######## dir_input_ctrl ########
Fig. 1: dir_input_ctrl, sequential cells colored by netlist name
Drawn at 6 px/µm. Other sequential cells in the stronger gray, the rest of the logic in the fainter gray.
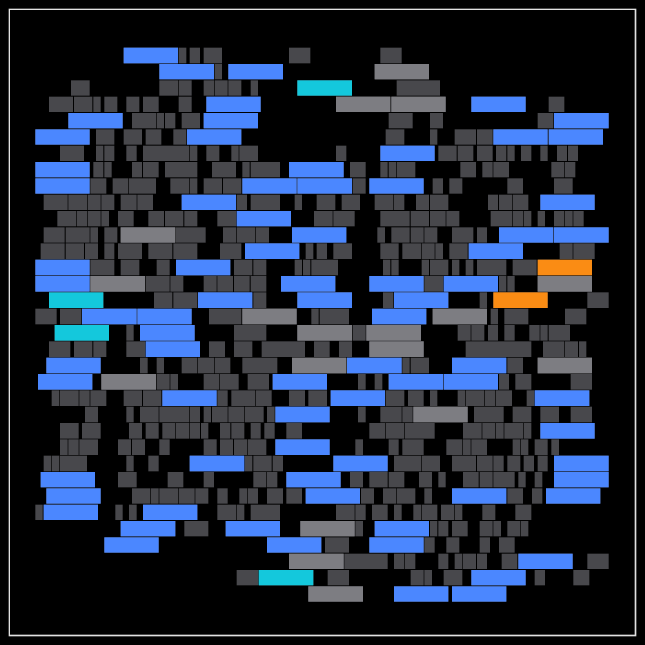

--- src/rtl/snake_pkg.sv ---
// rtl/snake_pkg.sv - shared direction encoding, FSM states and helpers for the snake direction path
package snake_pkg;

  typedef logic [1:0] dir_t;

  localparam dir_t DIR_UP    = 2'b00;
  localparam dir_t DIR_RIGHT = 2'b01;
  localparam dir_t DIR_DOWN  = 2'b10;
  localparam dir_t DIR_LEFT  = 2'b11;

  typedef enum logic {
    ARMED  = 1'b0,
    LOCKED = 1'b1
  } fsm_state_t;

  // Opposite directions differ only in the upper encoding bit.
  function automatic logic is_reverse(input dir_t a, input dir_t b);
    return (a ^ b) == 2'b10;
  endfunction

endpackage

--- src/rtl/btn_debounce.sv ---
// rtl/btn_debounce.sv - two-flop synchronizer plus stability counter for one push button
module btn_debounce #(
  parameter int DEBOUNCE_CYCLES = 500000
) (
  input  logic clk,
  input  logic rst_n,
  input  logic i_btn,
  output logic o_stable
);

  localparam int CNT_W = $clog2(DEBOUNCE_CYCLES + 1);

  logic             r_s1;
  logic             r_s2;
  logic             r_stable;
  logic [CNT_W-1:0] r_cnt;

  always_ff @(posedge clk or negedge rst_n) begin
    if (!rst_n) begin
      r_s1     <= 1'b0;
      r_s2     <= 1'b0;
      r_stable <= 1'b0;
      r_cnt    <= '0;
    end else begin
      r_s1 <= i_btn;
      r_s2 <= r_s1;
      // Any cycle of agreement restarts the count, so short glitches never land.
      if (r_s2 != r_stable) begin
        if (r_cnt == CNT_W'(DEBOUNCE_CYCLES - 1)) begin
          r_stable <= r_s2;
          r_cnt    <= '0;
        end else begin
          r_cnt <= r_cnt + CNT_W'(1);
        end
      end else begin
        r_cnt <= '0;
      end
    end
  end

  assign o_stable = r_stable;

endmodule

--- src/rtl/dir_input_ctrl.sv ---
// rtl/dir_input_ctrl.sv - button debounce, press detect and one-turn-per-tick direction loader
// Optional DIR_PENDING_TURN_EN keeps one press made while locked and retries it after the tick.
module dir_input_ctrl
  import snake_pkg::*;
#(
  parameter int DEBOUNCE_CYCLES = 500000
) (
  input  logic       clk,
  input  logic       rst_n,
  input  logic [3:0] btn,
  input  logic [1:0] cur_dir,
  input  logic       tick,
  input  logic       run,
  output logic [1:0] dir_d,
  output logic       dir_load,
  output logic [3:0] btn_stable
);

  logic [3:0] w_stable;
  logic [3:0] r_stable_d;
  logic [3:0] r_press;
  fsm_state_t r_state;
  fsm_state_t w_state_nxt;
  dir_t       w_cand;
  logic       w_cand_vld;
  logic       w_cand_ok;
  logic       w_sel_vld;
  dir_t       w_sel_dir;
  logic       w_load_nxt;
  dir_t       w_d_nxt;
  logic       r_load;
  dir_t       r_dir_d;

  for (genvar g = 0; g < 4; g++) begin : g_db
    btn_debounce #(.DEBOUNCE_CYCLES(DEBOUNCE_CYCLES)) u_db (
      .clk     (clk),
      .rst_n   (rst_n),
      .i_btn   (btn[g]),
      .o_stable(w_stable[g])
    );
  end

  always_ff @(posedge clk or negedge rst_n) begin
    if (!rst_n) begin
      r_stable_d <= '0;
      r_press    <= '0;
    end else begin
      r_stable_d <= w_stable;
      r_press    <= w_stable & ~r_stable_d;
    end
  end

  always_comb begin
    w_cand_vld = |r_press;
    if (r_press[0])      w_cand = DIR_UP;
    else if (r_press[1]) w_cand = DIR_RIGHT;
    else if (r_press[2]) w_cand = DIR_DOWN;
    else                 w_cand = DIR_LEFT;
    w_cand_ok = w_cand_vld && (w_cand != cur_dir) && !is_reverse(w_cand, cur_dir);
  end

`ifdef DIR_PENDING_TURN_EN
  logic r_pend_vld;
  dir_t r_pend_dir;
  logic w_pend_ok;

  assign w_pend_ok = r_pend_vld && (r_pend_dir != cur_dir) && !is_reverse(r_pend_dir, cur_dir);

  always_ff @(posedge clk or negedge rst_n) begin
    if (!rst_n) begin
      r_pend_vld <= 1'b0;
      r_pend_dir <= DIR_UP;
    end else if (!run) begin
      r_pend_vld <= 1'b0;
    end else if (r_state == LOCKED) begin
      if (w_cand_vld) begin
        r_pend_vld <= 1'b1;
        r_pend_dir <= w_cand;
      end
    end else begin
      r_pend_vld <= 1'b0;
    end
  end

  always_comb begin
    if (w_pend_ok) begin
      w_sel_vld = 1'b1;
      w_sel_dir = r_pend_dir;
    end else begin
      w_sel_vld = w_cand_ok;
      w_sel_dir = w_cand;
    end
  end
`else
  always_comb begin
    w_sel_vld = w_cand_ok;
    w_sel_dir = w_cand;
  end
`endif

  always_ff @(posedge clk or negedge rst_n) begin
    if (!rst_n) r_state <= ARMED;
    else        r_state <= w_state_nxt;
  end

  always_comb begin
    w_state_nxt = r_state;
    case (r_state)
      ARMED:   if (run && w_sel_vld) w_state_nxt = LOCKED;
      LOCKED:  if (!run || tick)     w_state_nxt = ARMED;
      default: w_state_nxt = ARMED;
    endcase
  end

  always_comb begin
    w_load_nxt = (r_state == ARMED) && run && w_sel_vld;
    w_d_nxt    = w_load_nxt ? w_sel_dir : r_dir_d;
  end

  always_ff @(posedge clk or negedge rst_n) begin
    if (!rst_n) begin
      r_load  <= 1'b0;
      r_dir_d <= DIR_UP;
    end else begin
      r_load  <= w_load_nxt;
      r_dir_d <= w_d_nxt;
    end
  end

  assign dir_d      = r_dir_d;
  assign dir_load   = r_load;
  assign btn_stable = w_stable;

endmodule

--- config.mk ---
export PLATFORM = sky130hd
export DESIGN_NAME = dir_input_ctrl
export DESIGN_NICKNAME = d
export VERILOG_FILES = /design/src/rtl/snake_pkg.sv /design/src/rtl/btn_debounce.sv /design/src/rtl/dir_input_ctrl.sv
export SDC_FILE = /design/constraint.sdc
export NUM_CORES = 1
export LEC_CHECK = 0
export ABC_AREA = 0
export CORE_MARGIN = 4
export CORE_UTILIZATION = 50
export DETAILED_ROUTE_END_ITERATION = 10
export GPL_ROUTABILITY_DRIVEN = 0
export PLACE_DENSITY = 0.7
export REMOVE_ABC_BUFFERS = 1
export SYNTH_ARGS = -nofsm -noshare
export SYNTH_HDL_FRONTEND = slang
export SYNTH_SLANG_ARGS = --single-unit
--- constraint.sdc ---
create_clock -name clk -period 1.9 [get_ports clk]
set_input_delay 0.285 -clock clk [delete_from_list [all_inputs] [get_ports clk]]
set_output_delay 0.285 -clock clk [all_outputs]
set_load 0.005 [all_outputs]
######## lat_data_mem_flat ########
`src/rtl/lat_data_mem_if.sv`:
```
// Request/response bus between a requester and lat_data_mem.
// The requester holds req_* until it sees ready high at a rising edge.
interface lat_data_mem_if #(
  parameter int ADDR_WIDTH = 8,
  parameter int DATA_WIDTH = 16
);
  logic                  req_rd;
  logic                  req_wr;
  logic [ADDR_WIDTH-1:0] req_addr;
  logic [DATA_WIDTH-1:0] req_w_data;
  logic                  ready;
  logic [DATA_WIDTH-1:0] r_data;
  logic                  r_valid;

  modport master (
    output req_rd, req_wr, req_addr, req_w_data,
    input  ready, r_data, r_valid
  );

  modport slave (
    input  req_rd, req_wr, req_addr, req_w_data,
    output ready, r_data, r_valid
  );
endinterface

```
`src/rtl/lat_data_mem.sv`:
```
// Data memory with RD_LAT-cycle pipelined reads, periodic ready-low stalls,
// saturating access counters and sticky conflict/range error flags.
module lat_data_mem #(
  parameter int ADDR_WIDTH   = 8,
  parameter int DATA_WIDTH   = 16,
  parameter int DEPTH        = 256,
  parameter int RD_LAT       = 1,
  parameter int STALL_PERIOD = 16,
  parameter int STALL_LEN    = 0,
  parameter int CNT_WIDTH    = 16
) (
  input  logic                 clk,
  input  logic                 rst,
  lat_data_mem_if.slave        bus,
  input  logic                 clr_stat,
  output logic [CNT_WIDTH-1:0] rd_cnt,
  output logic [CNT_WIDTH-1:0] wr_cnt,
  output logic                 err_conflict,
  output logic                 err_range
);
  localparam int CW  = $clog2(STALL_PERIOD);
  localparam int AIW = (DEPTH > 1) ? $clog2(DEPTH) : 1;
  localparam logic [CW-1:0]         CNT_LAST = CW'(STALL_PERIOD - 1);
  localparam logic [31:0]           RDY_LIM  = 32'(STALL_PERIOD - STALL_LEN);
  localparam logic [ADDR_WIDTH:0]   DEPTH_L  = (ADDR_WIDTH+1)'(DEPTH);

  logic [CW-1:0]                       cnt;
  logic                                ready;
  logic                                acc, wr_acc, rd_acc, conflict, in_range;
  logic [AIW-1:0]                      idx;
  logic [DATA_WIDTH-1:0]               mem [DEPTH];
  logic [RD_LAT-1:0][DATA_WIDTH-1:0]   dat_pipe;
  logic [RD_LAT:0]                     vld_pipe;
  logic [DATA_WIDTH-1:0]               r_data_q;

  // Free-running stall phase; ready drops for the last STALL_LEN slots.
  always_ff @(posedge clk) begin
    if (rst)                 cnt <= '0;
    else if (cnt == CNT_LAST) cnt <= '0;
    else                     cnt <= cnt + 1'b1;
  end

  assign ready    = (STALL_LEN == 0) || (32'(cnt) < RDY_LIM);
  assign in_range = {1'b0, bus.req_addr} < DEPTH_L;
  assign idx      = bus.req_addr[AIW-1:0];
  assign acc      = ready & (bus.req_rd | bus.req_wr);
  assign conflict = ready & bus.req_rd & bus.req_wr;
  assign wr_acc   = acc & bus.req_wr;
  assign rd_acc   = acc & bus.req_rd & ~bus.req_wr;

  // A conflicting read is dropped, so a read never shares an edge with a write.
  always_ff @(posedge clk) begin
    if (wr_acc && in_range) mem[idx] <= bus.req_w_data;
    dat_pipe[0] <= in_range ? mem[idx] : '0;
    for (int i = 1; i < RD_LAT; i++) dat_pipe[i] <= dat_pipe[i-1];
  end

  function automatic logic [CNT_WIDTH-1:0] cnt_next(
    input logic [CNT_WIDTH-1:0] c,
    input logic                 clr,
    input logic                 inc
  );
    logic [CNT_WIDTH-1:0] b;
    b = clr ? '0 : c;
    if (inc && !(&b)) b = b + 1'b1;
    return b;
  endfunction

  always_ff @(posedge clk) begin
    if (rst) begin
      vld_pipe     <= '0;
      r_data_q     <= '0;
      rd_cnt       <= '0;
      wr_cnt       <= '0;
      err_conflict <= 1'b0;
      err_range    <= 1'b0;
    end else begin
      vld_pipe <= {vld_pipe[RD_LAT-1:0], rd_acc};
      if (vld_pipe[RD_LAT-1]) r_data_q <= dat_pipe[RD_LAT-1];
      rd_cnt       <= cnt_next(rd_cnt, clr_stat, rd_acc);
      wr_cnt       <= cnt_next(wr_cnt, clr_stat, wr_acc);
      err_conflict <= (err_conflict & ~clr_stat) | conflict;
      err_range    <= (err_range & ~clr_stat) | (acc & ~in_range);
    end
  end

  assign bus.ready   = ready;
  assign bus.r_valid = vld_pipe[RD_LAT];
  assign bus.r_data  = r_data_q;
endmodule

```
`src/flat_wrapper.sv`:
```
// flat-port wrapper written by rule: the top's interface ports become plain ports
module lat_data_mem_flat 
#(
  parameter int ADDR_WIDTH   = 8,
  parameter int DATA_WIDTH   = 16,
  parameter int DEPTH        = 256,
  parameter int RD_LAT       = 1,
  parameter int STALL_PERIOD = 16,
  parameter int STALL_LEN    = 0,
  parameter int CNT_WIDTH    = 16
)
  (clk, rst, clr_stat, rd_cnt, wr_cnt, err_conflict, err_range, bus_req_rd, bus_req_wr, bus_req_addr, bus_req_w_data, bus_ready, bus_r_data, bus_r_valid);
  lat_data_mem_if #(.ADDR_WIDTH(ADDR_WIDTH), .DATA_WIDTH(DATA_WIDTH)) bus_i ();
  input  logic clk;
  input  logic rst;
  input  logic clr_stat;
  output logic [CNT_WIDTH-1:0] rd_cnt;
  output logic [CNT_WIDTH-1:0] wr_cnt;
  output logic err_conflict;
  output logic err_range;
  input wire logic [$bits(bus_i.req_rd)-1:0] bus_req_rd;
  input wire logic [$bits(bus_i.req_wr)-1:0] bus_req_wr;
  input wire logic [$bits(bus_i.req_addr)-1:0] bus_req_addr;
  input wire logic [$bits(bus_i.req_w_data)-1:0] bus_req_w_data;
  output wire logic [$bits(bus_i.ready)-1:0] bus_ready;
  output wire logic [$bits(bus_i.r_data)-1:0] bus_r_data;
  output wire logic [$bits(bus_i.r_valid)-1:0] bus_r_valid;
  assign bus_i.req_rd = bus_req_rd;
  assign bus_i.req_wr = bus_req_wr;
  assign bus_i.req_addr = bus_req_addr;
  assign bus_i.req_w_data = bus_req_w_data;
  assign bus_ready = bus_i.ready;
  assign bus_r_data = bus_i.r_data;
  assign bus_r_valid = bus_i.r_valid;
  lat_data_mem #(.ADDR_WIDTH(ADDR_WIDTH), .DATA_WIDTH(DATA_WIDTH), .DEPTH(DEPTH), .RD_LAT(RD_LAT), .STALL_PERIOD(STALL_PERIOD), .STALL_LEN(STALL_LEN), .CNT_WIDTH(CNT_WIDTH)) u_core (.clk(clk), .rst(rst), .bus(bus_i), .clr_stat(clr_stat), .rd_cnt(rd_cnt), .wr_cnt(wr_cnt), .err_conflict(err_conflict), .err_range(err_range));
endmodule
```
`config.mk`:
```
export PLATFORM = sky130hd
export DESIGN_NAME = lat_data_mem_flat
export DESIGN_NICKNAME = d
export VERILOG_FILES = /design/src/rtl/lat_data_mem_if.sv /design/src/rtl/lat_data_mem.sv /design/src/flat_wrapper.sv
export SDC_FILE = /design/constraint.sdc
export NUM_CORES = 2
export LEC_CHECK = 0
export CAP_MARGIN = 20
export CORE_UTILIZATION = 50
export DETAILED_ROUTE_END_ITERATION = 16
export PLACE_DENSITY_LB_ADDON = 0.1
export SKIP_LAST_GASP = 1
export SYNTH_ARGS = -nofsm -noshare
export SYNTH_HDL_FRONTEND = slang
export SYNTH_SLANG_ARGS = --single-unit
export TNS_END_PERCENT = 10
```
`constraint.sdc`:
```
create_clock -name clk -period 10.7 [get_ports clk]
set_input_delay 2.675 -clock clk [delete_from_list [all_inputs] [get_ports clk]]
set_output_delay 2.675 -clock clk [all_outputs]
set_load 0.02 [all_outputs]
```
######## mem_port_arbiter ########
==> src/rtl/mem_port_arbiter.sv <==
// Shares one fixed-latency single-port memory between instruction fetch and the MEM stage.
// Optional fetch anti-starvation streak limit is enabled by defining ARB_FAIRNESS_EN.
module mem_port_arbiter #(
  parameter int ADDR_W     = 16,
  parameter int MEM_LAT    = 2,
  parameter int STREAK_MAX = 4
) (
  input  logic              clk,
  input  logic              reset,
  input  logic              if_req,
  input  logic [ADDR_W-1:0] if_addr,
  output logic              if_ready,
  output logic              if_valid,
  output logic [31:0]       if_rdata,
  input  logic              d_req,
  input  logic              d_we,
  input  logic [ADDR_W-1:0] d_addr,
  input  logic [63:0]       d_wdata,
  input  logic [2:0]        d_func3,
  output logic              d_ready,
  output logic              d_valid,
  output logic [63:0]       d_rdata,
  output logic              mem_en,
  output logic              mem_we,
  output logic [ADDR_W-1:0] mem_addr,
  output logic [63:0]       mem_wdata,
  output logic [2:0]        mem_func3,
  input  logic [63:0]       mem_rdata,
  output logic              busy
);

  typedef enum logic [1:0] {IDLE, ISSUE, WAIT, RESP} state_t;

  state_t             r_state;
  state_t             w_next;
  logic               r_port_d;
  logic               r_we;
  logic [ADDR_W-1:0]  r_addr;
  logic [63:0]        r_wdata;
  logic [2:0]         r_func3;
  logic [2:0]         r_cnt;
  logic [31:0]        r_if_rdata;
  logic [63:0]        r_d_rdata;

  logic w_can_accept;
  logic w_fetch_pri;
  logic w_grant_d;
  logic w_grant_i;
  logic w_acc_d;
  logic w_acc_i;
  logic w_accept;
  logic w_last;

  assign w_can_accept = (r_state == IDLE) || (r_state == RESP);

`ifdef ARB_FAIRNESS_EN
  logic [2:0] r_streak;

  assign w_fetch_pri = if_req && (r_streak == 3'(STREAK_MAX));

  always_ff @(posedge clk or negedge reset) begin
    if (!reset) begin
      r_streak <= '0;
    end else if (w_acc_i) begin
      r_streak <= '0;
    end else if (w_acc_d && if_req && (r_streak != 3'(STREAK_MAX))) begin
      r_streak <= r_streak + 3'd1;
    end
  end
`else
  // STREAK_MAX is legal only in 1..7, so fetch never gets priority here.
  assign w_fetch_pri = (STREAK_MAX == 0);
`endif

  assign w_grant_d = d_req && !w_fetch_pri;
  assign w_grant_i = if_req && !w_grant_d;

  // Gated by reset so no ready is visible while reset is held.
  assign d_ready  = reset && w_can_accept && w_grant_d;
  assign if_ready = reset && w_can_accept && w_grant_i;

  assign w_acc_d  = d_req && d_ready;
  assign w_acc_i  = if_req && if_ready;
  assign w_accept = w_acc_d || w_acc_i;
  assign w_last   = (r_cnt == 3'(MEM_LAT - 1));

  always_comb begin
    w_next = r_state;
    case (r_state)
      IDLE:    w_next = w_accept ? ISSUE : IDLE;
      RESP:    w_next = w_accept ? ISSUE : IDLE;
      ISSUE:   w_next = WAIT;
      WAIT:    w_next = w_last ? RESP : WAIT;
      default: w_next = IDLE;
    endcase
  end

  always_ff @(posedge clk or negedge reset) begin
    if (!reset) begin
      r_state <= IDLE;
    end else begin
      r_state <= w_next;
    end
  end

  always_ff @(posedge clk or negedge reset) begin
    if (!reset) begin
      r_port_d <= 1'b0;
      r_we     <= 1'b0;
      r_addr   <= '0;
      r_wdata  <= '0;
      r_func3  <= '0;
    end else if (w_accept) begin
      r_port_d <= w_acc_d;
      r_we     <= w_acc_d && d_we;
      r_addr   <= w_acc_d ? d_addr : if_addr;
      r_wdata  <= w_acc_d ? d_wdata : '0;
      r_func3  <= w_acc_d ? d_func3 : 3'b010;
    end
  end

  always_ff @(posedge clk or negedge reset) begin
    if (!reset) begin
      r_cnt <= '0;
    end else if (r_state == WAIT) begin
      r_cnt <= w_last ? '0 : r_cnt + 3'd1;
    end
  end

  // Store completions leave d_rdata untouched; each port holds its last read.
  always_ff @(posedge clk or negedge reset) begin
    if (!reset) begin
      r_if_rdata <= '0;
      r_d_rdata  <= '0;
    end else if ((r_state == WAIT) && w_last) begin
      if (!r_port_d) begin
        r_if_rdata <= mem_rdata[31:0];
      end else if (!r_we) begin
        r_d_rdata <= mem_rdata;
      end
    end
  end

  assign mem_en    = (r_state == ISSUE);
  assign mem_we    = mem_en && r_we;
  assign mem_addr  = mem_en ? r_addr : '0;
  assign mem_wdata = mem_en ? r_wdata : '0;
  assign mem_func3 = mem_en ? r_func3 : '0;

  assign if_valid = (r_state == RESP) && !r_port_d;
  assign d_valid  = (r_state == RESP) && r_port_d;
  assign if_rdata = r_if_rdata;
  assign d_rdata  = r_d_rdata;
  assign busy     = (r_state != IDLE);

endmodule
==> config.mk <==
export PLATFORM = sky130hd
export DESIGN_NAME = mem_port_arbiter
export DESIGN_NICKNAME = d
export VERILOG_FILES = /design/src/rtl/mem_port_arbiter.sv
export SDC_FILE = /design/constraint.sdc
export NUM_CORES = 1
export LEC_CHECK = 0
export CORE_MARGIN = 5
export CORE_UTILIZATION = 35
export CTS_CLUSTER_SIZE = 28
export DETAILED_ROUTE_END_ITERATION = 6
export GPL_ROUTABILITY_DRIVEN = 0
export PLACE_DENSITY_LB_ADDON = 0.3
export REMOVE_ABC_BUFFERS = 1
export SYNTH_ARGS = -nofsm -noshare
export SYNTH_HDL_FRONTEND = slang
export SYNTH_SLANG_ARGS = --single-unit
==> constraint.sdc <==
create_clock -name clk -period 2.32 [get_ports clk]
set_input_delay 0.348 -clock clk [delete_from_list [all_inputs] [get_ports clk]]
set_output_delay 0.348 -clock clk [all_outputs]
set_load 0.01 [all_outputs]
######## register_bank_8088 ########
`src/rtl/register_bank_8088.sv`:
```
// 8088-style register bank: eight 16-bit registers, word or byte-lane writes, two async read ports.
// Optional same-cycle write-to-read forwarding is enabled by defining REGBANK_WRITE_BYPASS_EN.
module register_bank_8088 (
  input  logic        clk,
  input  logic        reset,
  input  logic        en_write,
  input  logic [2:0]  reg_write,
  input  logic [15:0] write_data,
  input  logic [2:0]  reg_read1,
  input  logic [2:0]  reg_read2,
  input  logic        size,
  input  logic        select_high_low,
  output logic [15:0] read_data1,
  output logic [15:0] read_data2
);

  logic [15:0] r_regs [8];
  logic [15:0] w_cur;
  logic [15:0] w_merged;
  logic        w_do_write;

  assign w_cur = r_regs[reg_write];

  // Byte writes merge the new byte into the untouched lane of the current value.
  always_comb begin
    w_merged = write_data;
    if (!size) begin
      if (select_high_low) w_merged = {write_data[7:0], w_cur[7:0]};
      else                 w_merged = {w_cur[15:8], write_data[7:0]};
    end
  end

  // Only AX..DX (index bit 2 clear) have addressable byte halves.
  assign w_do_write = en_write && (size || !reg_write[2]);

  always_ff @(posedge clk) begin
    if (reset) begin
      for (int i = 0; i < 8; i++) r_regs[i] <= '0;
    end else if (w_do_write) begin
      r_regs[reg_write] <= w_merged;
    end
  end

`ifdef REGBANK_WRITE_BYPASS_EN
  logic w_fwd;
  assign w_fwd      = w_do_write && !reset;
  assign read_data1 = (w_fwd && (reg_read1 == reg_write)) ? w_merged : r_regs[reg_read1];
  assign read_data2 = (w_fwd && (reg_read2 == reg_write)) ? w_merged : r_regs[reg_read2];
`else
  assign read_data1 = r_regs[reg_read1];
  assign read_data2 = r_regs[reg_read2];
`endif

endmodule

```
`config.mk`:
```
export PLATFORM = sky130hd
export DESIGN_NAME = register_bank_8088
export DESIGN_NICKNAME = d
export VERILOG_FILES = /design/src/rtl/register_bank_8088.sv
export SDC_FILE = /design/constraint.sdc
export NUM_CORES = 1
export LEC_CHECK = 0
export CAP_MARGIN = 25
export CELL_PAD_IN_SITES_DETAIL_PLACEMENT = 1
export CELL_PAD_IN_SITES_GLOBAL_PLACEMENT = 2
export CORE_UTILIZATION = 30
export DETAILED_ROUTE_END_ITERATION = 7
export DONT_BUFFER_PORTS = 1
export PLACE_DENSITY = 0.63
export SYNTH_ARGS = -nofsm -noshare
export SYNTH_HDL_FRONTEND = slang
export SYNTH_SLANG_ARGS = --single-unit
```
`constraint.sdc`:
```
create_clock -name clk -period 2.2 [get_ports clk]
set_input_delay 0.55 -clock clk [delete_from_list [all_inputs] [get_ports clk]]
set_output_delay 0.55 -clock clk [all_outputs]
set_load 0.02 [all_outputs]
```
Fig. 2: lat_data_mem_flat, placed standard cells
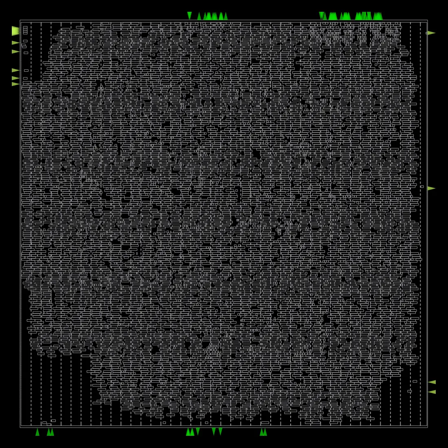
proportion of cell area occupied by registers: 69.1%
Finished Core Util: 57.5%

==> notes.md, lat_data_mem_flat <==
Notes on the flow outputs.

- The run finished with clean final reports.
- The global placement routability congestion is between 0.8 and 0.9.
- The beginning of the worst hold path reads u_core.err_conflict$_SDFF_PP0_.
- The initial DRC count reads 9506.
- CTS placed an instance of clkbuf_16 at the clock tree root.
- The design draws roughly 34 mW.
- The area fraction in full adders, half adders and majority gates reads less than 1%.
- The fraction of registers with async set/reset is 0%.
- The flop and latch count out of synthesis is about 4.2k.
- The via count of the first global-routing pass reads roughly 77k.
- Global routing used 26.5% of the available tracks across all layers.
- The final layout report lists a non-clock inverter count of 10.
- The number of non-filler instances in the completed layout reads between 10k and 15k.
- The number of well taps reads a little over 4k.
- The register ranked first by flip-flop count reads u_core.mem.
- The worst reg2reg path depth is 5.
- The maximum number of pins on one net before global-route repair reads between 150 and 200.
- The fraction of final layout cells with drive strength greater than 1 reads 28.0%.
- The combinational fraction of the cell area reads around 18%.
- In this run, synthesis inferred around 4.1k flip-flops with an integrated enable.
- The combinational cell area excluding buffers and inverters is about 32000 µm².
- The element type at the critical path end reads a flip-flop.
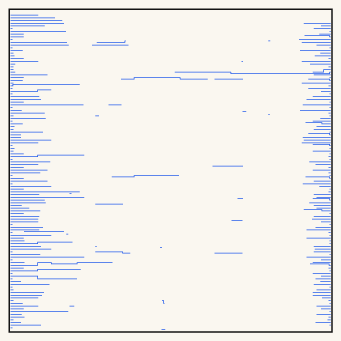
Fig. 3. Metal 3 (mem_port_arbiter).
Drawn at 2 px/µm.
235 nets have wire on it. The layer carries 2370 µm of wire. The wires run mostly horizontal. The layer holds 10% of the routed length.
Global Route met3 Usage: 7.65%
drt total wl: 23000 µm
via count of the routed design: 5761

Fig. 4: mem_port_arbiter, placed standard cells
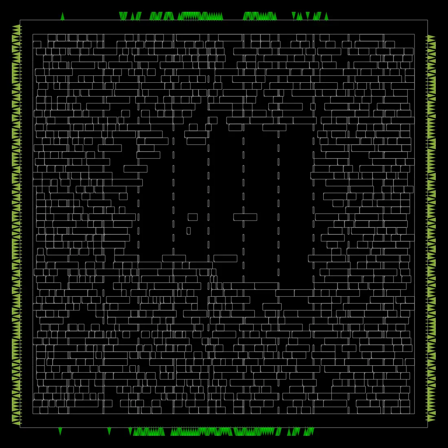
tally of non-filler cells in the final layout: 1205
tapcell count: 285

==> notes.md, mem_port_arbiter <==
Notes on the flow outputs.

- The via count of the first global-routing pass is 6285.
- The parity-gate share of the synthesized area counting xor and xnor cells is less than 1%.
- The hold violation total from the final report reads 0.
- The fraction of power consumed by the clock network is a little under a fifth.
- The buffer count excluding the clock tree in the final layout is 375.
- The final number of setup-violating endpoints reads 0.
- The master cell of the clock root buffer is clkbuf_16.
- The run finished with clean final reports.
- The top cell class by occupied area reads sequential cells.
- The compound-cell area share of the yosys netlist reads 10.5%.
- The leakage power of the design reads between 5 and 6 nW.
- The internal portion of the total power is around 11 mW.
- The power attributed to combinational cells is between 6 and 7 mW.
- Sequential cells burn a little under two fifths of the power.
- The total number of H-tree levels reads 4.
- The script computed a power per unit cell area of 1240 nW/µm².
- The fraction of registers with async set/reset reads 100%.
- The fraction of final layout cells with drive strength greater than 1 is between 15 and 20%.
- Before placement the cells fill 35.3% of the core.
- The TritonCTS clock tree is built.
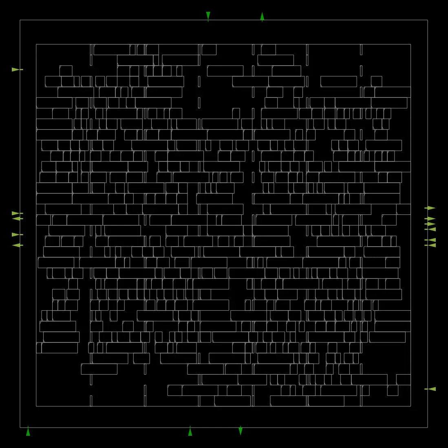
Fig. 5. Placed standard cells (dir_input_ctrl).
Placeable Area: 8850 µm²
sequential cell count of the final layout: 100

Fig. 6: dir_input_ctrl, metal 3
Drawn at 4 px/µm.
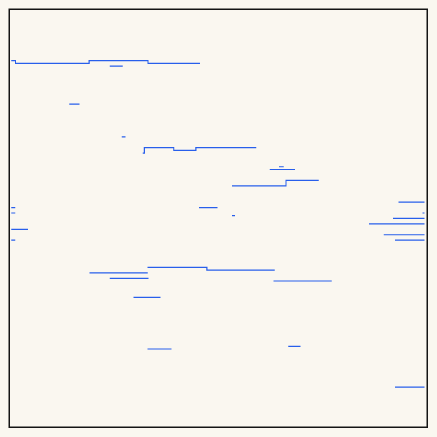
The wires run mostly horizontal. The layer carries 263 µm of wire. The longest straight run is 18.4 µm. The layer holds 3.0% of the routed length.

## Picture notes: Fig. 1
Key: orange = dir_d [placed flops 2]; blue = g_db.u_db.r_cnt [placed flops 76, where widely spread]; cyan = g_db.u_db.r_s1 [placed flops 4]
total sequential power: 2.18 mW
proportion of cell area occupied by registers: 45.1%

==> notes.md, dir_input_ctrl <==
Notes on the flow outputs.

- The register area share after synthesis is between 50% and 60%.
- In the final routed layout, each cell accounts on average for 14.4 µm.
- The final reports fail on setup timing.
- The post-route worst setup slack is -81.5 ps.
- The worst voltage drop across the vdd grid is 354 µV.
- In the post-synthesis netlist, the cell with the most instances is dfrtp_1.
- The total cell area at the placement stage is 5190 µm².
- The maximum number of pins on one net before global-route repair reads 37.
- The via count of the first global-routing pass was roughly 3.4k.
- In this run the biggest area consumer among cell types represents between 50% and 60% of the synthesized area.
- Dividing total power by cell area gives a power density of between 600 and 700 nW/µm².
- The net count reported at finish reads between 500 and 600.
- The share of the cycle needed by the critical path after routing is 104%.
- The nature of the critical path startpoint reads a flip-flop.
- The leakage power of the design reads around 2.3 nW.
- The final number of setup-violating endpoints reads 27.
- The run finished, with violations left.
- Of all flip-flops after synthesis, the portion carrying an async set or reset was 100%.
- The clock tree skew after final layout is just under 9 ps.
- Of all the cell area in the finished design, the clock network holds 3.61%.
- The critical-path maximum fanout is 2.
- The power attributed to combinational cells is ~180 µW.
Fig. 7: register_bank_8088, metal 3
Drawn at 2 px/µm.
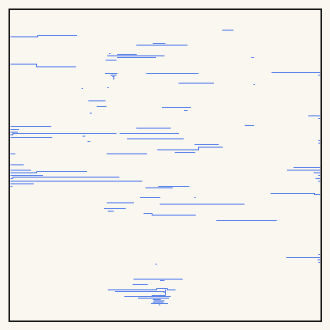
The wires run mostly horizontal. The layer carries 1160 µm of wire. The longest straight run is 65.6 µm. 62 nets have wire on it.
Global Route met3 Usage: 3.93%
drt total wl: 20100 µm
via count of the routed design: 3997

==> notes.md, register_bank_8088 <==
Notes on the flow outputs.

- Summed over all layers, the global routing overflow is 0.
- The max-cap check violation count is 0.
- In the routed layout, each cell is associated on average with a via count of roughly 5.1.
- The end-of-flow timing check tallies setup violations at 3.
- The final reports fail on setup timing.
- r_regs holds more flip-flops than any other register.
- The global placement routability congestion is 0.725.
- Among all stages on the critical path, the maximum delay recorded is between 500 and 600 ps.
- All stages included, the depth of the critical timing path comes to 2.
- The worst hold path terminates at r_regs[3][7]$_SDFFCE_PN0P_.
- The per-cell routed wire length reads around 26 µm.
- The sum of internal, switching and leakage power reads 6.54 mW.
- The portion of netlist area occupied by mux cells reads ~29%.
- The net count of the mapped netlist is 468.
- The first-pass iteration count of the detailed router is 5.
- The layout sequential cell count is about 130.
- Per the STA report, the cell with the highest stage delay on the worst path is mux4_2.
- The final timing report gives a worst setup slack of -18.9 ps.
- The flow ran to the end, but the final reports show violations.
- The number of sinks on the clock net reads 128.
- The number of buffers added to fix hold violations after cts reads 0.
- The finished layout holds a little under 800 standard cells, fillers aside.

==> layout pictures side by side <==
Cells colored by class.
picture 1
Drawn at 3 px/µm.
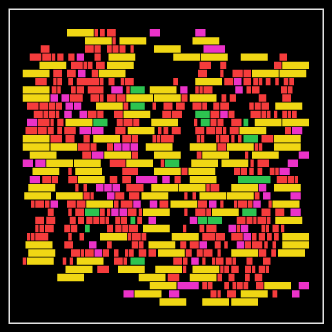
picture 2
Drawn at 2 px/µm.
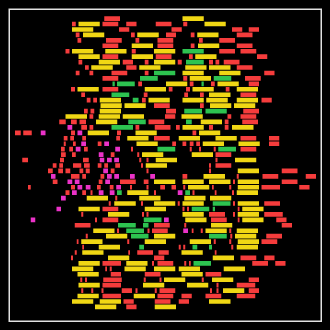
picture 3
Drawn at 1 px/µm.
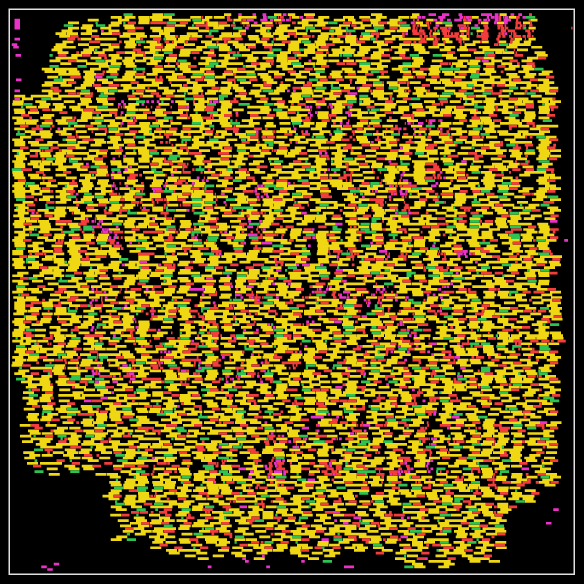
picture 4
Drawn at 1.5 px/µm.
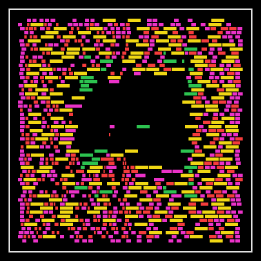
The one with the fewest sequential cells is picture 1.
The one with the most sequential cells is picture 3.
| from | picture |
|---|---|
| register_bank_8088 | picture 2 |
| lat_data_mem_flat | picture 3 |
| mem_port_arbiter | picture 4 |
| dir_input_ctrl | picture 1 |

Key to picture 4:
Key: magenta = remaining buffers and delay cells [cells 375, share of their area 31%]; red = remaining logic cells [cells 327, share of their area 25%]; green = clock drivers and dummy loads [cells 32, share of their area 5.0%]; yellow = registers [cells 186, share of their area 39%]


######## programmable_divider ########
Fig. 8: programmable_divider, metal 3
Drawn at 6 px/µm.
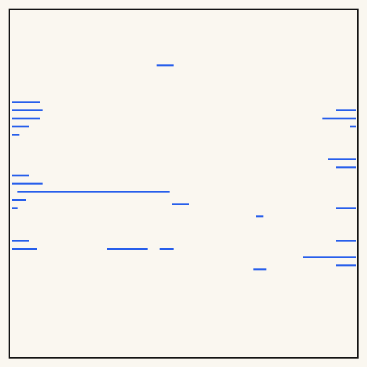

[src/rtl/programmable_divider.sv]
// programmable_divider
//    Runtime-programmable clock divider / clock-enable generator. A counter runs
//    0..N, where N is held in an active divisor register. On each wrap the
//    output either toggles (MODE=0, divide by 2(N+1)) or pulses for one cycle
//    (MODE=1, divide by N+1). A new divisor goes into a shadow register first
//    and is copied to the active register only at a wrap, so the counter never
//    has to jump and the output never glitches.
//
// Ports
//    CLK     in   clock, rising-edge active
//    RESET   in   asynchronous, active-high reset
//    EN      in   count enable; 0 freezes COUNT and Qout
//    LOAD    in   capture DIV into the shadow divisor on this edge
//    DIV     in   requested terminal count N (WIDTH bits)
//    MODE    in   0 = toggle output, 1 = pulse output
//    COUNT   out  current count value
//    Qout    out  divided output (registered)
//    TICK    out  registered one-cycle wrap pulse
//    PENDING out  shadow divisor loaded but not yet applied

module programmable_divider #(
   parameter int unsigned WIDTH     = 8,
   parameter int unsigned RESET_DIV = 5
) (
   input  logic             CLK,
   input  logic             RESET,
   input  logic             EN,
   input  logic             LOAD,
   input  logic [WIDTH-1:0] DIV,
   input  logic             MODE,
   output logic [WIDTH-1:0] COUNT,
   output logic             Qout,
   output logic             TICK,
   output logic             PENDING
);

   localparam logic [WIDTH-1:0] ResetDiv = RESET_DIV[WIDTH-1:0];

   logic [WIDTH-1:0] count_q, count_d;
   logic [WIDTH-1:0] div_active_q, div_active_d;
   logic [WIDTH-1:0] div_shadow_q, div_shadow_d;
   logic             pending_q, pending_d;
   logic             qout_q, qout_d;
   logic             tick_q, tick_d;
   logic             wrap;

   always_comb begin
      count_d      = count_q;
      div_active_d = div_active_q;
      div_shadow_d = div_shadow_q;
      pending_d    = pending_q;
      qout_d       = qout_q;
      tick_d       = 1'b0;

      wrap = EN && (count_q == div_active_q);

      if (EN) begin
         if (wrap) begin
            count_d = '0;
            tick_d  = 1'b1;
            if (pending_q) begin
               div_active_d = div_shadow_q;
               pending_d    = 1'b0;
            end
         end else begin
            count_d = count_q + 1'b1;
         end
      end

      if (MODE) begin
         qout_d = tick_d;
      end else if (wrap) begin
         qout_d = ~qout_q;
      end

      // A load on the applying wrap re-arms pending with the new value; the
      // old shadow has already been copied to the active register above.
      if (LOAD) begin
         div_shadow_d = DIV;
         pending_d    = 1'b1;
      end
   end

   always_ff @(posedge CLK or posedge RESET) begin
      if (RESET) begin
         count_q      <= '0;
         div_active_q <= ResetDiv;
         div_shadow_q <= ResetDiv;
         pending_q    <= 1'b0;
         qout_q       <= 1'b0;
         tick_q       <= 1'b0;
      end else begin
         count_q      <= count_d;
         div_active_q <= div_active_d;
         div_shadow_q <= div_shadow_d;
         pending_q    <= pending_d;
         qout_q       <= qout_d;
         tick_q       <= tick_d;
      end
   end

   assign COUNT   = count_q;
   assign Qout    = qout_q;
   assign TICK    = tick_q;
   assign PENDING = pending_q;

endmodule
[config.mk]
export PLATFORM = sky130hd
export DESIGN_NAME = programmable_divider
export DESIGN_NICKNAME = d
export VERILOG_FILES = /design/src/rtl/programmable_divider.sv
export SDC_FILE = /design/constraint.sdc
export NUM_CORES = 1
export LEC_CHECK = 0
export ABC_AREA = 1
export CAP_MARGIN = 15
export CORE_MARGIN = 2
export CORE_UTILIZATION = 45
export CTS_BUF_LIST = sky130_fd_sc_hd__clkbuf_8
export DETAILED_ROUTE_END_ITERATION = 10
export PLACE_DENSITY = 0.73
export SYNTH_ARGS = -nofsm -noshare
export SYNTH_HDL_FRONTEND = slang
export SYNTH_SLANG_ARGS = --single-unit
export TNS_END_PERCENT = 20
[constraint.sdc]
create_clock -name CLK -period 1.8 [get_ports CLK]
set_input_delay 0.45 -clock CLK [delete_from_list [all_inputs] [get_ports CLK]]
set_output_delay 0.45 -clock CLK [all_outputs]
set_load 0.05 [all_outputs]
######## relu_readout ########
===== src/rtl/relu_readout.sv =====
// relu_readout: layer-1 read-out stage behind the per-node accumulator bank.
// On a load strobe the whole accumulator bank is snapshotted and a one-cycle
// clear is sent back to the bank. The snapshot then streams out one node per
// valid/ready handshake. Each value goes through ReLU, a logical right-shift
// requantisation and unsigned saturation on the way out.
module relu_readout #(
    parameter int NODES = 16,
    parameter int IN_W  = 16,
    parameter int OUT_W = 8,
    parameter int SHIFT = 4
) (
    input  logic                       clk,
    input  logic                       clr_n,
    input  logic [NODES*IN_W-1:0]      sum_in,
    input  logic                       load,
    output logic                       acc_clr,
    output logic [OUT_W-1:0]           out_data,
    output logic [$clog2(NODES)-1:0]   out_index,
    output logic                       out_valid,
    input  logic                       out_ready,
    output logic                       out_last,
    output logic                       busy,
    output logic                       overrun
);

    localparam int IDX_W = $clog2(NODES);
    localparam logic [IDX_W-1:0] LAST_IDX  = IDX_W'(NODES - 1);
    localparam logic [IDX_W-1:0] FIRST_IDX = IDX_W'(0);

    typedef enum logic [0:0] {
        ST_IDLE   = 1'b0,
        ST_STREAM = 1'b1
    } state_t;

    // ReLU, then logical right shift, then clamp to the unsigned output range.
    function automatic logic [OUT_W-1:0] requant(input logic [IN_W-1:0] sum);
        logic [IN_W-1:0] r;
        logic [IN_W-1:0] q;
        if (sum[IN_W-1]) begin
            r = {IN_W{1'b0}};
        end else begin
            r = sum;
        end
        q = r >> SHIFT;
        if ((q >> OUT_W) != {IN_W{1'b0}}) begin
            requant = {OUT_W{1'b1}};
        end else begin
            requant = q[OUT_W-1:0];
        end
    endfunction

    state_t                  state_r;
    logic [IDX_W-1:0]        idx_r;
    logic [IN_W-1:0]         snap_r [NODES];
    logic                    acc_clr_r;
    logic [OUT_W-1:0]        out_data_r;
    logic                    out_valid_r;
    logic                    out_last_r;
    logic                    busy_r;
    logic                    overrun_r;

    logic                    capture_s;
    logic                    transfer_s;
    logic [IDX_W-1:0]        next_idx_s;
    logic [OUT_W-1:0]        next_data_s;
    logic [OUT_W-1:0]        first_data_s;

    // Handshake decode and the requantised value of the node that comes next.
    always_comb begin
        capture_s    = 1'b0;
        transfer_s   = 1'b0;
        next_idx_s   = idx_r + IDX_W'(1);
        next_data_s  = {OUT_W{1'b0}};
        first_data_s = requant(sum_in[IN_W-1:0]);
        if (state_r == ST_IDLE) begin
            capture_s = load;
        end else begin
            capture_s = 1'b0;
        end
        if (out_valid_r && out_ready) begin
            transfer_s = 1'b1;
        end else begin
            transfer_s = 1'b0;
        end
        if (idx_r != LAST_IDX) begin
            next_data_s = requant(snap_r[next_idx_s]);
        end else begin
            next_data_s = {OUT_W{1'b0}};
        end
    end

    // Snapshot bank: captured on the load edge, so the bank clear that follows
    // cannot reach the held data.
    always_ff @(posedge clk or negedge clr_n) begin
        if (!clr_n) begin
            for (int m = 0; m < NODES; m++) begin
                snap_r[m] <= {IN_W{1'b0}};
            end
        end else if (capture_s) begin
            for (int m = 0; m < NODES; m++) begin
                snap_r[m] <= sum_in[m*IN_W +: IN_W];
            end
        end
    end

    // Frame FSM with all stream outputs registered; the beat for the next
    // index is precomputed so out_data always matches out_index.
    always_ff @(posedge clk or negedge clr_n) begin
        if (!clr_n) begin
            state_r     <= ST_IDLE;
            idx_r       <= FIRST_IDX;
            acc_clr_r   <= 1'b0;
            out_data_r  <= {OUT_W{1'b0}};
            out_valid_r <= 1'b0;
            out_last_r  <= 1'b0;
            busy_r      <= 1'b0;
            overrun_r   <= 1'b0;
        end else begin
            case (state_r)
                ST_IDLE: begin
                    acc_clr_r <= load;
                    if (load) begin
                        state_r     <= ST_STREAM;
                        idx_r       <= FIRST_IDX;
                        out_valid_r <= 1'b1;
                        out_data_r  <= first_data_s;
                        out_last_r  <= (LAST_IDX == FIRST_IDX);
                        busy_r      <= 1'b1;
                    end
                end
                ST_STREAM: begin
                    acc_clr_r <= 1'b0;
                    if (load) begin
                        overrun_r <= 1'b1;
                    end
                    if (transfer_s) begin
                        if (idx_r == LAST_IDX) begin
                            state_r     <= ST_IDLE;
                            out_valid_r <= 1'b0;
                            out_last_r  <= 1'b0;
                            out_data_r  <= {OUT_W{1'b0}};
                            busy_r      <= 1'b0;
                        end else begin
                            idx_r      <= next_idx_s;
                            out_data_r <= next_data_s;
                            out_last_r <= (next_idx_s == LAST_IDX);
                        end
                    end
                end
                default: begin
                    state_r     <= ST_IDLE;
                    idx_r       <= FIRST_IDX;
                    acc_clr_r   <= 1'b0;
                    out_data_r  <= {OUT_W{1'b0}};
                    out_valid_r <= 1'b0;
                    out_last_r  <= 1'b0;
                    busy_r      <= 1'b0;
                end
            endcase
        end
    end

    assign acc_clr   = acc_clr_r;
    assign out_data  = out_data_r;
    assign out_index = idx_r;
    assign out_valid = out_valid_r;
    assign out_last  = out_last_r;
    assign busy      = busy_r;
    assign overrun   = overrun_r;

endmodule


===== config.mk =====
export PLATFORM = sky130hd
export DESIGN_NAME = relu_readout
export DESIGN_NICKNAME = d
export VERILOG_FILES = /design/src/rtl/relu_readout.sv
export SDC_FILE = /design/constraint.sdc
export NUM_CORES = 1
export LEC_CHECK = 0
export ABC_AREA = 1
export CAP_MARGIN = 20
export CELL_PAD_IN_SITES_DETAIL_PLACEMENT = 2
export CELL_PAD_IN_SITES_GLOBAL_PLACEMENT = 2
export CORE_MARGIN = 5
export CORE_UTILIZATION = 27
export DETAILED_ROUTE_END_ITERATION = 10
export PLACE_DENSITY = 0.9
export SYNTH_ARGS = -nofsm -noshare
export SYNTH_HDL_FRONTEND = slang
export SYNTH_SLANG_ARGS = --single-unit
export TNS_END_PERCENT = 20

===== constraint.sdc =====
create_clock -name clk -period 2.5 [get_ports clk]
set_input_delay 0.625 -clock clk [delete_from_list [all_inputs] [get_ports clk]]
set_output_delay 0.625 -clock clk [all_outputs]
set_load 0.01 [all_outputs]

######## bin2gray_wptr ########
### src/rtl/bin2gray_wptr.sv
// bin2gray_wptr
// Producer-side pointer generator for a dual-clock buffer. It keeps a binary
// write pointer and exports it as a registered Gray pointer. It brings the
// consumer's Gray read pointer in through a two-flop synchroniser, decodes it,
// and derives full, level and almost-full from it.
//
// Ports:
//   clk          sole clock, rising edge
//   rst          synchronous active-high reset
//   push         producer write request
//   rd_gray      Gray read pointer from the consumer clock domain
//   accept       push && !full (combinational); the write is taken this cycle
//   waddr        storage address (binary write pointer without the wrap bit)
//   wr_gray      registered Gray write pointer for export
//   full         registered full flag
//   almost_full  registered, level >= AFULL_THRESH
//   level        registered occupancy, 0..2^(WIDTH-1)
module bin2gray_wptr #(
   parameter int unsigned WIDTH        = 8,
   parameter int unsigned AFULL_THRESH = 120
) (
   input  logic             clk,
   input  logic             rst,
   input  logic             push,
   input  logic [WIDTH-1:0] rd_gray,
   output logic             accept,
   output logic [WIDTH-2:0] waddr,
   output logic [WIDTH-1:0] wr_gray,
   output logic             full,
   output logic             almost_full,
   output logic [WIDTH-1:0] level
);

   localparam logic [WIDTH-1:0] AF_LIM = WIDTH'(AFULL_THRESH);

   logic [WIDTH-1:0] wr_bin;
   logic [WIDTH-1:0] rs1, rs2;
   logic [WIDTH-1:0] nb, nb_gray, rb, diff, full_cmp;

   assign accept = push && !full;
   assign waddr  = wr_bin[WIDTH-2:0];

   always_comb begin
      nb      = wr_bin + {{(WIDTH-1){1'b0}}, accept};
      nb_gray = nb ^ (nb >> 1);
      // Each binary bit is the XOR of all Gray bits at or above it.
      rb = '0;
      for (int unsigned i = 0; i < WIDTH; i++) begin
         rb[i] = ^(rs2 >> i);
      end
      diff     = nb - rb;
      // The write pointer is exactly one lap ahead when the top two Gray bits
      // differ from the read pointer's and the rest match.
      full_cmp = {~rs2[WIDTH-1], ~rs2[WIDTH-2], rs2[WIDTH-3:0]};
   end

   always_ff @(posedge clk) begin
      if (rst) begin
         wr_bin      <= '0;
         wr_gray     <= '0;
         rs1         <= '0;
         rs2         <= '0;
         full        <= 1'b0;
         almost_full <= 1'b0;
         level       <= '0;
      end else begin
         rs1         <= rd_gray;
         rs2         <= rs1;
         wr_bin      <= nb;
         wr_gray     <= nb_gray;
         full        <= (nb_gray == full_cmp);
         almost_full <= (diff >= AF_LIM);
         level       <= diff;
      end
   end

endmodule

### config.mk
export PLATFORM = sky130hd
export DESIGN_NAME = bin2gray_wptr
export DESIGN_NICKNAME = d
export VERILOG_FILES = /design/src/rtl/bin2gray_wptr.sv
export SDC_FILE = /design/constraint.sdc
export NUM_CORES = 1
export LEC_CHECK = 0
export CAP_MARGIN = 30
export CORE_UTILIZATION = 30
export DETAILED_ROUTE_END_ITERATION = 8
export SLEW_MARGIN = 20
export SYNTH_ARGS = -nofsm -noshare
export SYNTH_HDL_FRONTEND = slang
export SYNTH_SLANG_ARGS = --single-unit
### constraint.sdc
create_clock -name clk -period 3.2 [get_ports clk]
set_input_delay 0.64 -clock clk [delete_from_list [all_inputs] [get_ports clk]]
set_output_delay 0.64 -clock clk [all_outputs]
set_load 0.02 [all_outputs]
Fig. 9: relu_readout, placed standard cells
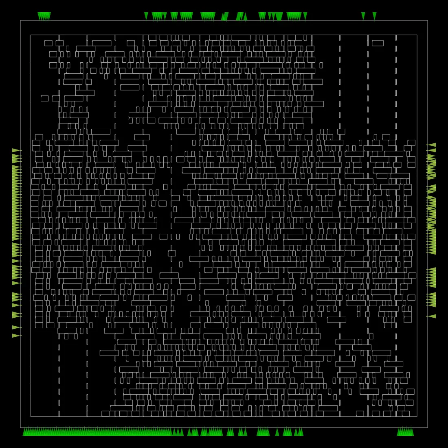
Placeable Area: 35700 µm²
sequential cell count of the final layout: 209

Fig. 10: relu_readout, metal 3
Drawn at 2 px/µm.
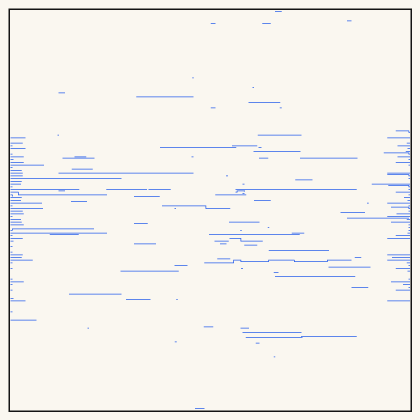
The longest straight run is 67.2 µm. The layer holds 4.2% of the routed length. The layer carries 1720 µm of wire. The wires run mostly horizontal. 130 nets have wire on it.
Global Route met3 Usage: 3.14%
drt total wl: 40500 µm
via count of the routed design: 9362

==> notes.md, relu_readout <==
Notes on the flow outputs.

- The cell with the biggest individual delay on the critical path reads dfrtp_4.
- The synthesized netlist occupies a cell area of approximately 9800 µm².
- The count of pins over their slew limit is 0.
- The mean cell area of the mapped netlist reads between 7 and 8 µm².
- 277 I/O pins were placed.
- The final-layout clock buffer total is 37.
- The time the worst path needs with I/O delays and setup reads 2430 ps.
- After synthesis, the share of cell area in mux cells is 0%.
- The combinational fraction of the cell area is 28.3%.
- The OpenROAD warning count reads 91.
- The cell count after synthesis came out at 1259.
- The switching power of the nets reads ~1.7 mW.
- Of the total synthesized cell area, the portion taken by full adders, half adders and majority gates is 0.256%.
- The routing usage on met1 is about a quarter.
- The run finished with clean final reports.
- The routing usage on met2 reads between 30% and 40%.
- The proportion of power drawn by flip-flops and latches is 43.1%.
- The number of antenna violations at the first check in global routing was 6.
- Wire segments on met3 add up to around 1700 µm in the final route.
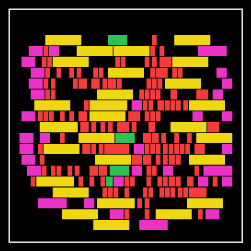
Fig. 11. Cells colored by class (programmable_divider).
Drawn at 4 px/µm.
Key: magenta = remaining buffers and delay cells [cells 32, share of their area 20%]; green = clock drivers and dummy loads [cells 4, share of their area 2.8%]; red = remaining logic cells [cells 133, share of their area 36%]; yellow = registers [cells 27, share of their area 41%]
total non-filler cell area in the finished layout: 1680 µm²
Finished Core Util: 60.9%

## Picture notes: Fig. 8
The layer carries 109 µm of wire. 24 nets have wire on it.

==> notes.md, programmable_divider <==
Notes on the flow outputs.

- The delay of the slowest critical-path stage is about 520 ps.
- The kind of cell adding the most delay to the critical path is buffers and inverters.
- The floorplan step defined a die boundary enclosing about 3300 µm².
- The post-route worst setup slack is around 190 ps.
- The routed wire length on met3 is 108 µm.
- The launching point of the worst reg2reg path reads COUNT[0]$_DFFE_PP0P_.
- The parity-gate share of the synthesized area counting xor and xnor cells is around 4.0%.
- The synthesized instance count is 164.
- The worst voltage drop across the vdd grid is roughly 1100 µV.
- The average vias per placed instance is 4.77.
- STA classifies the critical path endpoint as a flip-flop.
- The die outline width reads 57.9 µm.
- The placeable core region is approximately 2800 µm².
- The most critical min-delay path falls under flip-flop to flip-flop.
- The worst slack at placement reads -113 ps.
- The flow ran to the end, and the final reports show no timing, DRC or antenna violations.
Fig. 12: bin2gray_wptr, metal 3
Drawn at 4 px/µm.
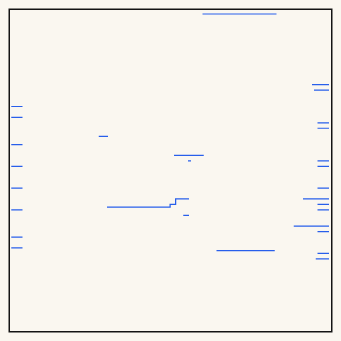
The layer holds 4.0% of the routed length. The wires run mostly horizontal.
via count of the routed design: 1389
Global Route met3 Usage: 2.39%
drt total wl: 3350 µm

==> notes.md, bin2gray_wptr <==
Notes on the flow outputs.

- The flow ran to the end, and the final reports show no timing, DRC or antenna violations.
- The OpenROAD warning count is 27.
- The uppermost signal routing layer after detailed routing is met4.
- The total congestion overflow after global routing reads 0.
- The number of unique standard cell types used by synthesis reads 33.
- The cell with the biggest individual delay on the critical path reads clkdlybuf4s50_1.
- The biggest slice of the area belongs to multi-input combinational cells.
- Wire segments on met2 add up to between 1500 and 2000 µm in the final route.
- The post-CTS clock slew at the launch and capture registers of the worst setup and hold paths is ~70 ps.
- The number of antenna violations at the first check in global routing is 0.
- The count of placed standard cells including taps reads about 320.
- The max-cap check violation count reads 0.
- The final-layout clock buffer total is 8.
- The via count of the first global-routing pass reads 1256.
- The number of buffers on the longest clock path is 2.
- Endpoints failing hold in the final report were tallied at 0.

==> layout pictures side by side <==
Metal layers overlaid.
shot_01.png
Drawn at 6 px/µm. Only two layers are drawn.
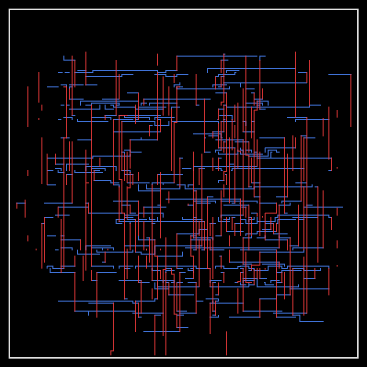
shot_02.png
Drawn at 2 px/µm. Only two layers are drawn.
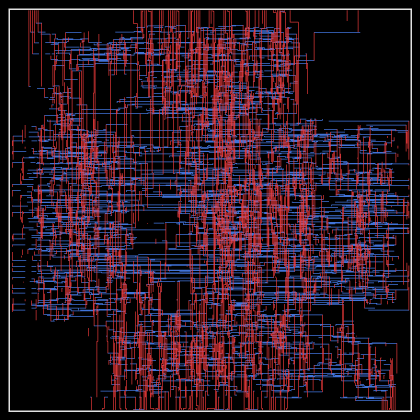
shot_03.png
Drawn at 4 px/µm. Only two layers are drawn.
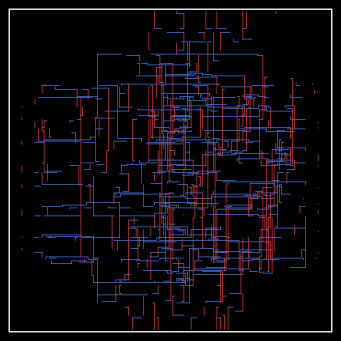
- bin2gray_wptr = shot_03.png
- programmable_divider = shot_01.png
- relu_readout = shot_02.png


######## fifo_wr_arb ########
Fig. 13: fifo_wr_arb, cells colored by class
Drawn at 4 px/µm.
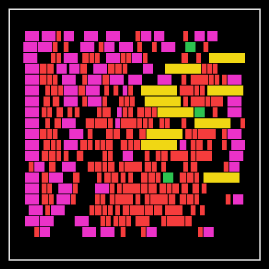

### src/rtl/fifo_wr_arb_pkg.sv
// Shared types and constants for the FIFO write-port arbiter.
// Holds the FSM state enum, the stats counter width and its saturating step.
package fifo_wr_arb_pkg;

  typedef enum logic {
    S_IDLE  = 1'b0,
    S_GRANT = 1'b1
  } state_e;

  localparam int CNT_W = 16;

  function automatic logic [CNT_W-1:0] sat_inc(
    input logic [CNT_W-1:0] v
  );
    return (&v) ? v : v + 1'b1;
  endfunction

endpackage

### src/rtl/fifo_wr_arb_rr_pick.sv
// Combinational round-robin picker.
// Returns the one-hot first set request at or after the priority pointer.
module rr_pick
  import fifo_wr_arb_pkg::*;
#(
  parameter int P_NUM_REQ = 4,
  parameter int PTR_W     = 2
) (
  input  logic [P_NUM_REQ-1:0] i_req,
  input  logic [PTR_W-1:0]     i_ptr,
  output logic [P_NUM_REQ-1:0] o_gnt
);

  logic             found;
  logic [PTR_W-1:0] idx;

  always_comb begin
    o_gnt = '0;
    found = 1'b0;
    idx   = '0;
    for (int i = 0; i < P_NUM_REQ; i++) begin
      idx = PTR_W'((int'(i_ptr) + i) % P_NUM_REQ);
      if (!found && i_req[idx]) begin
        o_gnt[idx] = 1'b1;
        found      = 1'b1;
      end
    end
  end

endmodule

### src/rtl/fifo_wr_arb.sv
// Round-robin burst arbiter feeding one FIFO write port.
// Define FIFO_WR_ARB_STAT_EN to enable the saturating accepted-beat counter.
module fifo_wr_arb
  import fifo_wr_arb_pkg::*;
#(
  parameter int P_NUM_REQ   = 4,
  parameter int P_DATA_W    = 8,
  parameter int P_BURST_MAX = 4
) (
  input  logic                          clk,
  input  logic                          rst,
  input  logic [P_NUM_REQ-1:0]          i_req,
  input  logic [P_NUM_REQ*P_DATA_W-1:0] i_data,
  input  logic                          i_full,
  output logic [P_NUM_REQ-1:0]          o_ack,
  output logic [P_NUM_REQ-1:0]          o_grant,
  output logic                          o_w_en,
  output logic [P_DATA_W-1:0]           o_data,
  output logic [CNT_W-1:0]              o_wr_cnt
);

  localparam int PTR_W  = (P_NUM_REQ > 1) ? $clog2(P_NUM_REQ) : 1;
  localparam int BEAT_W = $clog2(P_BURST_MAX + 1);

  state_e                 state_q, state_d;
  logic [P_NUM_REQ-1:0]   grant_q, grant_d;
  logic [PTR_W-1:0]       ptr_q, ptr_d;
  logic [BEAT_W-1:0]      beat_q, beat_d;

  logic [P_NUM_REQ-1:0]   pick;
  logic [PTR_W-1:0]       g_idx;
  logic [PTR_W-1:0]       ptr_nxt;
  logic                   req_g;
  logic                   w_en;
  logic                   last_beat;

  rr_pick #(
    .P_NUM_REQ (P_NUM_REQ),
    .PTR_W     (PTR_W)
  ) u_pick (
    .i_req (i_req),
    .i_ptr (ptr_q),
    .o_gnt (pick)
  );

  always_comb begin
    g_idx = '0;
    for (int i = 0; i < P_NUM_REQ; i++) begin
      if (grant_q[i]) g_idx = PTR_W'(i);
    end
  end

  assign req_g   = (state_q == S_GRANT) && i_req[g_idx];
  assign ptr_nxt = (g_idx == PTR_W'(P_NUM_REQ - 1))
                 ? '0 : g_idx + PTR_W'(1);
  assign last_beat = (beat_q == BEAT_W'(P_BURST_MAX - 1));

  always_comb begin
    state_d = state_q;
    grant_d = grant_q;
    ptr_d   = ptr_q;
    beat_d  = beat_q;
    w_en    = 1'b0;
    unique case (state_q)
      S_IDLE: begin
        beat_d = '0;
        if (|i_req) begin
          grant_d = pick;
          state_d = S_GRANT;
        end
      end
      S_GRANT: begin
        w_en = req_g && !i_full;
        // a stalled beat leaves grant and count frozen
        if (!req_g || (w_en && last_beat)) begin
          state_d = S_IDLE;
          grant_d = '0;
          ptr_d   = ptr_nxt;
          beat_d  = '0;
        end else if (w_en) begin
          beat_d = beat_q + BEAT_W'(1);
        end
      end
    endcase
  end

  always_ff @(posedge clk or posedge rst) begin
    if (rst) begin
      state_q <= S_IDLE;
      grant_q <= '0;
      ptr_q   <= '0;
      beat_q  <= '0;
    end else begin
      state_q <= state_d;
      grant_q <= grant_d;
      ptr_q   <= ptr_d;
      beat_q  <= beat_d;
    end
  end

  assign o_grant = grant_q;
  assign o_w_en  = w_en;
  assign o_ack   = w_en ? grant_q : '0;
  assign o_data  = (state_q == S_GRANT)
                 ? i_data[g_idx*P_DATA_W +: P_DATA_W]
                 : '0;

`ifdef FIFO_WR_ARB_STAT_EN
  logic [CNT_W-1:0] wr_cnt_q, wr_cnt_d;

  always_comb begin
    wr_cnt_d = wr_cnt_q;
    if (w_en) wr_cnt_d = sat_inc(wr_cnt_q);
  end

  always_ff @(posedge clk or posedge rst) begin
    if (rst) wr_cnt_q <= '0;
    else     wr_cnt_q <= wr_cnt_d;
  end

  assign o_wr_cnt = wr_cnt_q;
`else
  assign o_wr_cnt = '0;
`endif

endmodule

### config.mk
export PLATFORM = sky130hd
export DESIGN_NAME = fifo_wr_arb
export DESIGN_NICKNAME = d
export VERILOG_FILES = /design/src/rtl/fifo_wr_arb_pkg.sv /design/src/rtl/fifo_wr_arb_rr_pick.sv /design/src/rtl/fifo_wr_arb.sv
export SDC_FILE = /design/constraint.sdc
export NUM_CORES = 1
export LEC_CHECK = 0
export ABC_AREA = 1
export ABC_CLOCK_PERIOD_IN_PS = 4900
export CORE_MARGIN = 3
export CORE_UTILIZATION = 42
export DETAILED_ROUTE_END_ITERATION = 8
export GPL_TIMING_DRIVEN = 0
export PLACE_DENSITY = 0.86
export SLEW_MARGIN = 20
export SYNTH_ARGS = -nofsm -noshare
export SYNTH_HDL_FRONTEND = slang
export SYNTH_SLANG_ARGS = --single-unit
### constraint.sdc
create_clock -name clk -period 4.9 [get_ports clk]
set_input_delay 0.735 -clock clk [delete_from_list [all_inputs] [get_ports clk]]
set_output_delay 0.735 -clock clk [all_outputs]
set_load 0.01 [all_outputs]
######## ad978x_dac_ctrl ########
--- config.mk ---
export PLATFORM = sky130hd
export DESIGN_NAME = ad978x_dac_ctrl
export DESIGN_NICKNAME = d
export VERILOG_FILES = /design/src/rtl/ad978x_dac_ctrl.sv
export SDC_FILE = /design/constraint.sdc
export NUM_CORES = 1
export LEC_CHECK = 0
export ABC_AREA = 1
export CORE_ASPECT_RATIO = 1.1
export CORE_MARGIN = 2
export CORE_UTILIZATION = 58
export DETAILED_ROUTE_END_ITERATION = 8
export PLACE_DENSITY = 0.91
export SLEW_MARGIN = 0
export SYNTH_ARGS = -nofsm -noshare
export SYNTH_HDL_FRONTEND = slang
export SYNTH_SLANG_ARGS = --single-unit
export TNS_END_PERCENT = 1
--- constraint.sdc ---
create_clock -name clk_in -period 13.03 [get_ports clk_in]
set_input_delay 3.2575 -clock clk_in [delete_from_list [all_inputs] [get_ports clk_in]]
set_output_delay 3.2575 -clock clk_in [all_outputs]
set_load 0.02 [all_outputs]
--- src/rtl/ad978x_dac_ctrl.sv ---
// AD978x DAC controller: SPI register master with read-back, timed DAC hardware reset,
// and an N-channel sample multiplexer with a channel-0 frame marker (DCI).
module ad978x_dac_ctrl #(
    parameter int unsigned N_CH       = 2,
    parameter int unsigned DAC_W      = 16,
    parameter int unsigned SCK_DIV    = 4,
    parameter int unsigned RST_CYCLES = 64,
    parameter int unsigned OFFSET_BIN = 0
) (
    input  logic                  clk_in,
    input  logic                  rst_in,
    input  logic                  cmd_trig_in,
    input  logic                  cmd_rw_in,
    input  logic [4:0]            cmd_addr_in,
    input  logic [7:0]            cmd_data_in,
    output logic [7:0]            cmd_data_out,
    output logic                  cmd_busy_out,
    output logic                  cmd_done_out,
    output logic                  rst_out,
    output logic                  spi_scs_out,
    output logic                  spi_sck_out,
    output logic                  spi_sdo_out,
    input  logic                  spi_sdi_in,
    input  logic [N_CH*DAC_W-1:0] dac_in,
    input  logic                  dac_valid_in,
    output logic [DAC_W-1:0]      d_out,
    output logic                  dci_out
);

    localparam int unsigned DivW = $clog2(SCK_DIV + 1);
    localparam logic [DivW-1:0] DivLast = DivW'(SCK_DIV - 1);
    localparam int unsigned RstW = $clog2(RST_CYCLES + 1);
    localparam logic [RstW-1:0] RstLast = RstW'(RST_CYCLES - 1);
    localparam int unsigned ChW = $clog2(N_CH);
    localparam logic [ChW-1:0] ChLast = ChW'(N_CH - 1);
    localparam logic [DAC_W-1:0] MsbFlip = (OFFSET_BIN != 0) ? (DAC_W'(1) << (DAC_W - 1)) : '0;

    typedef enum logic [1:0] {StIdle, StSetup, StShift, StHold} spi_state_e;

    logic                  rst_out_q, rst_out_d;
    logic [RstW-1:0]       rst_cnt_q, rst_cnt_d;
    spi_state_e            state_q, state_d;
    logic [DivW-1:0]       div_q, div_d;
    logic [3:0]            bit_q, bit_d;
    logic                  sck_q, sck_d;
    logic                  scs_q, scs_d;
    logic [15:0]           shreg_q, shreg_d;
    logic                  rw_q, rw_d;
    logic [7:0]            rx_q, rx_d;
    logic [7:0]            rdata_q, rdata_d;
    logic                  done_q, done_d;
    logic [N_CH*DAC_W-1:0] in_q, in_d;
    logic [N_CH*DAC_W-1:0] shadow_q, shadow_d;
    logic [ChW-1:0]        ch_q, ch_d;
    logic [DAC_W-1:0]      dout_q, dout_d;
    logic                  dci_q, dci_d;
    logic                  div_last;

    always_comb begin
        rst_cnt_d = rst_cnt_q;
        rst_out_d = rst_out_q;
        if (rst_out_q) begin
            rst_cnt_d = rst_cnt_q + 1'b1;
            if (rst_cnt_q == RstLast) begin
                rst_out_d = 1'b0;
            end
        end
    end

    always_comb begin
        state_d  = state_q;
        div_d    = div_q;
        bit_d    = bit_q;
        sck_d    = sck_q;
        scs_d    = scs_q;
        shreg_d  = shreg_q;
        rw_d     = rw_q;
        rx_d     = rx_q;
        rdata_d  = rdata_q;
        done_d   = 1'b0;
        div_last = (div_q == DivLast);
        unique case (state_q)
            StIdle: begin
                if (cmd_trig_in && !rst_out_q) begin
                    state_d = StSetup;
                    scs_d   = 1'b0;
                    div_d   = '0;
                    rw_d    = cmd_rw_in;
                    shreg_d = {cmd_rw_in, 2'b00, cmd_addr_in, cmd_rw_in ? 8'h00 : cmd_data_in};
                end
            end
            StSetup: begin
                if (div_last) begin
                    state_d = StShift;
                    div_d   = '0;
                    bit_d   = 4'd15;
                    sck_d   = 1'b1;
                end else begin
                    div_d = div_q + 1'b1;
                end
            end
            StShift: begin
                if (div_last) begin
                    div_d = '0;
                    if (sck_q) begin
                        sck_d   = 1'b0;
                        shreg_d = {shreg_q[14:0], 1'b0};
                    end else if (bit_q == 4'd0) begin
                        state_d = StHold;
                    end else begin
                        // Rising edge of bit (bit_q-1); read data occupies bits 7..0
                        sck_d = 1'b1;
                        bit_d = bit_q - 1'b1;
                        if (rw_q && bit_q <= 4'd8) begin
                            rx_d = {rx_q[6:0], spi_sdi_in};
                        end
                    end
                end else begin
                    div_d = div_q + 1'b1;
                end
            end
            StHold: begin
                if (div_last) begin
                    state_d = StIdle;
                    scs_d   = 1'b1;
                    done_d  = 1'b1;
                    if (rw_q) begin
                        rdata_d = rx_q;
                    end
                end else begin
                    div_d = div_q + 1'b1;
                end
            end
            default: state_d = StIdle;
        endcase
    end

    // New dac_in wins over the held value when valid coincides with the frame copy
    always_comb begin
        in_d     = dac_valid_in ? dac_in : in_q;
        shadow_d = (ch_q == ChLast) ? in_d : shadow_q;
        ch_d     = (ch_q == ChLast) ? '0 : ch_q + 1'b1;
        dout_d   = shadow_q[int'(ch_q)*DAC_W +: DAC_W] ^ MsbFlip;
        dci_d    = (ch_q == '0);
    end

    always_ff @(posedge clk_in or posedge rst_in) begin
        if (rst_in) begin
            rst_out_q <= 1'b1;
            rst_cnt_q <= '0;
            state_q   <= StIdle;
            div_q     <= '0;
            bit_q     <= '0;
            sck_q     <= 1'b0;
            scs_q     <= 1'b1;
            shreg_q   <= '0;
            rw_q      <= 1'b0;
            rx_q      <= '0;
            rdata_q   <= '0;
            done_q    <= 1'b0;
            in_q      <= '0;
            shadow_q  <= '0;
            ch_q      <= '0;
            dout_q    <= '0;
            dci_q     <= 1'b0;
        end else begin
            rst_out_q <= rst_out_d;
            rst_cnt_q <= rst_cnt_d;
            state_q   <= state_d;
            div_q     <= div_d;
            bit_q     <= bit_d;
            sck_q     <= sck_d;
            scs_q     <= scs_d;
            shreg_q   <= shreg_d;
            rw_q      <= rw_d;
            rx_q      <= rx_d;
            rdata_q   <= rdata_d;
            done_q    <= done_d;
            in_q      <= in_d;
            shadow_q  <= shadow_d;
            ch_q      <= ch_d;
            dout_q    <= dout_d;
            dci_q     <= dci_d;
        end
    end

    assign rst_out      = rst_out_q;
    assign cmd_busy_out = (state_q != StIdle) || rst_out_q;
    assign cmd_done_out = done_q;
    assign cmd_data_out = rdata_q;
    assign spi_scs_out  = scs_q;
    assign spi_sck_out  = sck_q;
    assign spi_sdo_out  = shreg_q[15];
    assign d_out        = dout_q;
    assign dci_out      = dci_q;

endmodule

Fig. 14: ad978x_dac_ctrl, placed standard cells
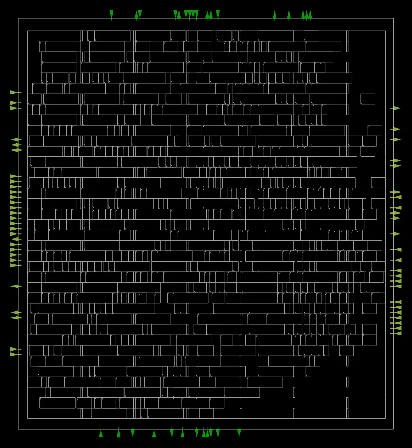
Finished Core Util: 75.2%
Placeable Area: 9350 µm²
proportion of cell area occupied by registers: 47.7%

==> notes.md, ad978x_dac_ctrl <==
Notes on the flow outputs.

- Listed in order, past its start point the critical path passes inv_1 -> ha_1 -> nand2_1 -> clkdlybuf4s50_1.
- The routed wire length on met3 is 785 µm.
- The count of filler cells inserted in the layout is between 600 and 700.
- The die footprint reads 10400 µm².
- In this run the vertical extent of the chip is around 110 µm.
- Multi-input logic gates represent a cell area share of approximately 27%.
- The flow ran to the end, and the final reports show no timing, DRC or antenna violations.
- The most used standard cell by instance count after synthesis reads nand2_1.
- The number of non-filler instances in the completed layout reads 807.
- The registers reported with the highest flop counts are in_q (32), shadow_q (32).
- The max-slew headroom at the worst pin is 34.7%.
- The biggest slice of the total power is consumed by sequential cells.
- In this run, post-CTS hold repair placed 0 buffers.
- The routing usage on met2 is between 40% and 50%.
- The power attributed to sequential cells reads ~520 µW.
- The sum of internal, switching and leakage power reads between 1 and 1.5 mW.
- After synthesis, the cell types taking the most area are dfrtp_1, nand2_1, o21ai_0.
- The number of sinks on the clock net reads around 130.
- After detailed routing, the average wire length per cell comes to 14.9 µm.
- The routing usage on met1 is about 29%.
- For this run the aggregate overflow at the end of global routing stands at 0.
- The combinational power share is roughly 23%.
- The leakage power in the latest report is 3.52 nW.
- The net count of the mapped netlist is around 660.
- The buffer and inverter count on the worst path is 2.
- After clock tree synthesis, the clock-pin slew on the worst setup and hold paths is approximately 60 ps.
- The post-CTS setup-driven buffer insertion count reads 0.
- The total cell area at the placement stage is 6410 µm².
- The synthesized cell area is between 5000 and 6000 µm².
Fig. 15: fifo_wr_arb, sequential cells colored by netlist name
Drawn at 10 px/µm. Other sequential cells in the stronger gray, the rest of the logic in the fainter gray.
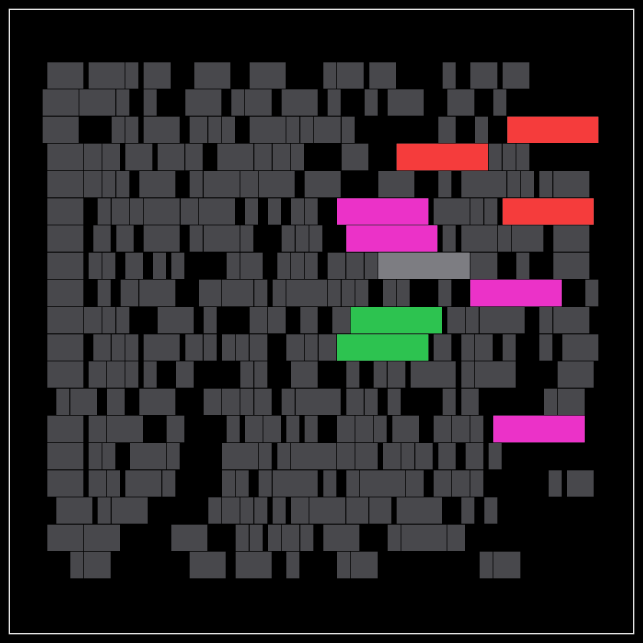
Key: magenta = o_grant [placed flops 4]; green = ptr_q [placed flops 2]; red = beat_q [placed flops 3]

## Picture notes: Fig. 13
Key: red = remaining logic cells [cells 207, share of their area 51%]; green = clock-net drivers [cells 3, share of their area 1.1%]; magenta = remaining buffers and delay cells [cells 76, share of their area 35%]; yellow = registers [cells 10, share of their area 13%]
total non-filler cell area in the finished layout: 2010 µm²
Placeable Area: 2880 µm²
proportion of cell area occupied by registers: 12.4%
Finished Core Util: 70.0%

==> notes.md, fifo_wr_arb <==
Notes on the flow outputs.

- The final timing report lists a hold violation count of 0.
- The worst reg2reg path depth reads 12.
- The buffer count excluding the clock tree in the final layout reads ~76.
- The run finished with clean final reports.
- The first-pass iteration count of the detailed router reads 4.
- The fraction of final layout cells with drive strength greater than 1 reads between 10% and 20%.
- The flow reports power dissipated in the clock network as approximately 57 µW.
- Global routing used 18.6% of the available tracks across all layers.
- The worst setup path startpoint reads i_req[3].
- The net count reported at finish is about 350.
- The largest family of logic cells by area is simple AND/OR/NAND/NOR gates.
- Global route summary, busiest routing layer listed as met2.
- The proportion of power drawn by flip-flops and latches is between 10% and 20%.
- The synthesized chip area reported by yosys reads between 1000 and 1500 µm².
- Setup repair after global routing left no endpoint under its margin.
- Counting the fill cells in the layout gives ~270.
- The TritonCTS clock tree reads built.
- The number of cells on the critical path reads 8.
- In the per-layer summary, the met1 wirelength comes to 1490 µm.
- The combinational power reported by the tool is 821 µW.
- The mean cell area of the mapped netlist reads approximately 6.0 µm².
- The placement stage leaves a total instance area of 1990 µm².
- Entering global routing, the biggest net connects 11 pins.

######## channel_scan_ctrl ########
Fig. 16: channel_scan_ctrl, sequential cells colored by netlist name
Drawn at 4 px/µm. Other sequential cells in the stronger gray, the rest of the logic in the fainter gray.
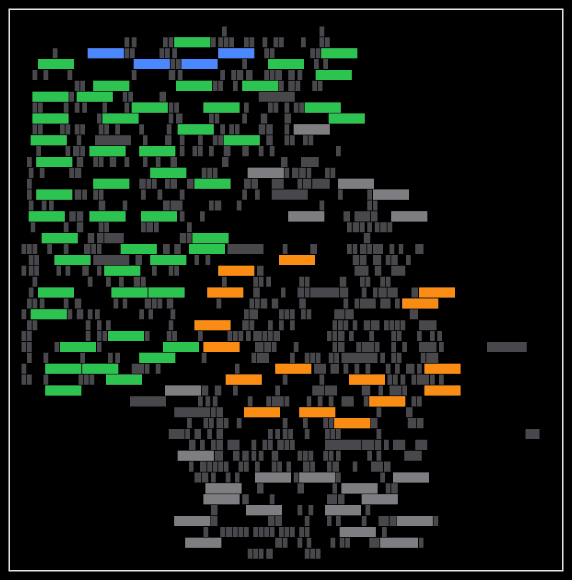

**src/rtl/chan_scan_pkg.sv**
```systemverilog
// chan_scan_pkg: shared states, phase lengths and channel slice helper for the channel scanner
package chan_scan_pkg;
  typedef enum logic [2:0] {IDLE, CLEAR, GATE, SETTLE, LATCH, READOUT, DONE} state_t;
  localparam int CLR_CYCLES = 2;
  localparam int SETTLE_CYCLES = 2;
  function automatic int ch_off(input int ch, input int w);
    return ch * w;
  endfunction
endpackage

```
**src/rtl/scan_gate_timer.sv**
```systemverilog
// scan_gate_timer: loadable down-counter that stops at zero and flags it
module scan_gate_timer #(
  parameter int W = 16
) (
  input  logic         clk,
  input  logic         rst_n,
  input  logic         load,
  input  logic [W-1:0] value,
  output logic         zero
);
  logic [W-1:0] cnt;
  // load wins; otherwise count down and park at zero
  always_ff @(posedge clk or negedge rst_n)
    if (!rst_n) cnt <= '0;
    else if (load) cnt <= value;
    else if (cnt != '0) cnt <= cnt - W'(1);
  assign zero = (cnt == '0);
endmodule

```
**src/rtl/channel_scan_ctrl.sv**
```systemverilog
// channel_scan_ctrl: frame sequencer (clear, gate, settle, snapshot, stream); CHAN_SCAN_SAT_EN saturates overflowed words
module channel_scan_ctrl
  import chan_scan_pkg::*;
#(
  parameter int NUM_CH = 4,
  parameter int CNT_W  = 12,
  parameter int GATE_W = 16
) (
  input  logic                    clk,
  input  logic                    rst_n,
  input  logic                    start,
  input  logic                    continuous,
  input  logic [GATE_W-1:0]       gate_len,
  input  logic [NUM_CH*CNT_W-1:0] ch_data,
  input  logic [NUM_CH-1:0]       ch_ovf,
  output logic                    ch_clr,
  output logic                    ch_en,
  output logic                    out_valid,
  input  logic                    out_ready,
  output logic [2:0]              out_ch,
  output logic [CNT_W-1:0]        out_data,
  output logic                    out_ovf,
  output logic                    busy,
  output logic                    done
);
  state_t state, next;
  logic [GATE_W-1:0] gate_q, gate_eff, load_val;
  logic load, zero, last, frame_start;
  logic [2:0] idx;
  logic [CNT_W-1:0] snap [8];
  logic [7:0] snap_ovf;
  logic [CNT_W-1:0] word;
  scan_gate_timer #(.W(GATE_W)) u_timer (
    .clk(clk), .rst_n(rst_n), .load(load), .value(load_val), .zero(zero)
  );
  assign gate_eff = (gate_len == '0) ? GATE_W'(1) : gate_len;
  assign last = out_ready && idx == 3'(NUM_CH - 1);
  assign frame_start = (state == IDLE && start) || (state == DONE && continuous);
  // state register
  always_ff @(posedge clk or negedge rst_n)
    if (!rst_n) state <= IDLE;
    else state <= next;
  // next state and phase timer loads
  always_comb begin
    next = state;
    load = 1'b0;
    load_val = '0;
    case (state)
      IDLE:    if (start) begin next = CLEAR; load = 1'b1; load_val = GATE_W'(CLR_CYCLES - 1); end
      CLEAR:   if (zero) begin next = GATE; load = 1'b1; load_val = gate_q - GATE_W'(1); end
      GATE:    if (zero) begin next = SETTLE; load = 1'b1; load_val = GATE_W'(SETTLE_CYCLES - 1); end
      SETTLE:  if (zero) next = LATCH;
      LATCH:   next = READOUT;
      READOUT: if (last) next = DONE;
      DONE:    if (continuous) begin next = CLEAR; load = 1'b1; load_val = GATE_W'(CLR_CYCLES - 1); end
               else next = IDLE;
      default: next = IDLE;
    endcase
  end
  // gate length, snapshot bank and readout index
  always_ff @(posedge clk or negedge rst_n)
    if (!rst_n) begin
      gate_q <= GATE_W'(1);
      idx <= '0;
      snap_ovf <= '0;
      for (int i = 0; i < 8; i++) snap[i] <= '0;
    end else begin
      if (frame_start) gate_q <= gate_eff;
      if (state == LATCH) begin
        idx <= '0;
        for (int i = 0; i < NUM_CH; i++) begin
          snap[i] <= ch_data[ch_off(i, CNT_W) +: CNT_W];
          snap_ovf[i] <= ch_ovf[i];
        end
      end else if (state == READOUT && out_ready) idx <= idx + 3'd1;
    end
`ifdef CHAN_SCAN_SAT_EN
  assign word = snap_ovf[idx] ? '1 : snap[idx];
`else
  assign word = snap[idx];
`endif
  assign ch_clr = (state == IDLE) || (state == CLEAR);
  assign ch_en = (state == GATE);
  assign out_valid = (state == READOUT);
  assign out_ch = out_valid ? idx : 3'd0;
  assign out_data = out_valid ? word : '0;
  assign out_ovf = out_valid && snap_ovf[idx];
  assign busy = (state != IDLE);
  assign done = (state == DONE);
endmodule

```
**config.mk**
```make
export PLATFORM = sky130hd
export DESIGN_NAME = channel_scan_ctrl
export DESIGN_NICKNAME = d
export VERILOG_FILES = /design/src/rtl/chan_scan_pkg.sv /design/src/rtl/scan_gate_timer.sv /design/src/rtl/channel_scan_ctrl.sv
export SDC_FILE = /design/constraint.sdc
export NUM_CORES = 1
export LEC_CHECK = 0
export ABC_AREA = 1
export ABC_CLOCK_PERIOD_IN_PS = 3650
export CORE_AREA = 2 2 136 138
export CTS_CLUSTER_SIZE = 25
export DETAILED_ROUTE_END_ITERATION = 16
export DIE_AREA = 0 0 138 140
export DONT_BUFFER_PORTS = 1
export GPL_TIMING_DRIVEN = 0
export PLACE_DENSITY = 0.52
export SLEW_MARGIN = 20
export SYNTH_ARGS = -nofsm -noshare
export SYNTH_HDL_FRONTEND = slang
export SYNTH_SLANG_ARGS = --single-unit
```
**constraint.sdc**
```tcl
create_clock -name clk -period 3.65 [get_ports clk]
set_clock_uncertainty 0.15 [all_clocks]
set_input_delay 0.5475 -clock clk [delete_from_list [all_inputs] [get_ports clk]]
set_output_delay 0.5475 -clock clk [all_outputs]
set_load 0.05 [all_outputs]
```
######## node_path_encoder ########
### src/rtl/node_path_encoder.sv
// node_path_encoder
// Walks parent links from a target node up to the root through a shared tree
// table, stacks the field ids met on the way, then streams them root-first
// under valid/ready. Each tree level costs one FETCH and one WAIT cycle.
// Optional build macro: NODE_PATH_OVF_CHECK_EN -- when defined, a path longer
// than MAX_DEPTH is reported on err and dropped; otherwise the collected
// (root-side truncated) ids are emitted as a normal path.

module node_path_encoder #(
    parameter int                ADDR_W    = 8,
    parameter int                FIELD_W   = 8,
    parameter int                MAX_DEPTH = 8,
    parameter logic [ADDR_W-1:0] ROOT_ADDR = '0
) (
    input  logic               clk_i,
    input  logic               reset_i,
    input  logic [ADDR_W-1:0]  req_addr,
    input  logic               req_valid,
    output logic               req_ready,
    output logic               lookup_rd,
    output logic [ADDR_W-1:0]  lookup_addr,
    input  logic [ADDR_W-1:0]  lookup_parent,
    input  logic [FIELD_W-1:0] lookup_field_id,
    output logic [FIELD_W-1:0] out_field_id,
    output logic               out_valid,
    input  logic               out_ready,
    output logic               out_last,
    output logic               done,
    output logic               err
);

    localparam int               CNT_W      = $clog2(MAX_DEPTH + 1);
    localparam int               IDX_W      = (MAX_DEPTH > 1) ? $clog2(MAX_DEPTH) : 1;
    localparam logic [CNT_W-1:0] DEPTH_FULL = CNT_W'(MAX_DEPTH);
    localparam logic [CNT_W-1:0] DEPTH_ONE  = CNT_W'(1);

    typedef enum logic [1:0] {
        S_IDLE  = 2'd0,
        S_FETCH = 2'd1,
        S_WAIT  = 2'd2,
        S_EMIT  = 2'd3
    } state_t;

    state_t             r_state;
    state_t             w_state_next;
    logic [ADDR_W-1:0]  r_cur;
    logic [CNT_W-1:0]   r_depth;
    logic [FIELD_W-1:0] r_stack [MAX_DEPTH];
    logic               r_done;

    logic               w_accept;
    logic               w_root_req;
    logic               w_push;
    logic               w_pop;
    logic               w_finish;
    logic               w_can_push;
    logic               w_full_after;
    logic               w_emit;
    logic [IDX_W-1:0]   w_wr_idx;
    logic [IDX_W-1:0]   w_top_idx;
`ifdef NODE_PATH_OVF_CHECK_EN
    logic               w_ovf;
    logic               r_err;
`endif

    // The counter saturates at MAX_DEPTH; the walk always leaves WAIT once full.
    assign w_can_push   = (r_depth != DEPTH_FULL);
    assign w_full_after = ((r_depth + DEPTH_ONE) == DEPTH_FULL);
    assign w_wr_idx     = IDX_W'(r_depth);
    assign w_top_idx    = IDX_W'(r_depth - DEPTH_ONE);

    // State register.
    // NOTE: clocked state uses non-blocking (<=) so every flop samples the
    // pre-edge values; blocking here would create order-dependent races.
    always_ff @(posedge clk_i) begin
        if (!reset_i) begin
            r_state <= S_IDLE;
        end else begin
            r_state <= w_state_next;
        end
    end

    // Next-state and per-cycle control strobes.
    // NOTE: every signal gets a default before the case, so no path leaves a
    // signal unassigned and no latch is inferred.
    always_comb begin
        w_state_next = r_state;
        w_accept     = 1'b0;
        w_root_req   = 1'b0;
        w_push       = 1'b0;
        w_pop        = 1'b0;
        w_finish     = 1'b0;
`ifdef NODE_PATH_OVF_CHECK_EN
        w_ovf        = 1'b0;
`endif
        unique case (r_state)
            S_IDLE: begin
                if (req_valid) begin
                    w_accept = 1'b1;
                    if (req_addr == ROOT_ADDR) begin
                        w_root_req = 1'b1;
                    end else begin
                        w_state_next = S_FETCH;
                    end
                end
            end
            S_FETCH: begin
                w_state_next = S_WAIT;
            end
            S_WAIT: begin
                w_push = w_can_push;
                if (lookup_parent == ROOT_ADDR) begin
                    w_state_next = S_EMIT;
                end else if (w_full_after) begin
`ifdef NODE_PATH_OVF_CHECK_EN
                    w_ovf        = 1'b1;
                    w_state_next = S_IDLE;
`else
                    w_state_next = S_EMIT;
`endif
                end else begin
                    w_state_next = S_FETCH;
                end
            end
            S_EMIT: begin
                if (out_ready) begin
                    w_pop = 1'b1;
                    if (r_depth == DEPTH_ONE) begin
                        w_finish     = 1'b1;
                        w_state_next = S_IDLE;
                    end
                end
            end
            default: begin
                w_state_next = S_IDLE;
            end
        endcase
    end

    // Walk pointer, stack depth and the done pulse.
    always_ff @(posedge clk_i) begin
        if (!reset_i) begin
            r_cur   <= '0;
            r_depth <= '0;
            r_done  <= 1'b0;
        end else begin
            r_done <= w_root_req | w_finish;
            if (w_accept) begin
                r_cur   <= req_addr;
                r_depth <= '0;
            end else if (w_push) begin
                r_cur   <= lookup_parent;
                r_depth <= r_depth + DEPTH_ONE;
            end else if (w_pop) begin
                r_depth <= r_depth - DEPTH_ONE;
            end
        end
    end

    // Stack storage, written on each WAIT.
    // NOTE: the storage array is deliberately not reset; only r_depth
    // qualifies which entries are live, so resetting the data buys nothing.
    always_ff @(posedge clk_i) begin
        if (w_push) begin
            r_stack[w_wr_idx] <= lookup_field_id;
        end
    end

`ifdef NODE_PATH_OVF_CHECK_EN
    // Overflow pulse lands in the cycle after the WAIT that filled the stack.
    always_ff @(posedge clk_i) begin
        if (!reset_i) begin
            r_err <= 1'b0;
        end else begin
            r_err <= w_ovf;
        end
    end

    assign err = reset_i & r_err;
`else
    assign err = 1'b0;
`endif

    // Outputs decode from registered state and are forced low while reset is held.
    assign w_emit       = reset_i & (r_state == S_EMIT);
    assign req_ready    = reset_i & (r_state == S_IDLE);
    assign lookup_rd    = reset_i & (r_state == S_FETCH);
    assign lookup_addr  = lookup_rd ? r_cur : '0;
    assign out_valid    = w_emit;
    assign out_field_id = w_emit ? r_stack[w_top_idx] : '0;
    assign out_last     = w_emit & (r_depth == DEPTH_ONE);
    assign done         = reset_i & r_done;

endmodule

### config.mk
export PLATFORM = sky130hd
export DESIGN_NAME = node_path_encoder
export DESIGN_NICKNAME = d
export VERILOG_FILES = /design/src/rtl/node_path_encoder.sv
export SDC_FILE = /design/constraint.sdc
export NUM_CORES = 1
export LEC_CHECK = 0
export ABC_CLOCK_PERIOD_IN_PS = 3000
export CORE_ASPECT_RATIO = 1.75
export CORE_MARGIN = 3
export CORE_UTILIZATION = 25
export DETAILED_ROUTE_END_ITERATION = 7
export GPL_TIMING_DRIVEN = 0
export PLACE_DENSITY = 0.44
export SKIP_LAST_GASP = 1
export SYNTH_ARGS = -nofsm -noshare
export SYNTH_HDL_FRONTEND = slang
export SYNTH_SLANG_ARGS = --single-unit
export TNS_END_PERCENT = 30
### constraint.sdc
create_clock -name clk_i -period 3 [get_ports clk_i]
set_clock_uncertainty 0.1 [all_clocks]
set_input_delay 0.45 -clock clk_i [delete_from_list [all_inputs] [get_ports clk_i]]
set_output_delay 0.45 -clock clk_i [all_outputs]
set_load 0.02 [all_outputs]
######## draw_scheduler_flat ########
### src/rtl/draw_scheduler_pkg.sv
// rtl/draw_scheduler_pkg.sv - shared state encodings, coordinate widths and defaults for the draw scheduler and drawers
package draw_scheduler_pkg;

    localparam int X_W  = 8;
    localparam int Y_W  = 7;
    localparam int C_W  = 3;
    localparam int ST_W = 3;

    localparam int FRAMES_PER_STEP_DEF = 4;
    localparam int DRAW_TIMEOUT_DEF    = 20000;

    // Plain constants rather than an enum so existing drawers and
    // debug tooling can keep comparing raw 3-bit codes.
    localparam logic [ST_W-1:0] ST_IDLE       = 3'd0;
    localparam logic [ST_W-1:0] ST_WAIT_FRAME = 3'd1;
    localparam logic [ST_W-1:0] ST_ERASE      = 3'd2;
    localparam logic [ST_W-1:0] ST_UPDATE     = 3'd3;
    localparam logic [ST_W-1:0] ST_DRAW_WALL  = 3'd4;
    localparam logic [ST_W-1:0] ST_DRAW_BIRD  = 3'd5;
    localparam logic [ST_W-1:0] ST_CHECK      = 3'd6;
    localparam logic [ST_W-1:0] ST_GAME_OVER  = 3'd7;

    typedef struct packed {
        logic [X_W-1:0] x;
        logic [Y_W-1:0] y;
        logic [C_W-1:0] colour;
        logic           plot;
    } pixel_t;

    function automatic pixel_t make_pixel(input logic [X_W-1:0] x, input logic [Y_W-1:0] y,
                                          input logic [C_W-1:0] colour, input logic plot);
        pixel_t p;
        p.x      = x;
        p.y      = y;
        p.colour = colour;
        p.plot   = plot;
        return p;
    endfunction

endpackage

### src/rtl/draw_scheduler_if.sv
// rtl/draw_scheduler_if.sv - drawer handshake and shared VGA port bundle
// master: scheduler side (drives starts and vga_*, reads dones and drawer pixels)
// slave:  drawer/adapter side
interface draw_scheduler_if;
    import draw_scheduler_pkg::*;

    logic           clear_start, wall_start, bird_start;
    logic           clear_done,  wall_done,  bird_done;

    logic [X_W-1:0] clear_x,      wall_x,      bird_x;
    logic [Y_W-1:0] clear_y,      wall_y,      bird_y;
    logic [C_W-1:0] clear_colour, wall_colour, bird_colour;
    logic           clear_plot,   wall_plot,   bird_plot;

    logic [X_W-1:0] vga_x;
    logic [Y_W-1:0] vga_y;
    logic [C_W-1:0] vga_colour;
    logic           vga_plot;

    modport master (
        output clear_start, wall_start, bird_start,
        input  clear_done,  wall_done,  bird_done,
        input  clear_x, clear_y, clear_colour, clear_plot,
        input  wall_x,  wall_y,  wall_colour,  wall_plot,
        input  bird_x,  bird_y,  bird_colour,  bird_plot,
        output vga_x, vga_y, vga_colour, vga_plot
    );

    modport slave (
        input  clear_start, wall_start, bird_start,
        output clear_done,  wall_done,  bird_done,
        output clear_x, clear_y, clear_colour, clear_plot,
        output wall_x,  wall_y,  wall_colour,  wall_plot,
        output bird_x,  bird_y,  bird_colour,  bird_plot,
        input  vga_x, vga_y, vga_colour, vga_plot
    );

endinterface

### src/rtl/draw_scheduler_frame_divider.sv
// rtl/draw_scheduler_frame_divider.sv - frame tick counter with clear and terminal-count pulse
// clk/reset: clock, sync active-high reset
// clear: hold count at zero; tick: frame pulse; tc: high on the TERMINAL-th tick
module frame_divider
    import draw_scheduler_pkg::*;
#(
    parameter int TERMINAL = FRAMES_PER_STEP_DEF
) (
    input  logic clk,
    input  logic reset,
    input  logic clear,
    input  logic tick,
    output logic tc
);

    logic [3:0] count;

    // Gated by clear so ticks seen while the scheduler is elsewhere never count.
    assign tc = tick && !clear && (count == 4'(TERMINAL - 1));

    always_ff @(posedge clk) begin
        if (reset || clear) begin
            count <= 4'd0;
        end else if (tick) begin
            count <= tc ? 4'd0 : count + 4'd1;
        end
    end

endmodule

### src/rtl/draw_scheduler.sv
// rtl/draw_scheduler.sv - game step sequencer: frame pacing, drawer start/done handshakes, VGA mux
// clk/reset: clock, sync active-high reset
// frame_tick: per-frame pulse; go: player key (level); collision: sampled in CHECK only
// bus: drawer starts/dones/pixels and shared VGA port
// update_en: position advance pulse; cur_state: state code; game_over; timeout_err (sticky)
module draw_scheduler
    import draw_scheduler_pkg::*;
#(
    parameter int FRAMES_PER_STEP = FRAMES_PER_STEP_DEF,
    parameter int DRAW_TIMEOUT    = DRAW_TIMEOUT_DEF
) (
    input  logic            clk,
    input  logic            reset,
    input  logic            frame_tick,
    input  logic            go,
    input  logic            collision,
    draw_scheduler_if.master bus,
    output logic            update_en,
    output logic [ST_W-1:0] cur_state,
    output logic            game_over,
    output logic            timeout_err
);

    localparam int CW = (DRAW_TIMEOUT > 1) ? $clog2(DRAW_TIMEOUT) : 1;

    logic [ST_W-1:0] state, next_state;
    logic            go_q;
    logic            first_q;
    logic [CW-1:0]   phase_cnt;
    logic            timeout_q;

    logic            go_rise;
    logic            frame_tc;
    logic            is_draw;
    logic            done_sel;
    logic            done_ok;
    logic            phase_to;
    logic            advance;
    logic            live;
    pixel_t          px;

    assign go_rise = go && !go_q;
    assign is_draw = (state == ST_ERASE) || (state == ST_DRAW_WALL) || (state == ST_DRAW_BIRD);

    frame_divider #(.TERMINAL(FRAMES_PER_STEP)) u_frame_divider (
        .clk   (clk),
        .reset (reset),
        .clear (state != ST_WAIT_FRAME),
        .tick  (frame_tick),
        .tc    (frame_tc)
    );

    always_comb begin
        done_sel = 1'b0;
        case (state)
            ST_ERASE:     done_sel = bus.clear_done;
            ST_DRAW_WALL: done_sel = bus.wall_done;
            ST_DRAW_BIRD: done_sel = bus.bird_done;
            default:      done_sel = 1'b0;
        endcase
    end

    // A done in the start cycle belongs to the previous job of that drawer.
    assign done_ok  = is_draw && !first_q && done_sel;
    assign phase_to = is_draw && (phase_cnt == CW'(DRAW_TIMEOUT - 1));
    assign advance  = done_ok || phase_to;

    always_comb begin
        next_state = state;
        case (state)
            ST_IDLE:       if (go_rise)  next_state = ST_WAIT_FRAME;
            ST_WAIT_FRAME: if (frame_tc) next_state = ST_ERASE;
            ST_ERASE:      if (advance)  next_state = ST_UPDATE;
            ST_UPDATE:                   next_state = ST_DRAW_WALL;
            ST_DRAW_WALL:  if (advance)  next_state = ST_DRAW_BIRD;
            ST_DRAW_BIRD:  if (advance)  next_state = ST_CHECK;
            ST_CHECK:      next_state = collision ? ST_GAME_OVER : ST_WAIT_FRAME;
            ST_GAME_OVER:  if (go_rise)  next_state = ST_IDLE;
            default:                     next_state = ST_IDLE;
        endcase
    end

    always_ff @(posedge clk) begin
        if (reset) begin
            state     <= ST_IDLE;
            go_q      <= 1'b0;
            first_q   <= 1'b0;
            phase_cnt <= '0;
            timeout_q <= 1'b0;
        end else begin
            state     <= next_state;
            go_q      <= go;
            first_q   <= (next_state != state);
            phase_cnt <= ((next_state != state) || !is_draw) ? '0 : phase_cnt + CW'(1);
            if (phase_to && !done_ok) begin
                timeout_q <= 1'b1;
            end
        end
    end

    // Pulses are masked while reset is held so an aborted phase cannot
    // kick a drawer in the reset cycle itself.
    assign live            = !reset;
    assign bus.clear_start = live && first_q && (state == ST_ERASE);
    assign bus.wall_start  = live && first_q && (state == ST_DRAW_WALL);
    assign bus.bird_start  = live && first_q && (state == ST_DRAW_BIRD);
    assign update_en       = live && (state == ST_UPDATE);

    assign cur_state   = state;
    assign game_over   = (state == ST_GAME_OVER);
    assign timeout_err = timeout_q;

    always_comb begin
        px = '0;
        case (state)
            ST_ERASE:     px = make_pixel(bus.clear_x, bus.clear_y, bus.clear_colour, bus.clear_plot);
            ST_DRAW_WALL: px = make_pixel(bus.wall_x,  bus.wall_y,  bus.wall_colour,  bus.wall_plot);
            ST_DRAW_BIRD: px = make_pixel(bus.bird_x,  bus.bird_y,  bus.bird_colour,  bus.bird_plot);
            default:      px = '0;
        endcase
    end

    assign bus.vga_x      = px.x;
    assign bus.vga_y      = px.y;
    assign bus.vga_colour = px.colour;
    assign bus.vga_plot   = px.plot;

endmodule

### src/flat_wrapper.sv
// flat-port wrapper written by rule: the top's interface ports become plain ports
module draw_scheduler_flat import draw_scheduler_pkg::*;
#(
    parameter int FRAMES_PER_STEP = FRAMES_PER_STEP_DEF,
    parameter int DRAW_TIMEOUT    = DRAW_TIMEOUT_DEF
)
  (clk, reset, frame_tick, go, collision, update_en, cur_state, game_over, timeout_err, bus_clear_start, bus_wall_start, bus_bird_start, bus_clear_done, bus_wall_done, bus_bird_done, bus_clear_x, bus_clear_y, bus_clear_colour, bus_clear_plot, bus_wall_x, bus_wall_y, bus_wall_colour, bus_wall_plot, bus_bird_x, bus_bird_y, bus_bird_colour, bus_bird_plot, bus_vga_x, bus_vga_y, bus_vga_colour, bus_vga_plot);
  draw_scheduler_if bus_i ();
  input  logic clk;
  input  logic reset;
  input  logic frame_tick;
  input  logic go;
  input  logic collision;
  output logic update_en;
  output logic [ST_W-1:0] cur_state;
  output logic game_over;
  output logic timeout_err;
  output wire logic [$bits(bus_i.clear_start)-1:0] bus_clear_start;
  output wire logic [$bits(bus_i.wall_start)-1:0] bus_wall_start;
  output wire logic [$bits(bus_i.bird_start)-1:0] bus_bird_start;
  input wire logic [$bits(bus_i.clear_done)-1:0] bus_clear_done;
  input wire logic [$bits(bus_i.wall_done)-1:0] bus_wall_done;
  input wire logic [$bits(bus_i.bird_done)-1:0] bus_bird_done;
  input wire logic [$bits(bus_i.clear_x)-1:0] bus_clear_x;
  input wire logic [$bits(bus_i.clear_y)-1:0] bus_clear_y;
  input wire logic [$bits(bus_i.clear_colour)-1:0] bus_clear_colour;
  input wire logic [$bits(bus_i.clear_plot)-1:0] bus_clear_plot;
  input wire logic [$bits(bus_i.wall_x)-1:0] bus_wall_x;
  input wire logic [$bits(bus_i.wall_y)-1:0] bus_wall_y;
  input wire logic [$bits(bus_i.wall_colour)-1:0] bus_wall_colour;
  input wire logic [$bits(bus_i.wall_plot)-1:0] bus_wall_plot;
  input wire logic [$bits(bus_i.bird_x)-1:0] bus_bird_x;
  input wire logic [$bits(bus_i.bird_y)-1:0] bus_bird_y;
  input wire logic [$bits(bus_i.bird_colour)-1:0] bus_bird_colour;
  input wire logic [$bits(bus_i.bird_plot)-1:0] bus_bird_plot;
  output wire logic [$bits(bus_i.vga_x)-1:0] bus_vga_x;
  output wire logic [$bits(bus_i.vga_y)-1:0] bus_vga_y;
  output wire logic [$bits(bus_i.vga_colour)-1:0] bus_vga_colour;
  output wire logic [$bits(bus_i.vga_plot)-1:0] bus_vga_plot;
  assign bus_clear_start = bus_i.clear_start;
  assign bus_wall_start = bus_i.wall_start;
  assign bus_bird_start = bus_i.bird_start;
  assign bus_i.clear_done = bus_clear_done;
  assign bus_i.wall_done = bus_wall_done;
  assign bus_i.bird_done = bus_bird_done;
  assign bus_i.clear_x = bus_clear_x;
  assign bus_i.clear_y = bus_clear_y;
  assign bus_i.clear_colour = bus_clear_colour;
  assign bus_i.clear_plot = bus_clear_plot;
  assign bus_i.wall_x = bus_wall_x;
  assign bus_i.wall_y = bus_wall_y;
  assign bus_i.wall_colour = bus_wall_colour;
  assign bus_i.wall_plot = bus_wall_plot;
  assign bus_i.bird_x = bus_bird_x;
  assign bus_i.bird_y = bus_bird_y;
  assign bus_i.bird_colour = bus_bird_colour;
  assign bus_i.bird_plot = bus_bird_plot;
  assign bus_vga_x = bus_i.vga_x;
  assign bus_vga_y = bus_i.vga_y;
  assign bus_vga_colour = bus_i.vga_colour;
  assign bus_vga_plot = bus_i.vga_plot;
  draw_scheduler #(.FRAMES_PER_STEP(FRAMES_PER_STEP), .DRAW_TIMEOUT(DRAW_TIMEOUT)) u_core (.clk(clk), .reset(reset), .frame_tick(frame_tick), .go(go), .collision(collision), .bus(bus_i), .update_en(update_en), .cur_state(cur_state), .game_over(game_over), .timeout_err(timeout_err));
endmodule
### config.mk
export PLATFORM = sky130hd
export DESIGN_NAME = draw_scheduler_flat
export DESIGN_NICKNAME = d
export VERILOG_FILES = /design/src/rtl/draw_scheduler_pkg.sv /design/src/rtl/draw_scheduler_if.sv /design/src/rtl/draw_scheduler_frame_divider.sv /design/src/rtl/draw_scheduler.sv /design/src/flat_wrapper.sv
export SDC_FILE = /design/constraint.sdc
export NUM_CORES = 1
export LEC_CHECK = 0
export CORE_ASPECT_RATIO = 0.9
export CORE_UTILIZATION = 35
export DETAILED_ROUTE_END_ITERATION = 16
export PLACE_DENSITY = 0.76
export SLEW_MARGIN = 15
export SYNTH_ARGS = -nofsm -noshare
export SYNTH_HDL_FRONTEND = slang
export SYNTH_SLANG_ARGS = --single-unit
### constraint.sdc
create_clock -name clk -period 2.3 [get_ports clk]
set_clock_uncertainty 0.15 [all_clocks]
set_input_delay 0.46 -clock clk [delete_from_list [all_inputs] [get_ports clk]]
set_output_delay 0.46 -clock clk [all_outputs]
set_load 0.02 [all_outputs]
######## lcd_frame_writer ########
## config.mk

```make
export PLATFORM = sky130hd
export DESIGN_NAME = lcd_frame_writer
export DESIGN_NICKNAME = d
export VERILOG_FILES = /design/src/rtl/lcd_frame_writer.sv
export SDC_FILE = /design/constraint.sdc
export NUM_CORES = 1
export LEC_CHECK = 0
export CELL_PAD_IN_SITES_DETAIL_PLACEMENT = 0
export CELL_PAD_IN_SITES_GLOBAL_PLACEMENT = 2
export CORE_MARGIN = 5
export CORE_UTILIZATION = 34
export CTS_CLUSTER_SIZE = 30
export DETAILED_ROUTE_END_ITERATION = 12
export PLACE_DENSITY = 0.81
export SLEW_MARGIN = 30
export SYNTH_ARGS = -nofsm -noshare
export SYNTH_HDL_FRONTEND = slang
export SYNTH_SLANG_ARGS = --single-unit
```

## constraint.sdc

```tcl
create_clock -name clock -period 3.4 [get_ports clock]
set_clock_uncertainty 0.15 [all_clocks]
set_input_delay 0.68 -clock clock [delete_from_list [all_inputs] [get_ports clock]]
set_output_delay 0.68 -clock clock [all_outputs]
set_load 0.1 [all_outputs]
```

## src/rtl/lcd_frame_writer.sv

```systemverilog
// lcd_frame_writer: write-only driver for an HD44780-style 8-bit character LCD.
// After reset it waits INIT_WAIT cycles, sends the four-command init sequence and then
// writes one full frame (upper line: 2 digits, lower line: 4 digits) per rising edge of
// valid_in. Rising edges seen while not idle collapse into a single pending request.
//
// Ports:
//   clock                     system clock, rising edge
//   reset                     asynchronous reset, active low
//   valid_in                  level flag; each 0->1 edge requests one frame
//   upper10, upper01          upper-line ASCII digits, tens then units
//   lower1000 .. lower0001    lower-line ASCII digits, MSD first
//   lcd_data, lcd_rs, lcd_e   LCD bus (rs: 0 = command, 1 = character)
//   lcd_rw                    tied low, the LCD is never read
//   init_done                 high once the init sequence has completed
//   busy                      high while a frame is being written
//   frame_done                one-cycle pulse at the end of a frame
module lcd_frame_writer #(
   parameter int unsigned E_CYCLES   = 4,
   parameter int unsigned CMD_WAIT   = 50,
   parameter int unsigned CLEAR_WAIT = 2000,
   parameter int unsigned INIT_WAIT  = 20000,
   parameter logic [6:0]  UPPER_ADDR = 7'h00,
   parameter logic [6:0]  LOWER_ADDR = 7'h40
) (
   input  logic       clock,
   input  logic       reset,
   input  logic       valid_in,
   input  logic [7:0] upper10,
   input  logic [7:0] upper01,
   input  logic [7:0] lower1000,
   input  logic [7:0] lower0100,
   input  logic [7:0] lower0010,
   input  logic [7:0] lower0001,
   output logic [7:0] lcd_data,
   output logic       lcd_rs,
   output logic       lcd_rw,
   output logic       lcd_e,
   output logic       init_done,
   output logic       busy,
   output logic       frame_done
);

   localparam int unsigned MaxA   = (INIT_WAIT > CLEAR_WAIT) ? INIT_WAIT : CLEAR_WAIT;
   localparam int unsigned MaxB   = (CMD_WAIT > E_CYCLES) ? CMD_WAIT : E_CYCLES;
   localparam int unsigned MaxCnt = (MaxA > MaxB) ? MaxA : MaxB;
   localparam int unsigned CntW   = $clog2(MaxCnt + 1);

   typedef enum logic [2:0] {StInitWait, StSetup, StEHigh, StWait, StIdle} state_e;

   state_e           state_q;
   logic [CntW-1:0]  cnt_q;
   logic [2:0]       idx_q;      // byte index within the current sequence
   logic             frame_q;    // 0: init sequence, 1: frame
   logic             pending_q;
   logic             valid_q;
   logic [5:0][7:0]  buf_q;      // frame snapshot, [0] = upper10 .. [5] = lower0001

   logic             valid_rise;
   logic [CntW-1:0]  wait_last;
   logic             last_byte;
   logic [2:0]       idx_nxt;
   logic [7:0]       nxt_data;
   logic             nxt_rs;

   assign lcd_rw     = 1'b0;
   assign valid_rise = valid_in & ~valid_q;
   assign idx_nxt    = idx_q + 3'd1;
   assign last_byte  = frame_q ? (idx_q == 3'd7) : (idx_q == 3'd3);
   // Clear Display (third init command) needs the long wait.
   assign wait_last  = (!frame_q && idx_q == 3'd2) ? CntW'(CLEAR_WAIT - 1) :
                                                     CntW'(CMD_WAIT - 1);

   // Byte and register select for the transfer following the current one.
   always_comb begin
      nxt_rs   = 1'b0;
      nxt_data = 8'h00;
      if (frame_q) begin
         unique case (idx_nxt)
            3'd0: nxt_data = {1'b1, UPPER_ADDR};
            3'd1: begin nxt_rs = 1'b1; nxt_data = buf_q[0]; end
            3'd2: begin nxt_rs = 1'b1; nxt_data = buf_q[1]; end
            3'd3: nxt_data = {1'b1, LOWER_ADDR};
            3'd4: begin nxt_rs = 1'b1; nxt_data = buf_q[2]; end
            3'd5: begin nxt_rs = 1'b1; nxt_data = buf_q[3]; end
            3'd6: begin nxt_rs = 1'b1; nxt_data = buf_q[4]; end
            3'd7: begin nxt_rs = 1'b1; nxt_data = buf_q[5]; end
         endcase
      end else begin
         unique case (idx_nxt[1:0])
            2'd0: nxt_data = 8'h38;
            2'd1: nxt_data = 8'h0C;
            2'd2: nxt_data = 8'h01;
            2'd3: nxt_data = 8'h06;
         endcase
      end
   end

   always_ff @(posedge clock or negedge reset) begin
      if (!reset) begin
         state_q    <= StInitWait;
         cnt_q      <= '0;
         idx_q      <= '0;
         frame_q    <= 1'b0;
         pending_q  <= 1'b0;
         valid_q    <= 1'b0;
         buf_q      <= '0;
         lcd_data   <= '0;
         lcd_rs     <= 1'b0;
         lcd_e      <= 1'b0;
         init_done  <= 1'b0;
         busy       <= 1'b0;
         frame_done <= 1'b0;
      end else begin
         valid_q    <= valid_in;
         frame_done <= 1'b0;
         // In IDLE an edge starts a frame directly; elsewhere it is remembered.
         if (valid_rise && state_q != StIdle) pending_q <= 1'b1;

         unique case (state_q)
            StInitWait: begin
               if (cnt_q == CntW'(INIT_WAIT - 1)) begin
                  cnt_q    <= '0;
                  idx_q    <= '0;
                  frame_q  <= 1'b0;
                  lcd_data <= 8'h38;
                  lcd_rs   <= 1'b0;
                  state_q  <= StSetup;
               end else begin
                  cnt_q <= cnt_q + 1'b1;
               end
            end
            StSetup: begin
               cnt_q   <= '0;
               lcd_e   <= 1'b1;
               state_q <= StEHigh;
            end
            StEHigh: begin
               if (cnt_q == CntW'(E_CYCLES - 1)) begin
                  cnt_q   <= '0;
                  lcd_e   <= 1'b0;
                  state_q <= StWait;
               end else begin
                  cnt_q <= cnt_q + 1'b1;
               end
            end
            StWait: begin
               if (cnt_q == wait_last) begin
                  cnt_q <= '0;
                  if (last_byte) begin
                     state_q <= StIdle;
                     if (frame_q) begin
                        busy       <= 1'b0;
                        frame_done <= 1'b1;
                     end else begin
                        init_done <= 1'b1;
                     end
                  end else begin
                     idx_q    <= idx_nxt;
                     lcd_data <= nxt_data;
                     lcd_rs   <= nxt_rs;
                     state_q  <= StSetup;
                  end
               end else begin
                  cnt_q <= cnt_q + 1'b1;
               end
            end
            StIdle: begin
               if (valid_rise || pending_q) begin
                  buf_q     <= {lower0001, lower0010, lower0100, lower1000, upper01, upper10};
                  busy      <= 1'b1;
                  pending_q <= 1'b0;
                  frame_q   <= 1'b1;
                  idx_q     <= '0;
                  cnt_q     <= '0;
                  lcd_data  <= {1'b1, UPPER_ADDR};
                  lcd_rs    <= 1'b0;
                  state_q   <= StSetup;
               end
            end
            default: state_q <= StInitWait;
         endcase
      end
   end

endmodule
```


==> screenshots <==
Placed standard cells.
panel A
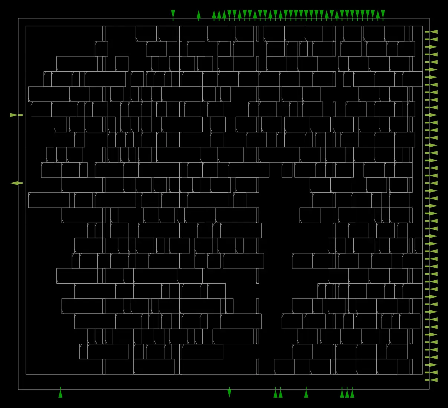
panel B
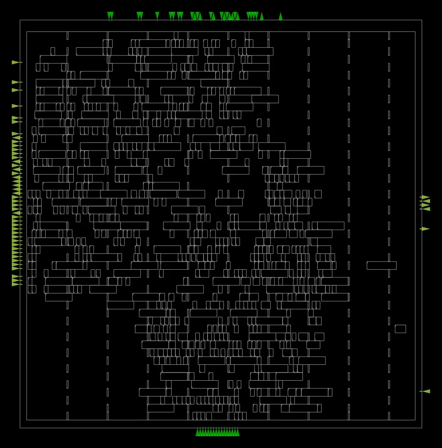
panel C
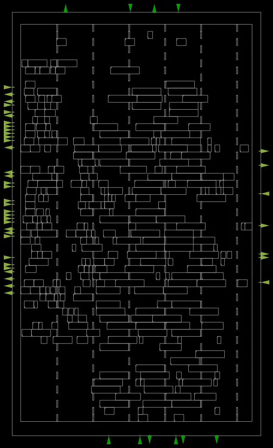
panel D
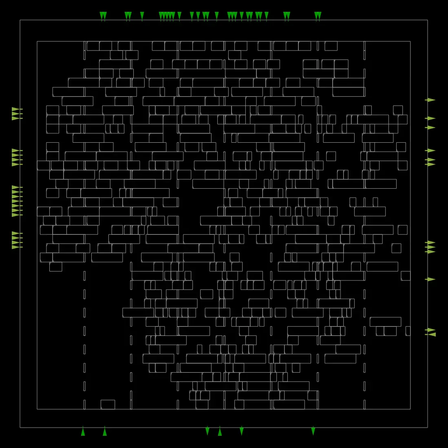
lcd_frame_writer -> panel D
channel_scan_ctrl -> panel B
node_path_encoder -> panel C
draw_scheduler_flat -> panel A

Fig. 17: lcd_frame_writer, metal 3
Drawn at 3 px/µm.
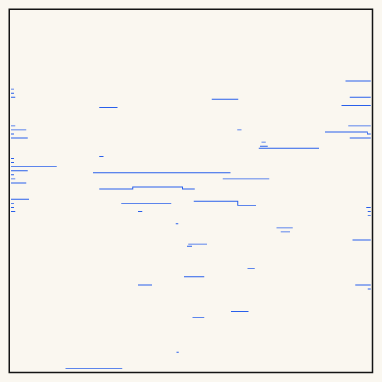
The wires run mostly horizontal. 44 nets have wire on it.
via count of the routed design: 3121
drt total wl: 10400 µm
Global Route met3 Usage: 1.96%

Fig. 18: lcd_frame_writer, sequential cells colored by netlist name
Drawn at 4 px/µm. Other sequential cells in the stronger gray, the rest of the logic in the fainter gray.
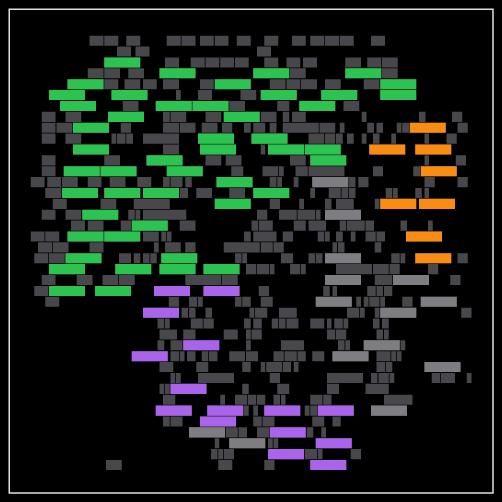
Key: green = buf_q [placed flops 48]; purple = cnt_q [placed flops 15, where south]; orange = lcd_data [placed flops 8]
Another 14 sequential cells are not colored.
Finished Core Util: 43.7%
sequential cell area: 2130 µm²
proportion of cell area occupied by registers: 40.5%
total sequential power: 1.01 mW

==> notes.md, lcd_frame_writer <==
Notes on the flow outputs.

- The run finished with clean final reports.
- The portion of netlist area occupied by mux cells is around 15%.
- The parity-gate share of the synthesized area counting xor and xnor cells is 2.95%.
- The HPWL after detailed placement is between 7000 and 8000 µm.
- The die outline width reads ~120 µm.
- The register area share after synthesis is just over 50%.
- The number of cells on the critical path is 7.
- The die footprint is approximately 15000 µm².
- Per the layout area report, the combinational fraction of cell area is 36.6%.
- The final layout reports a setup TNS of 0 ps.
- The non-clock inverter count in the final layout reads 10.
- Looking at the power breakdown, the clock network takes approximately half of the total.
- 0 antenna diodes ended up in the layout.
- The max-slew headroom at the worst pin is between 40 and 50%.
- After synthesis, the design contains between 300 and 400 cells according to Yosys.
- The launching point of the worst reg2reg path reads idx_q[0]$_DFFE_PN0P_.
- The final design was reported to hold multi-input combinational gates totalling between 200 and 300.
- After clock tree synthesis, the setup repair step added 0 buffers.
- The clock network contribution to total cell area reads approximately 5.8%.
- The transition at the pin with the smallest max-transition slack is approximately 800 ps.
Fig. 19: node_path_encoder, metal layers overlaid
Drawn at 3 px/µm. Only two layers are drawn.
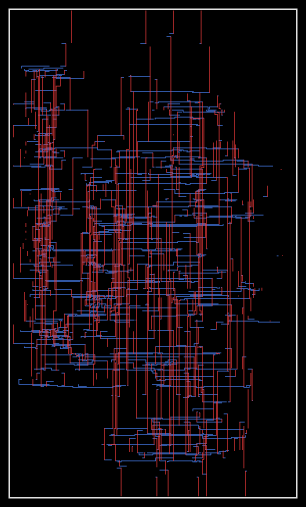
Key: red = M2 [wire length 4650 µm]; blue = M1 [wire length 3360 µm]

Fig. 20: node_path_encoder, sequential cells colored by netlist name
Drawn at 4 px/µm. Other sequential cells in the stronger gray, the rest of the logic in the fainter gray.
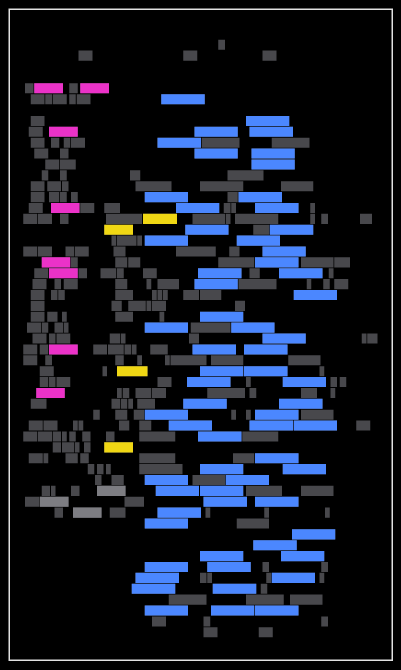
Key: magenta = r_cur [placed flops 8]; yellow = r_depth [placed flops 4]; blue = r_stack [placed flops 64]
Another 3 sequential cells are not colored.
proportion of cell area occupied by registers: 48.1%
Finished Core Util: 34.2%

==> notes.md, node_path_encoder <==
Notes on the flow outputs.

- The TritonCTS clock tree reads built.
- The final report lists the setup-violating endpoint count as 0.
- The flow ran to the end, and the final reports show no timing, DRC or antenna violations.
- The post-route setup TNS is 0 ps.
- The worst hold path terminates at r_done$_SDFF_PN0_.
- The die footprint reads between 15000 and 20000 µm².
- The transition at the pin with the smallest max-transition slack is around 990 ps.
- Setup repair after global routing could not meet its margin everywhere.
- The number of non-filler instances in the completed layout is about 480.
- The number of antenna violations at the first check in global routing reads 0.
- The detailed placement HPWL is ~5900 µm.
- In the final layout, flip-flops and latches occupy 2230 µm².
- The number of cells on the critical path reads 9.
- The via count of the first global-routing pass came to 2221.
- For this run, the leading register cell type out of synthesis is edfxtp_1.
- The critical path goes through buf_8 -> inv_1 -> ha_2 -> buf_6 -> buf_8 -> mux4_1 -> nand2_1 -> a21oi_1 -> clkdlybuf4s15_2.
- The top-level port count is about 50.
- For this sky-water flow run, the detailed-routed wirelength per cell is reported as 17.7 µm.
- Looking at hold timing, the worst path starts from reset_i.
- The portion of netlist area occupied by mux cells is 13.3%.
- The type of the tightest min-delay check reads input pin to flip-flop.
- The combinational cell area excluding buffers and inverters reads 1210 µm².
- The number of diodes is 0.
- The synthesis stat section lists a flop and latch total of ~79.
- The cell type contributing the most total cell area after synthesis is edfxtp_1.
- The instance count of the mapped netlist reads 237.
Fig. 21: draw_scheduler_flat, metal layers overlaid
Drawn at 4 px/µm. Only two layers are drawn.
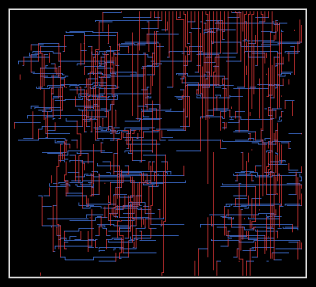
Key: red = M2 [wire length 2290 µm]; blue = M1 [wire length 1890 µm]
WL per Instance: 12.5 µm
via count of the routed design: 1785
Global Route Usage Sum: 17.5%
drt total wl: 4640 µm

==> notes.md, draw_scheduler_flat <==
Notes on the flow outputs.

- The combinational power share is 22.9%.
- The worst setup path category is input pin to output port.
- The routed wire length on met3 is approximately 440 µm.
- The time the worst path needs with I/O delays and setup is between 2000 and 2500 ps.
- Of the total power, the clock network draws between 20% and 30%.
- The nature of the critical path startpoint reads an input pin.
- The most used standard cell by instance count after synthesis reads nand2_1.
- Once the clock tree was built, the resizer swapped 24 gates to a different size.
- The number of cells on the worst hold path is listed as 1.
- The count of antenna-violating nets left after detailed routing is 0.
- The script computed the net switching share of total power as around 22%.
- The flow ran to the end, and the final reports show no timing, DRC or antenna violations.
- The buffer count excluding the clock tree in the final layout is around 110.
- The flop share of the area is ~18%.
- The kind of cell adding the most delay to the critical path reads buffers and inverters.
- Logic depth along the worst register-to-register path is recorded as 5.
- In the detailed route, the total length drawn on met2 is about 2300 µm.
- The critical path goes through clkdlybuf4s50_1 -> nand3b_1 -> nor3_1 -> dlygate4sd2_1.
- The post-route worst setup slack is 54.2 ps.
Fig. 22: channel_scan_ctrl, metal 3
Drawn at 3 px/µm.
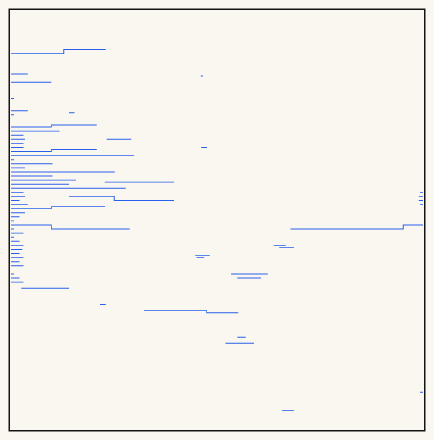
The layer holds 5.2% of the routed length. The longest straight run is 40.7 µm.
drt total wl: 13200 µm
via count of the routed design: 4309

About Fig. 16:
Key: blue = snap_ovf [placed flops 4]; orange = u_timer.cnt [placed flops 16]; green = snap [placed flops 48]
Another 22 sequential cells are not colored.

==> notes.md, channel_scan_ctrl <==
Notes on the flow outputs.

- The DRC violation total left in the routed layout is recorded as 0.
- The synthesized cell area reads just under 5000 µm².
- The switching power share of the total reads between 40 and 50%.
- The flow ran to the end, and the final reports show no timing, DRC or antenna violations.
- The delay of the slowest critical-path stage is 890 ps.
- The total cell area at the placement stage is 5180 µm².
- The share of the cycle needed by the critical path after routing is 95.8%.
- The count of antenna-violating nets left after detailed routing reads 0.
- For met1 alone, demand over resource in global routing was a little under a fifth.
- Cells fill 31.0% of the core in the end.
- In this design, the critical path's most frequently occurring cell is inv_2.
- The number of buffers created by CTS is 9.
- The type of the tightest min-delay check is input pin to flip-flop.
- The die boundary height reads around 140 µm.
- Post-CTS repair changed the size of 0 cells.


==> screenshots <==
Sequential cells colored by netlist name.
(a)
Drawn at 1 px/µm. Other sequential cells in the stronger gray, the rest of the logic in the fainter gray.
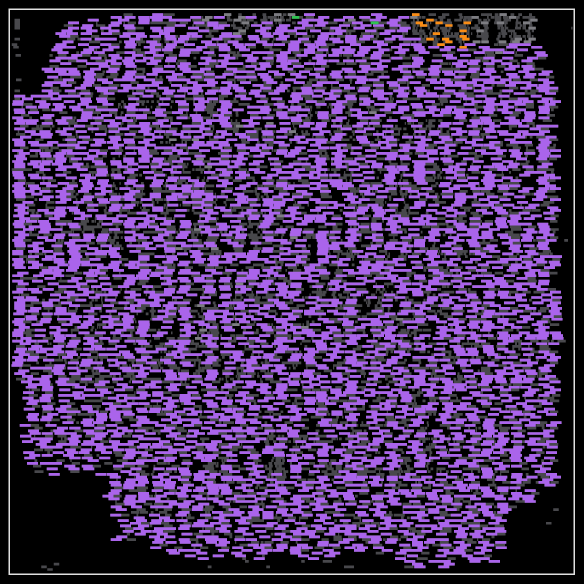
(b)
Drawn at 4 px/µm. Other sequential cells in the stronger gray, the rest of the logic in the fainter gray.
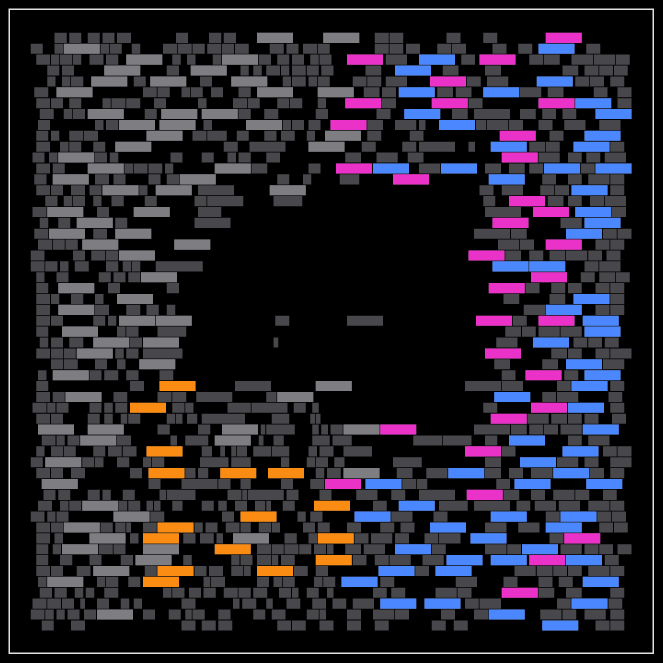
(c)
Drawn at 8 px/µm. Other sequential cells in the stronger gray, the rest of the logic in the fainter gray.
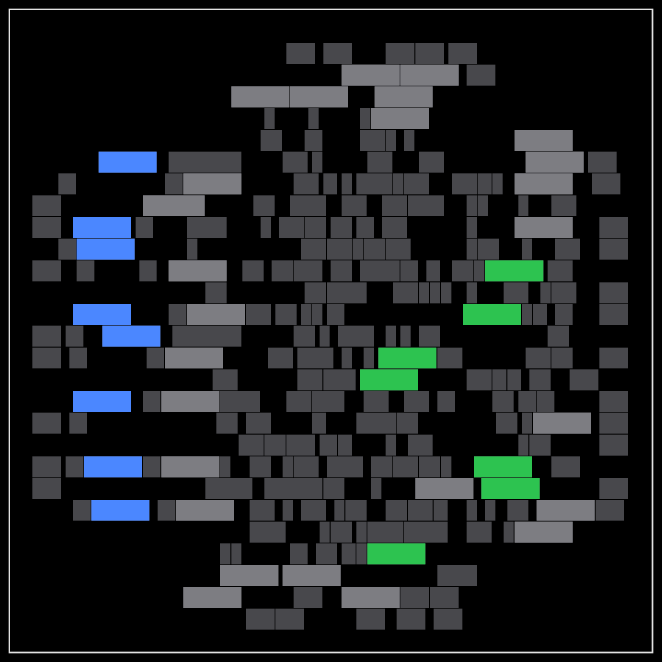
(d)
Drawn at 6 px/µm. Other sequential cells in the stronger gray, the rest of the logic in the fainter gray.
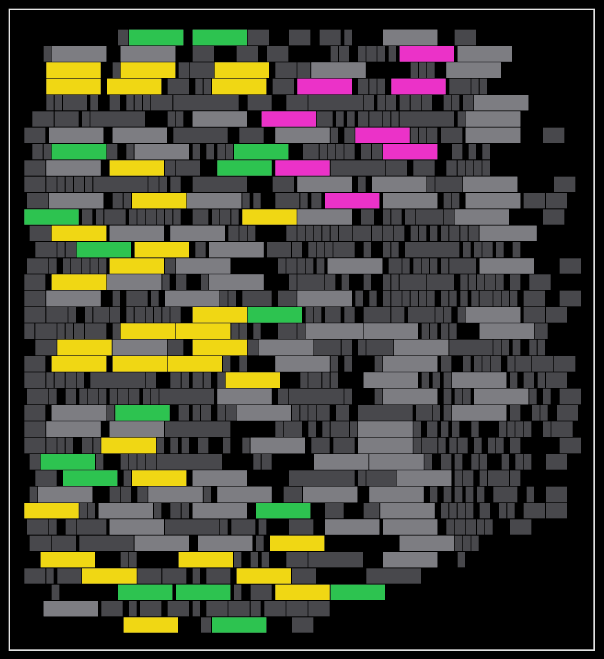
(e)
Drawn at 3 px/µm. Other sequential cells in the stronger gray, the rest of the logic in the fainter gray.
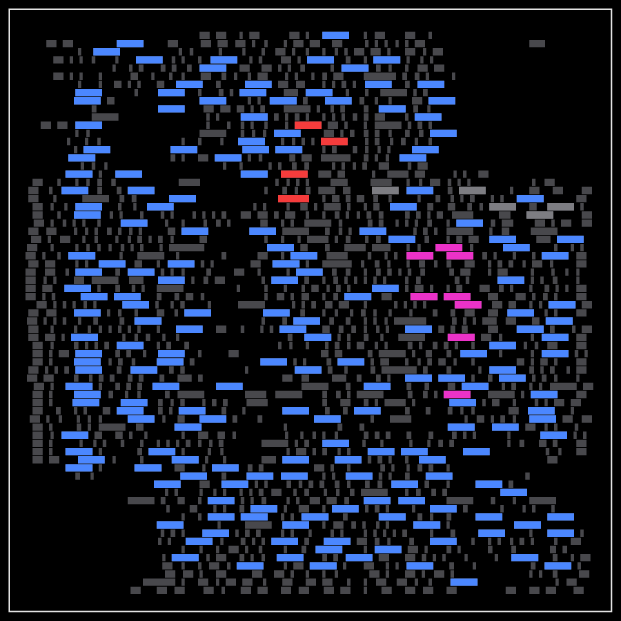
(f)
Drawn at 8 px/µm. Other sequential cells in the stronger gray, the rest of the logic in the fainter gray.
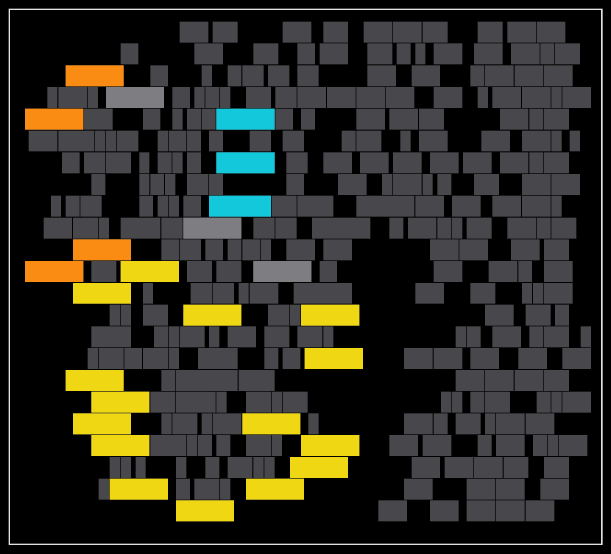
The one with the largest die is (a).
bin2gray_wptr -> (c)
relu_readout -> (e)
lat_data_mem_flat -> (a)
draw_scheduler_flat -> (f)
ad978x_dac_ctrl -> (d)
mem_port_arbiter -> (b)

Key to (b):
Key: magenta = if_rdata [placed flops 32]; blue = d_rdata [placed flops 64]; orange = r_addr [placed flops 16]


==> layout pictures side by side <==
Placed standard cells.
Plate I
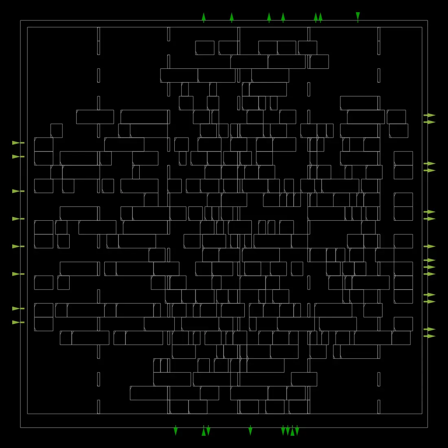
Plate II
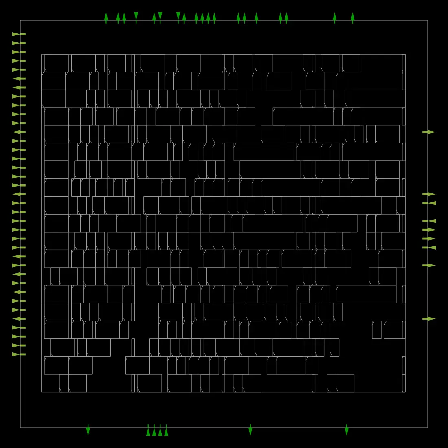
Plate III
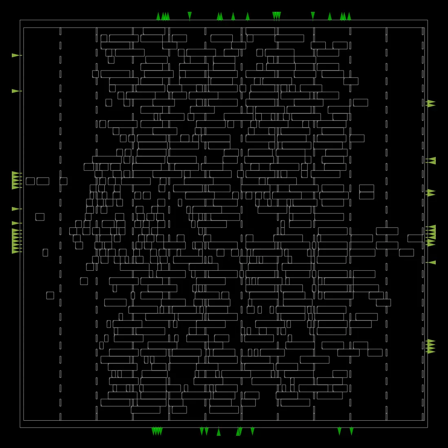
- highest utilization: Plate II
- most sequential cells: Plate III
- bin2gray_wptr = Plate I
- register_bank_8088 = Plate III
- fifo_wr_arb = Plate II

Power figures rest on the tool's default switching activity, not on a simulated workload.
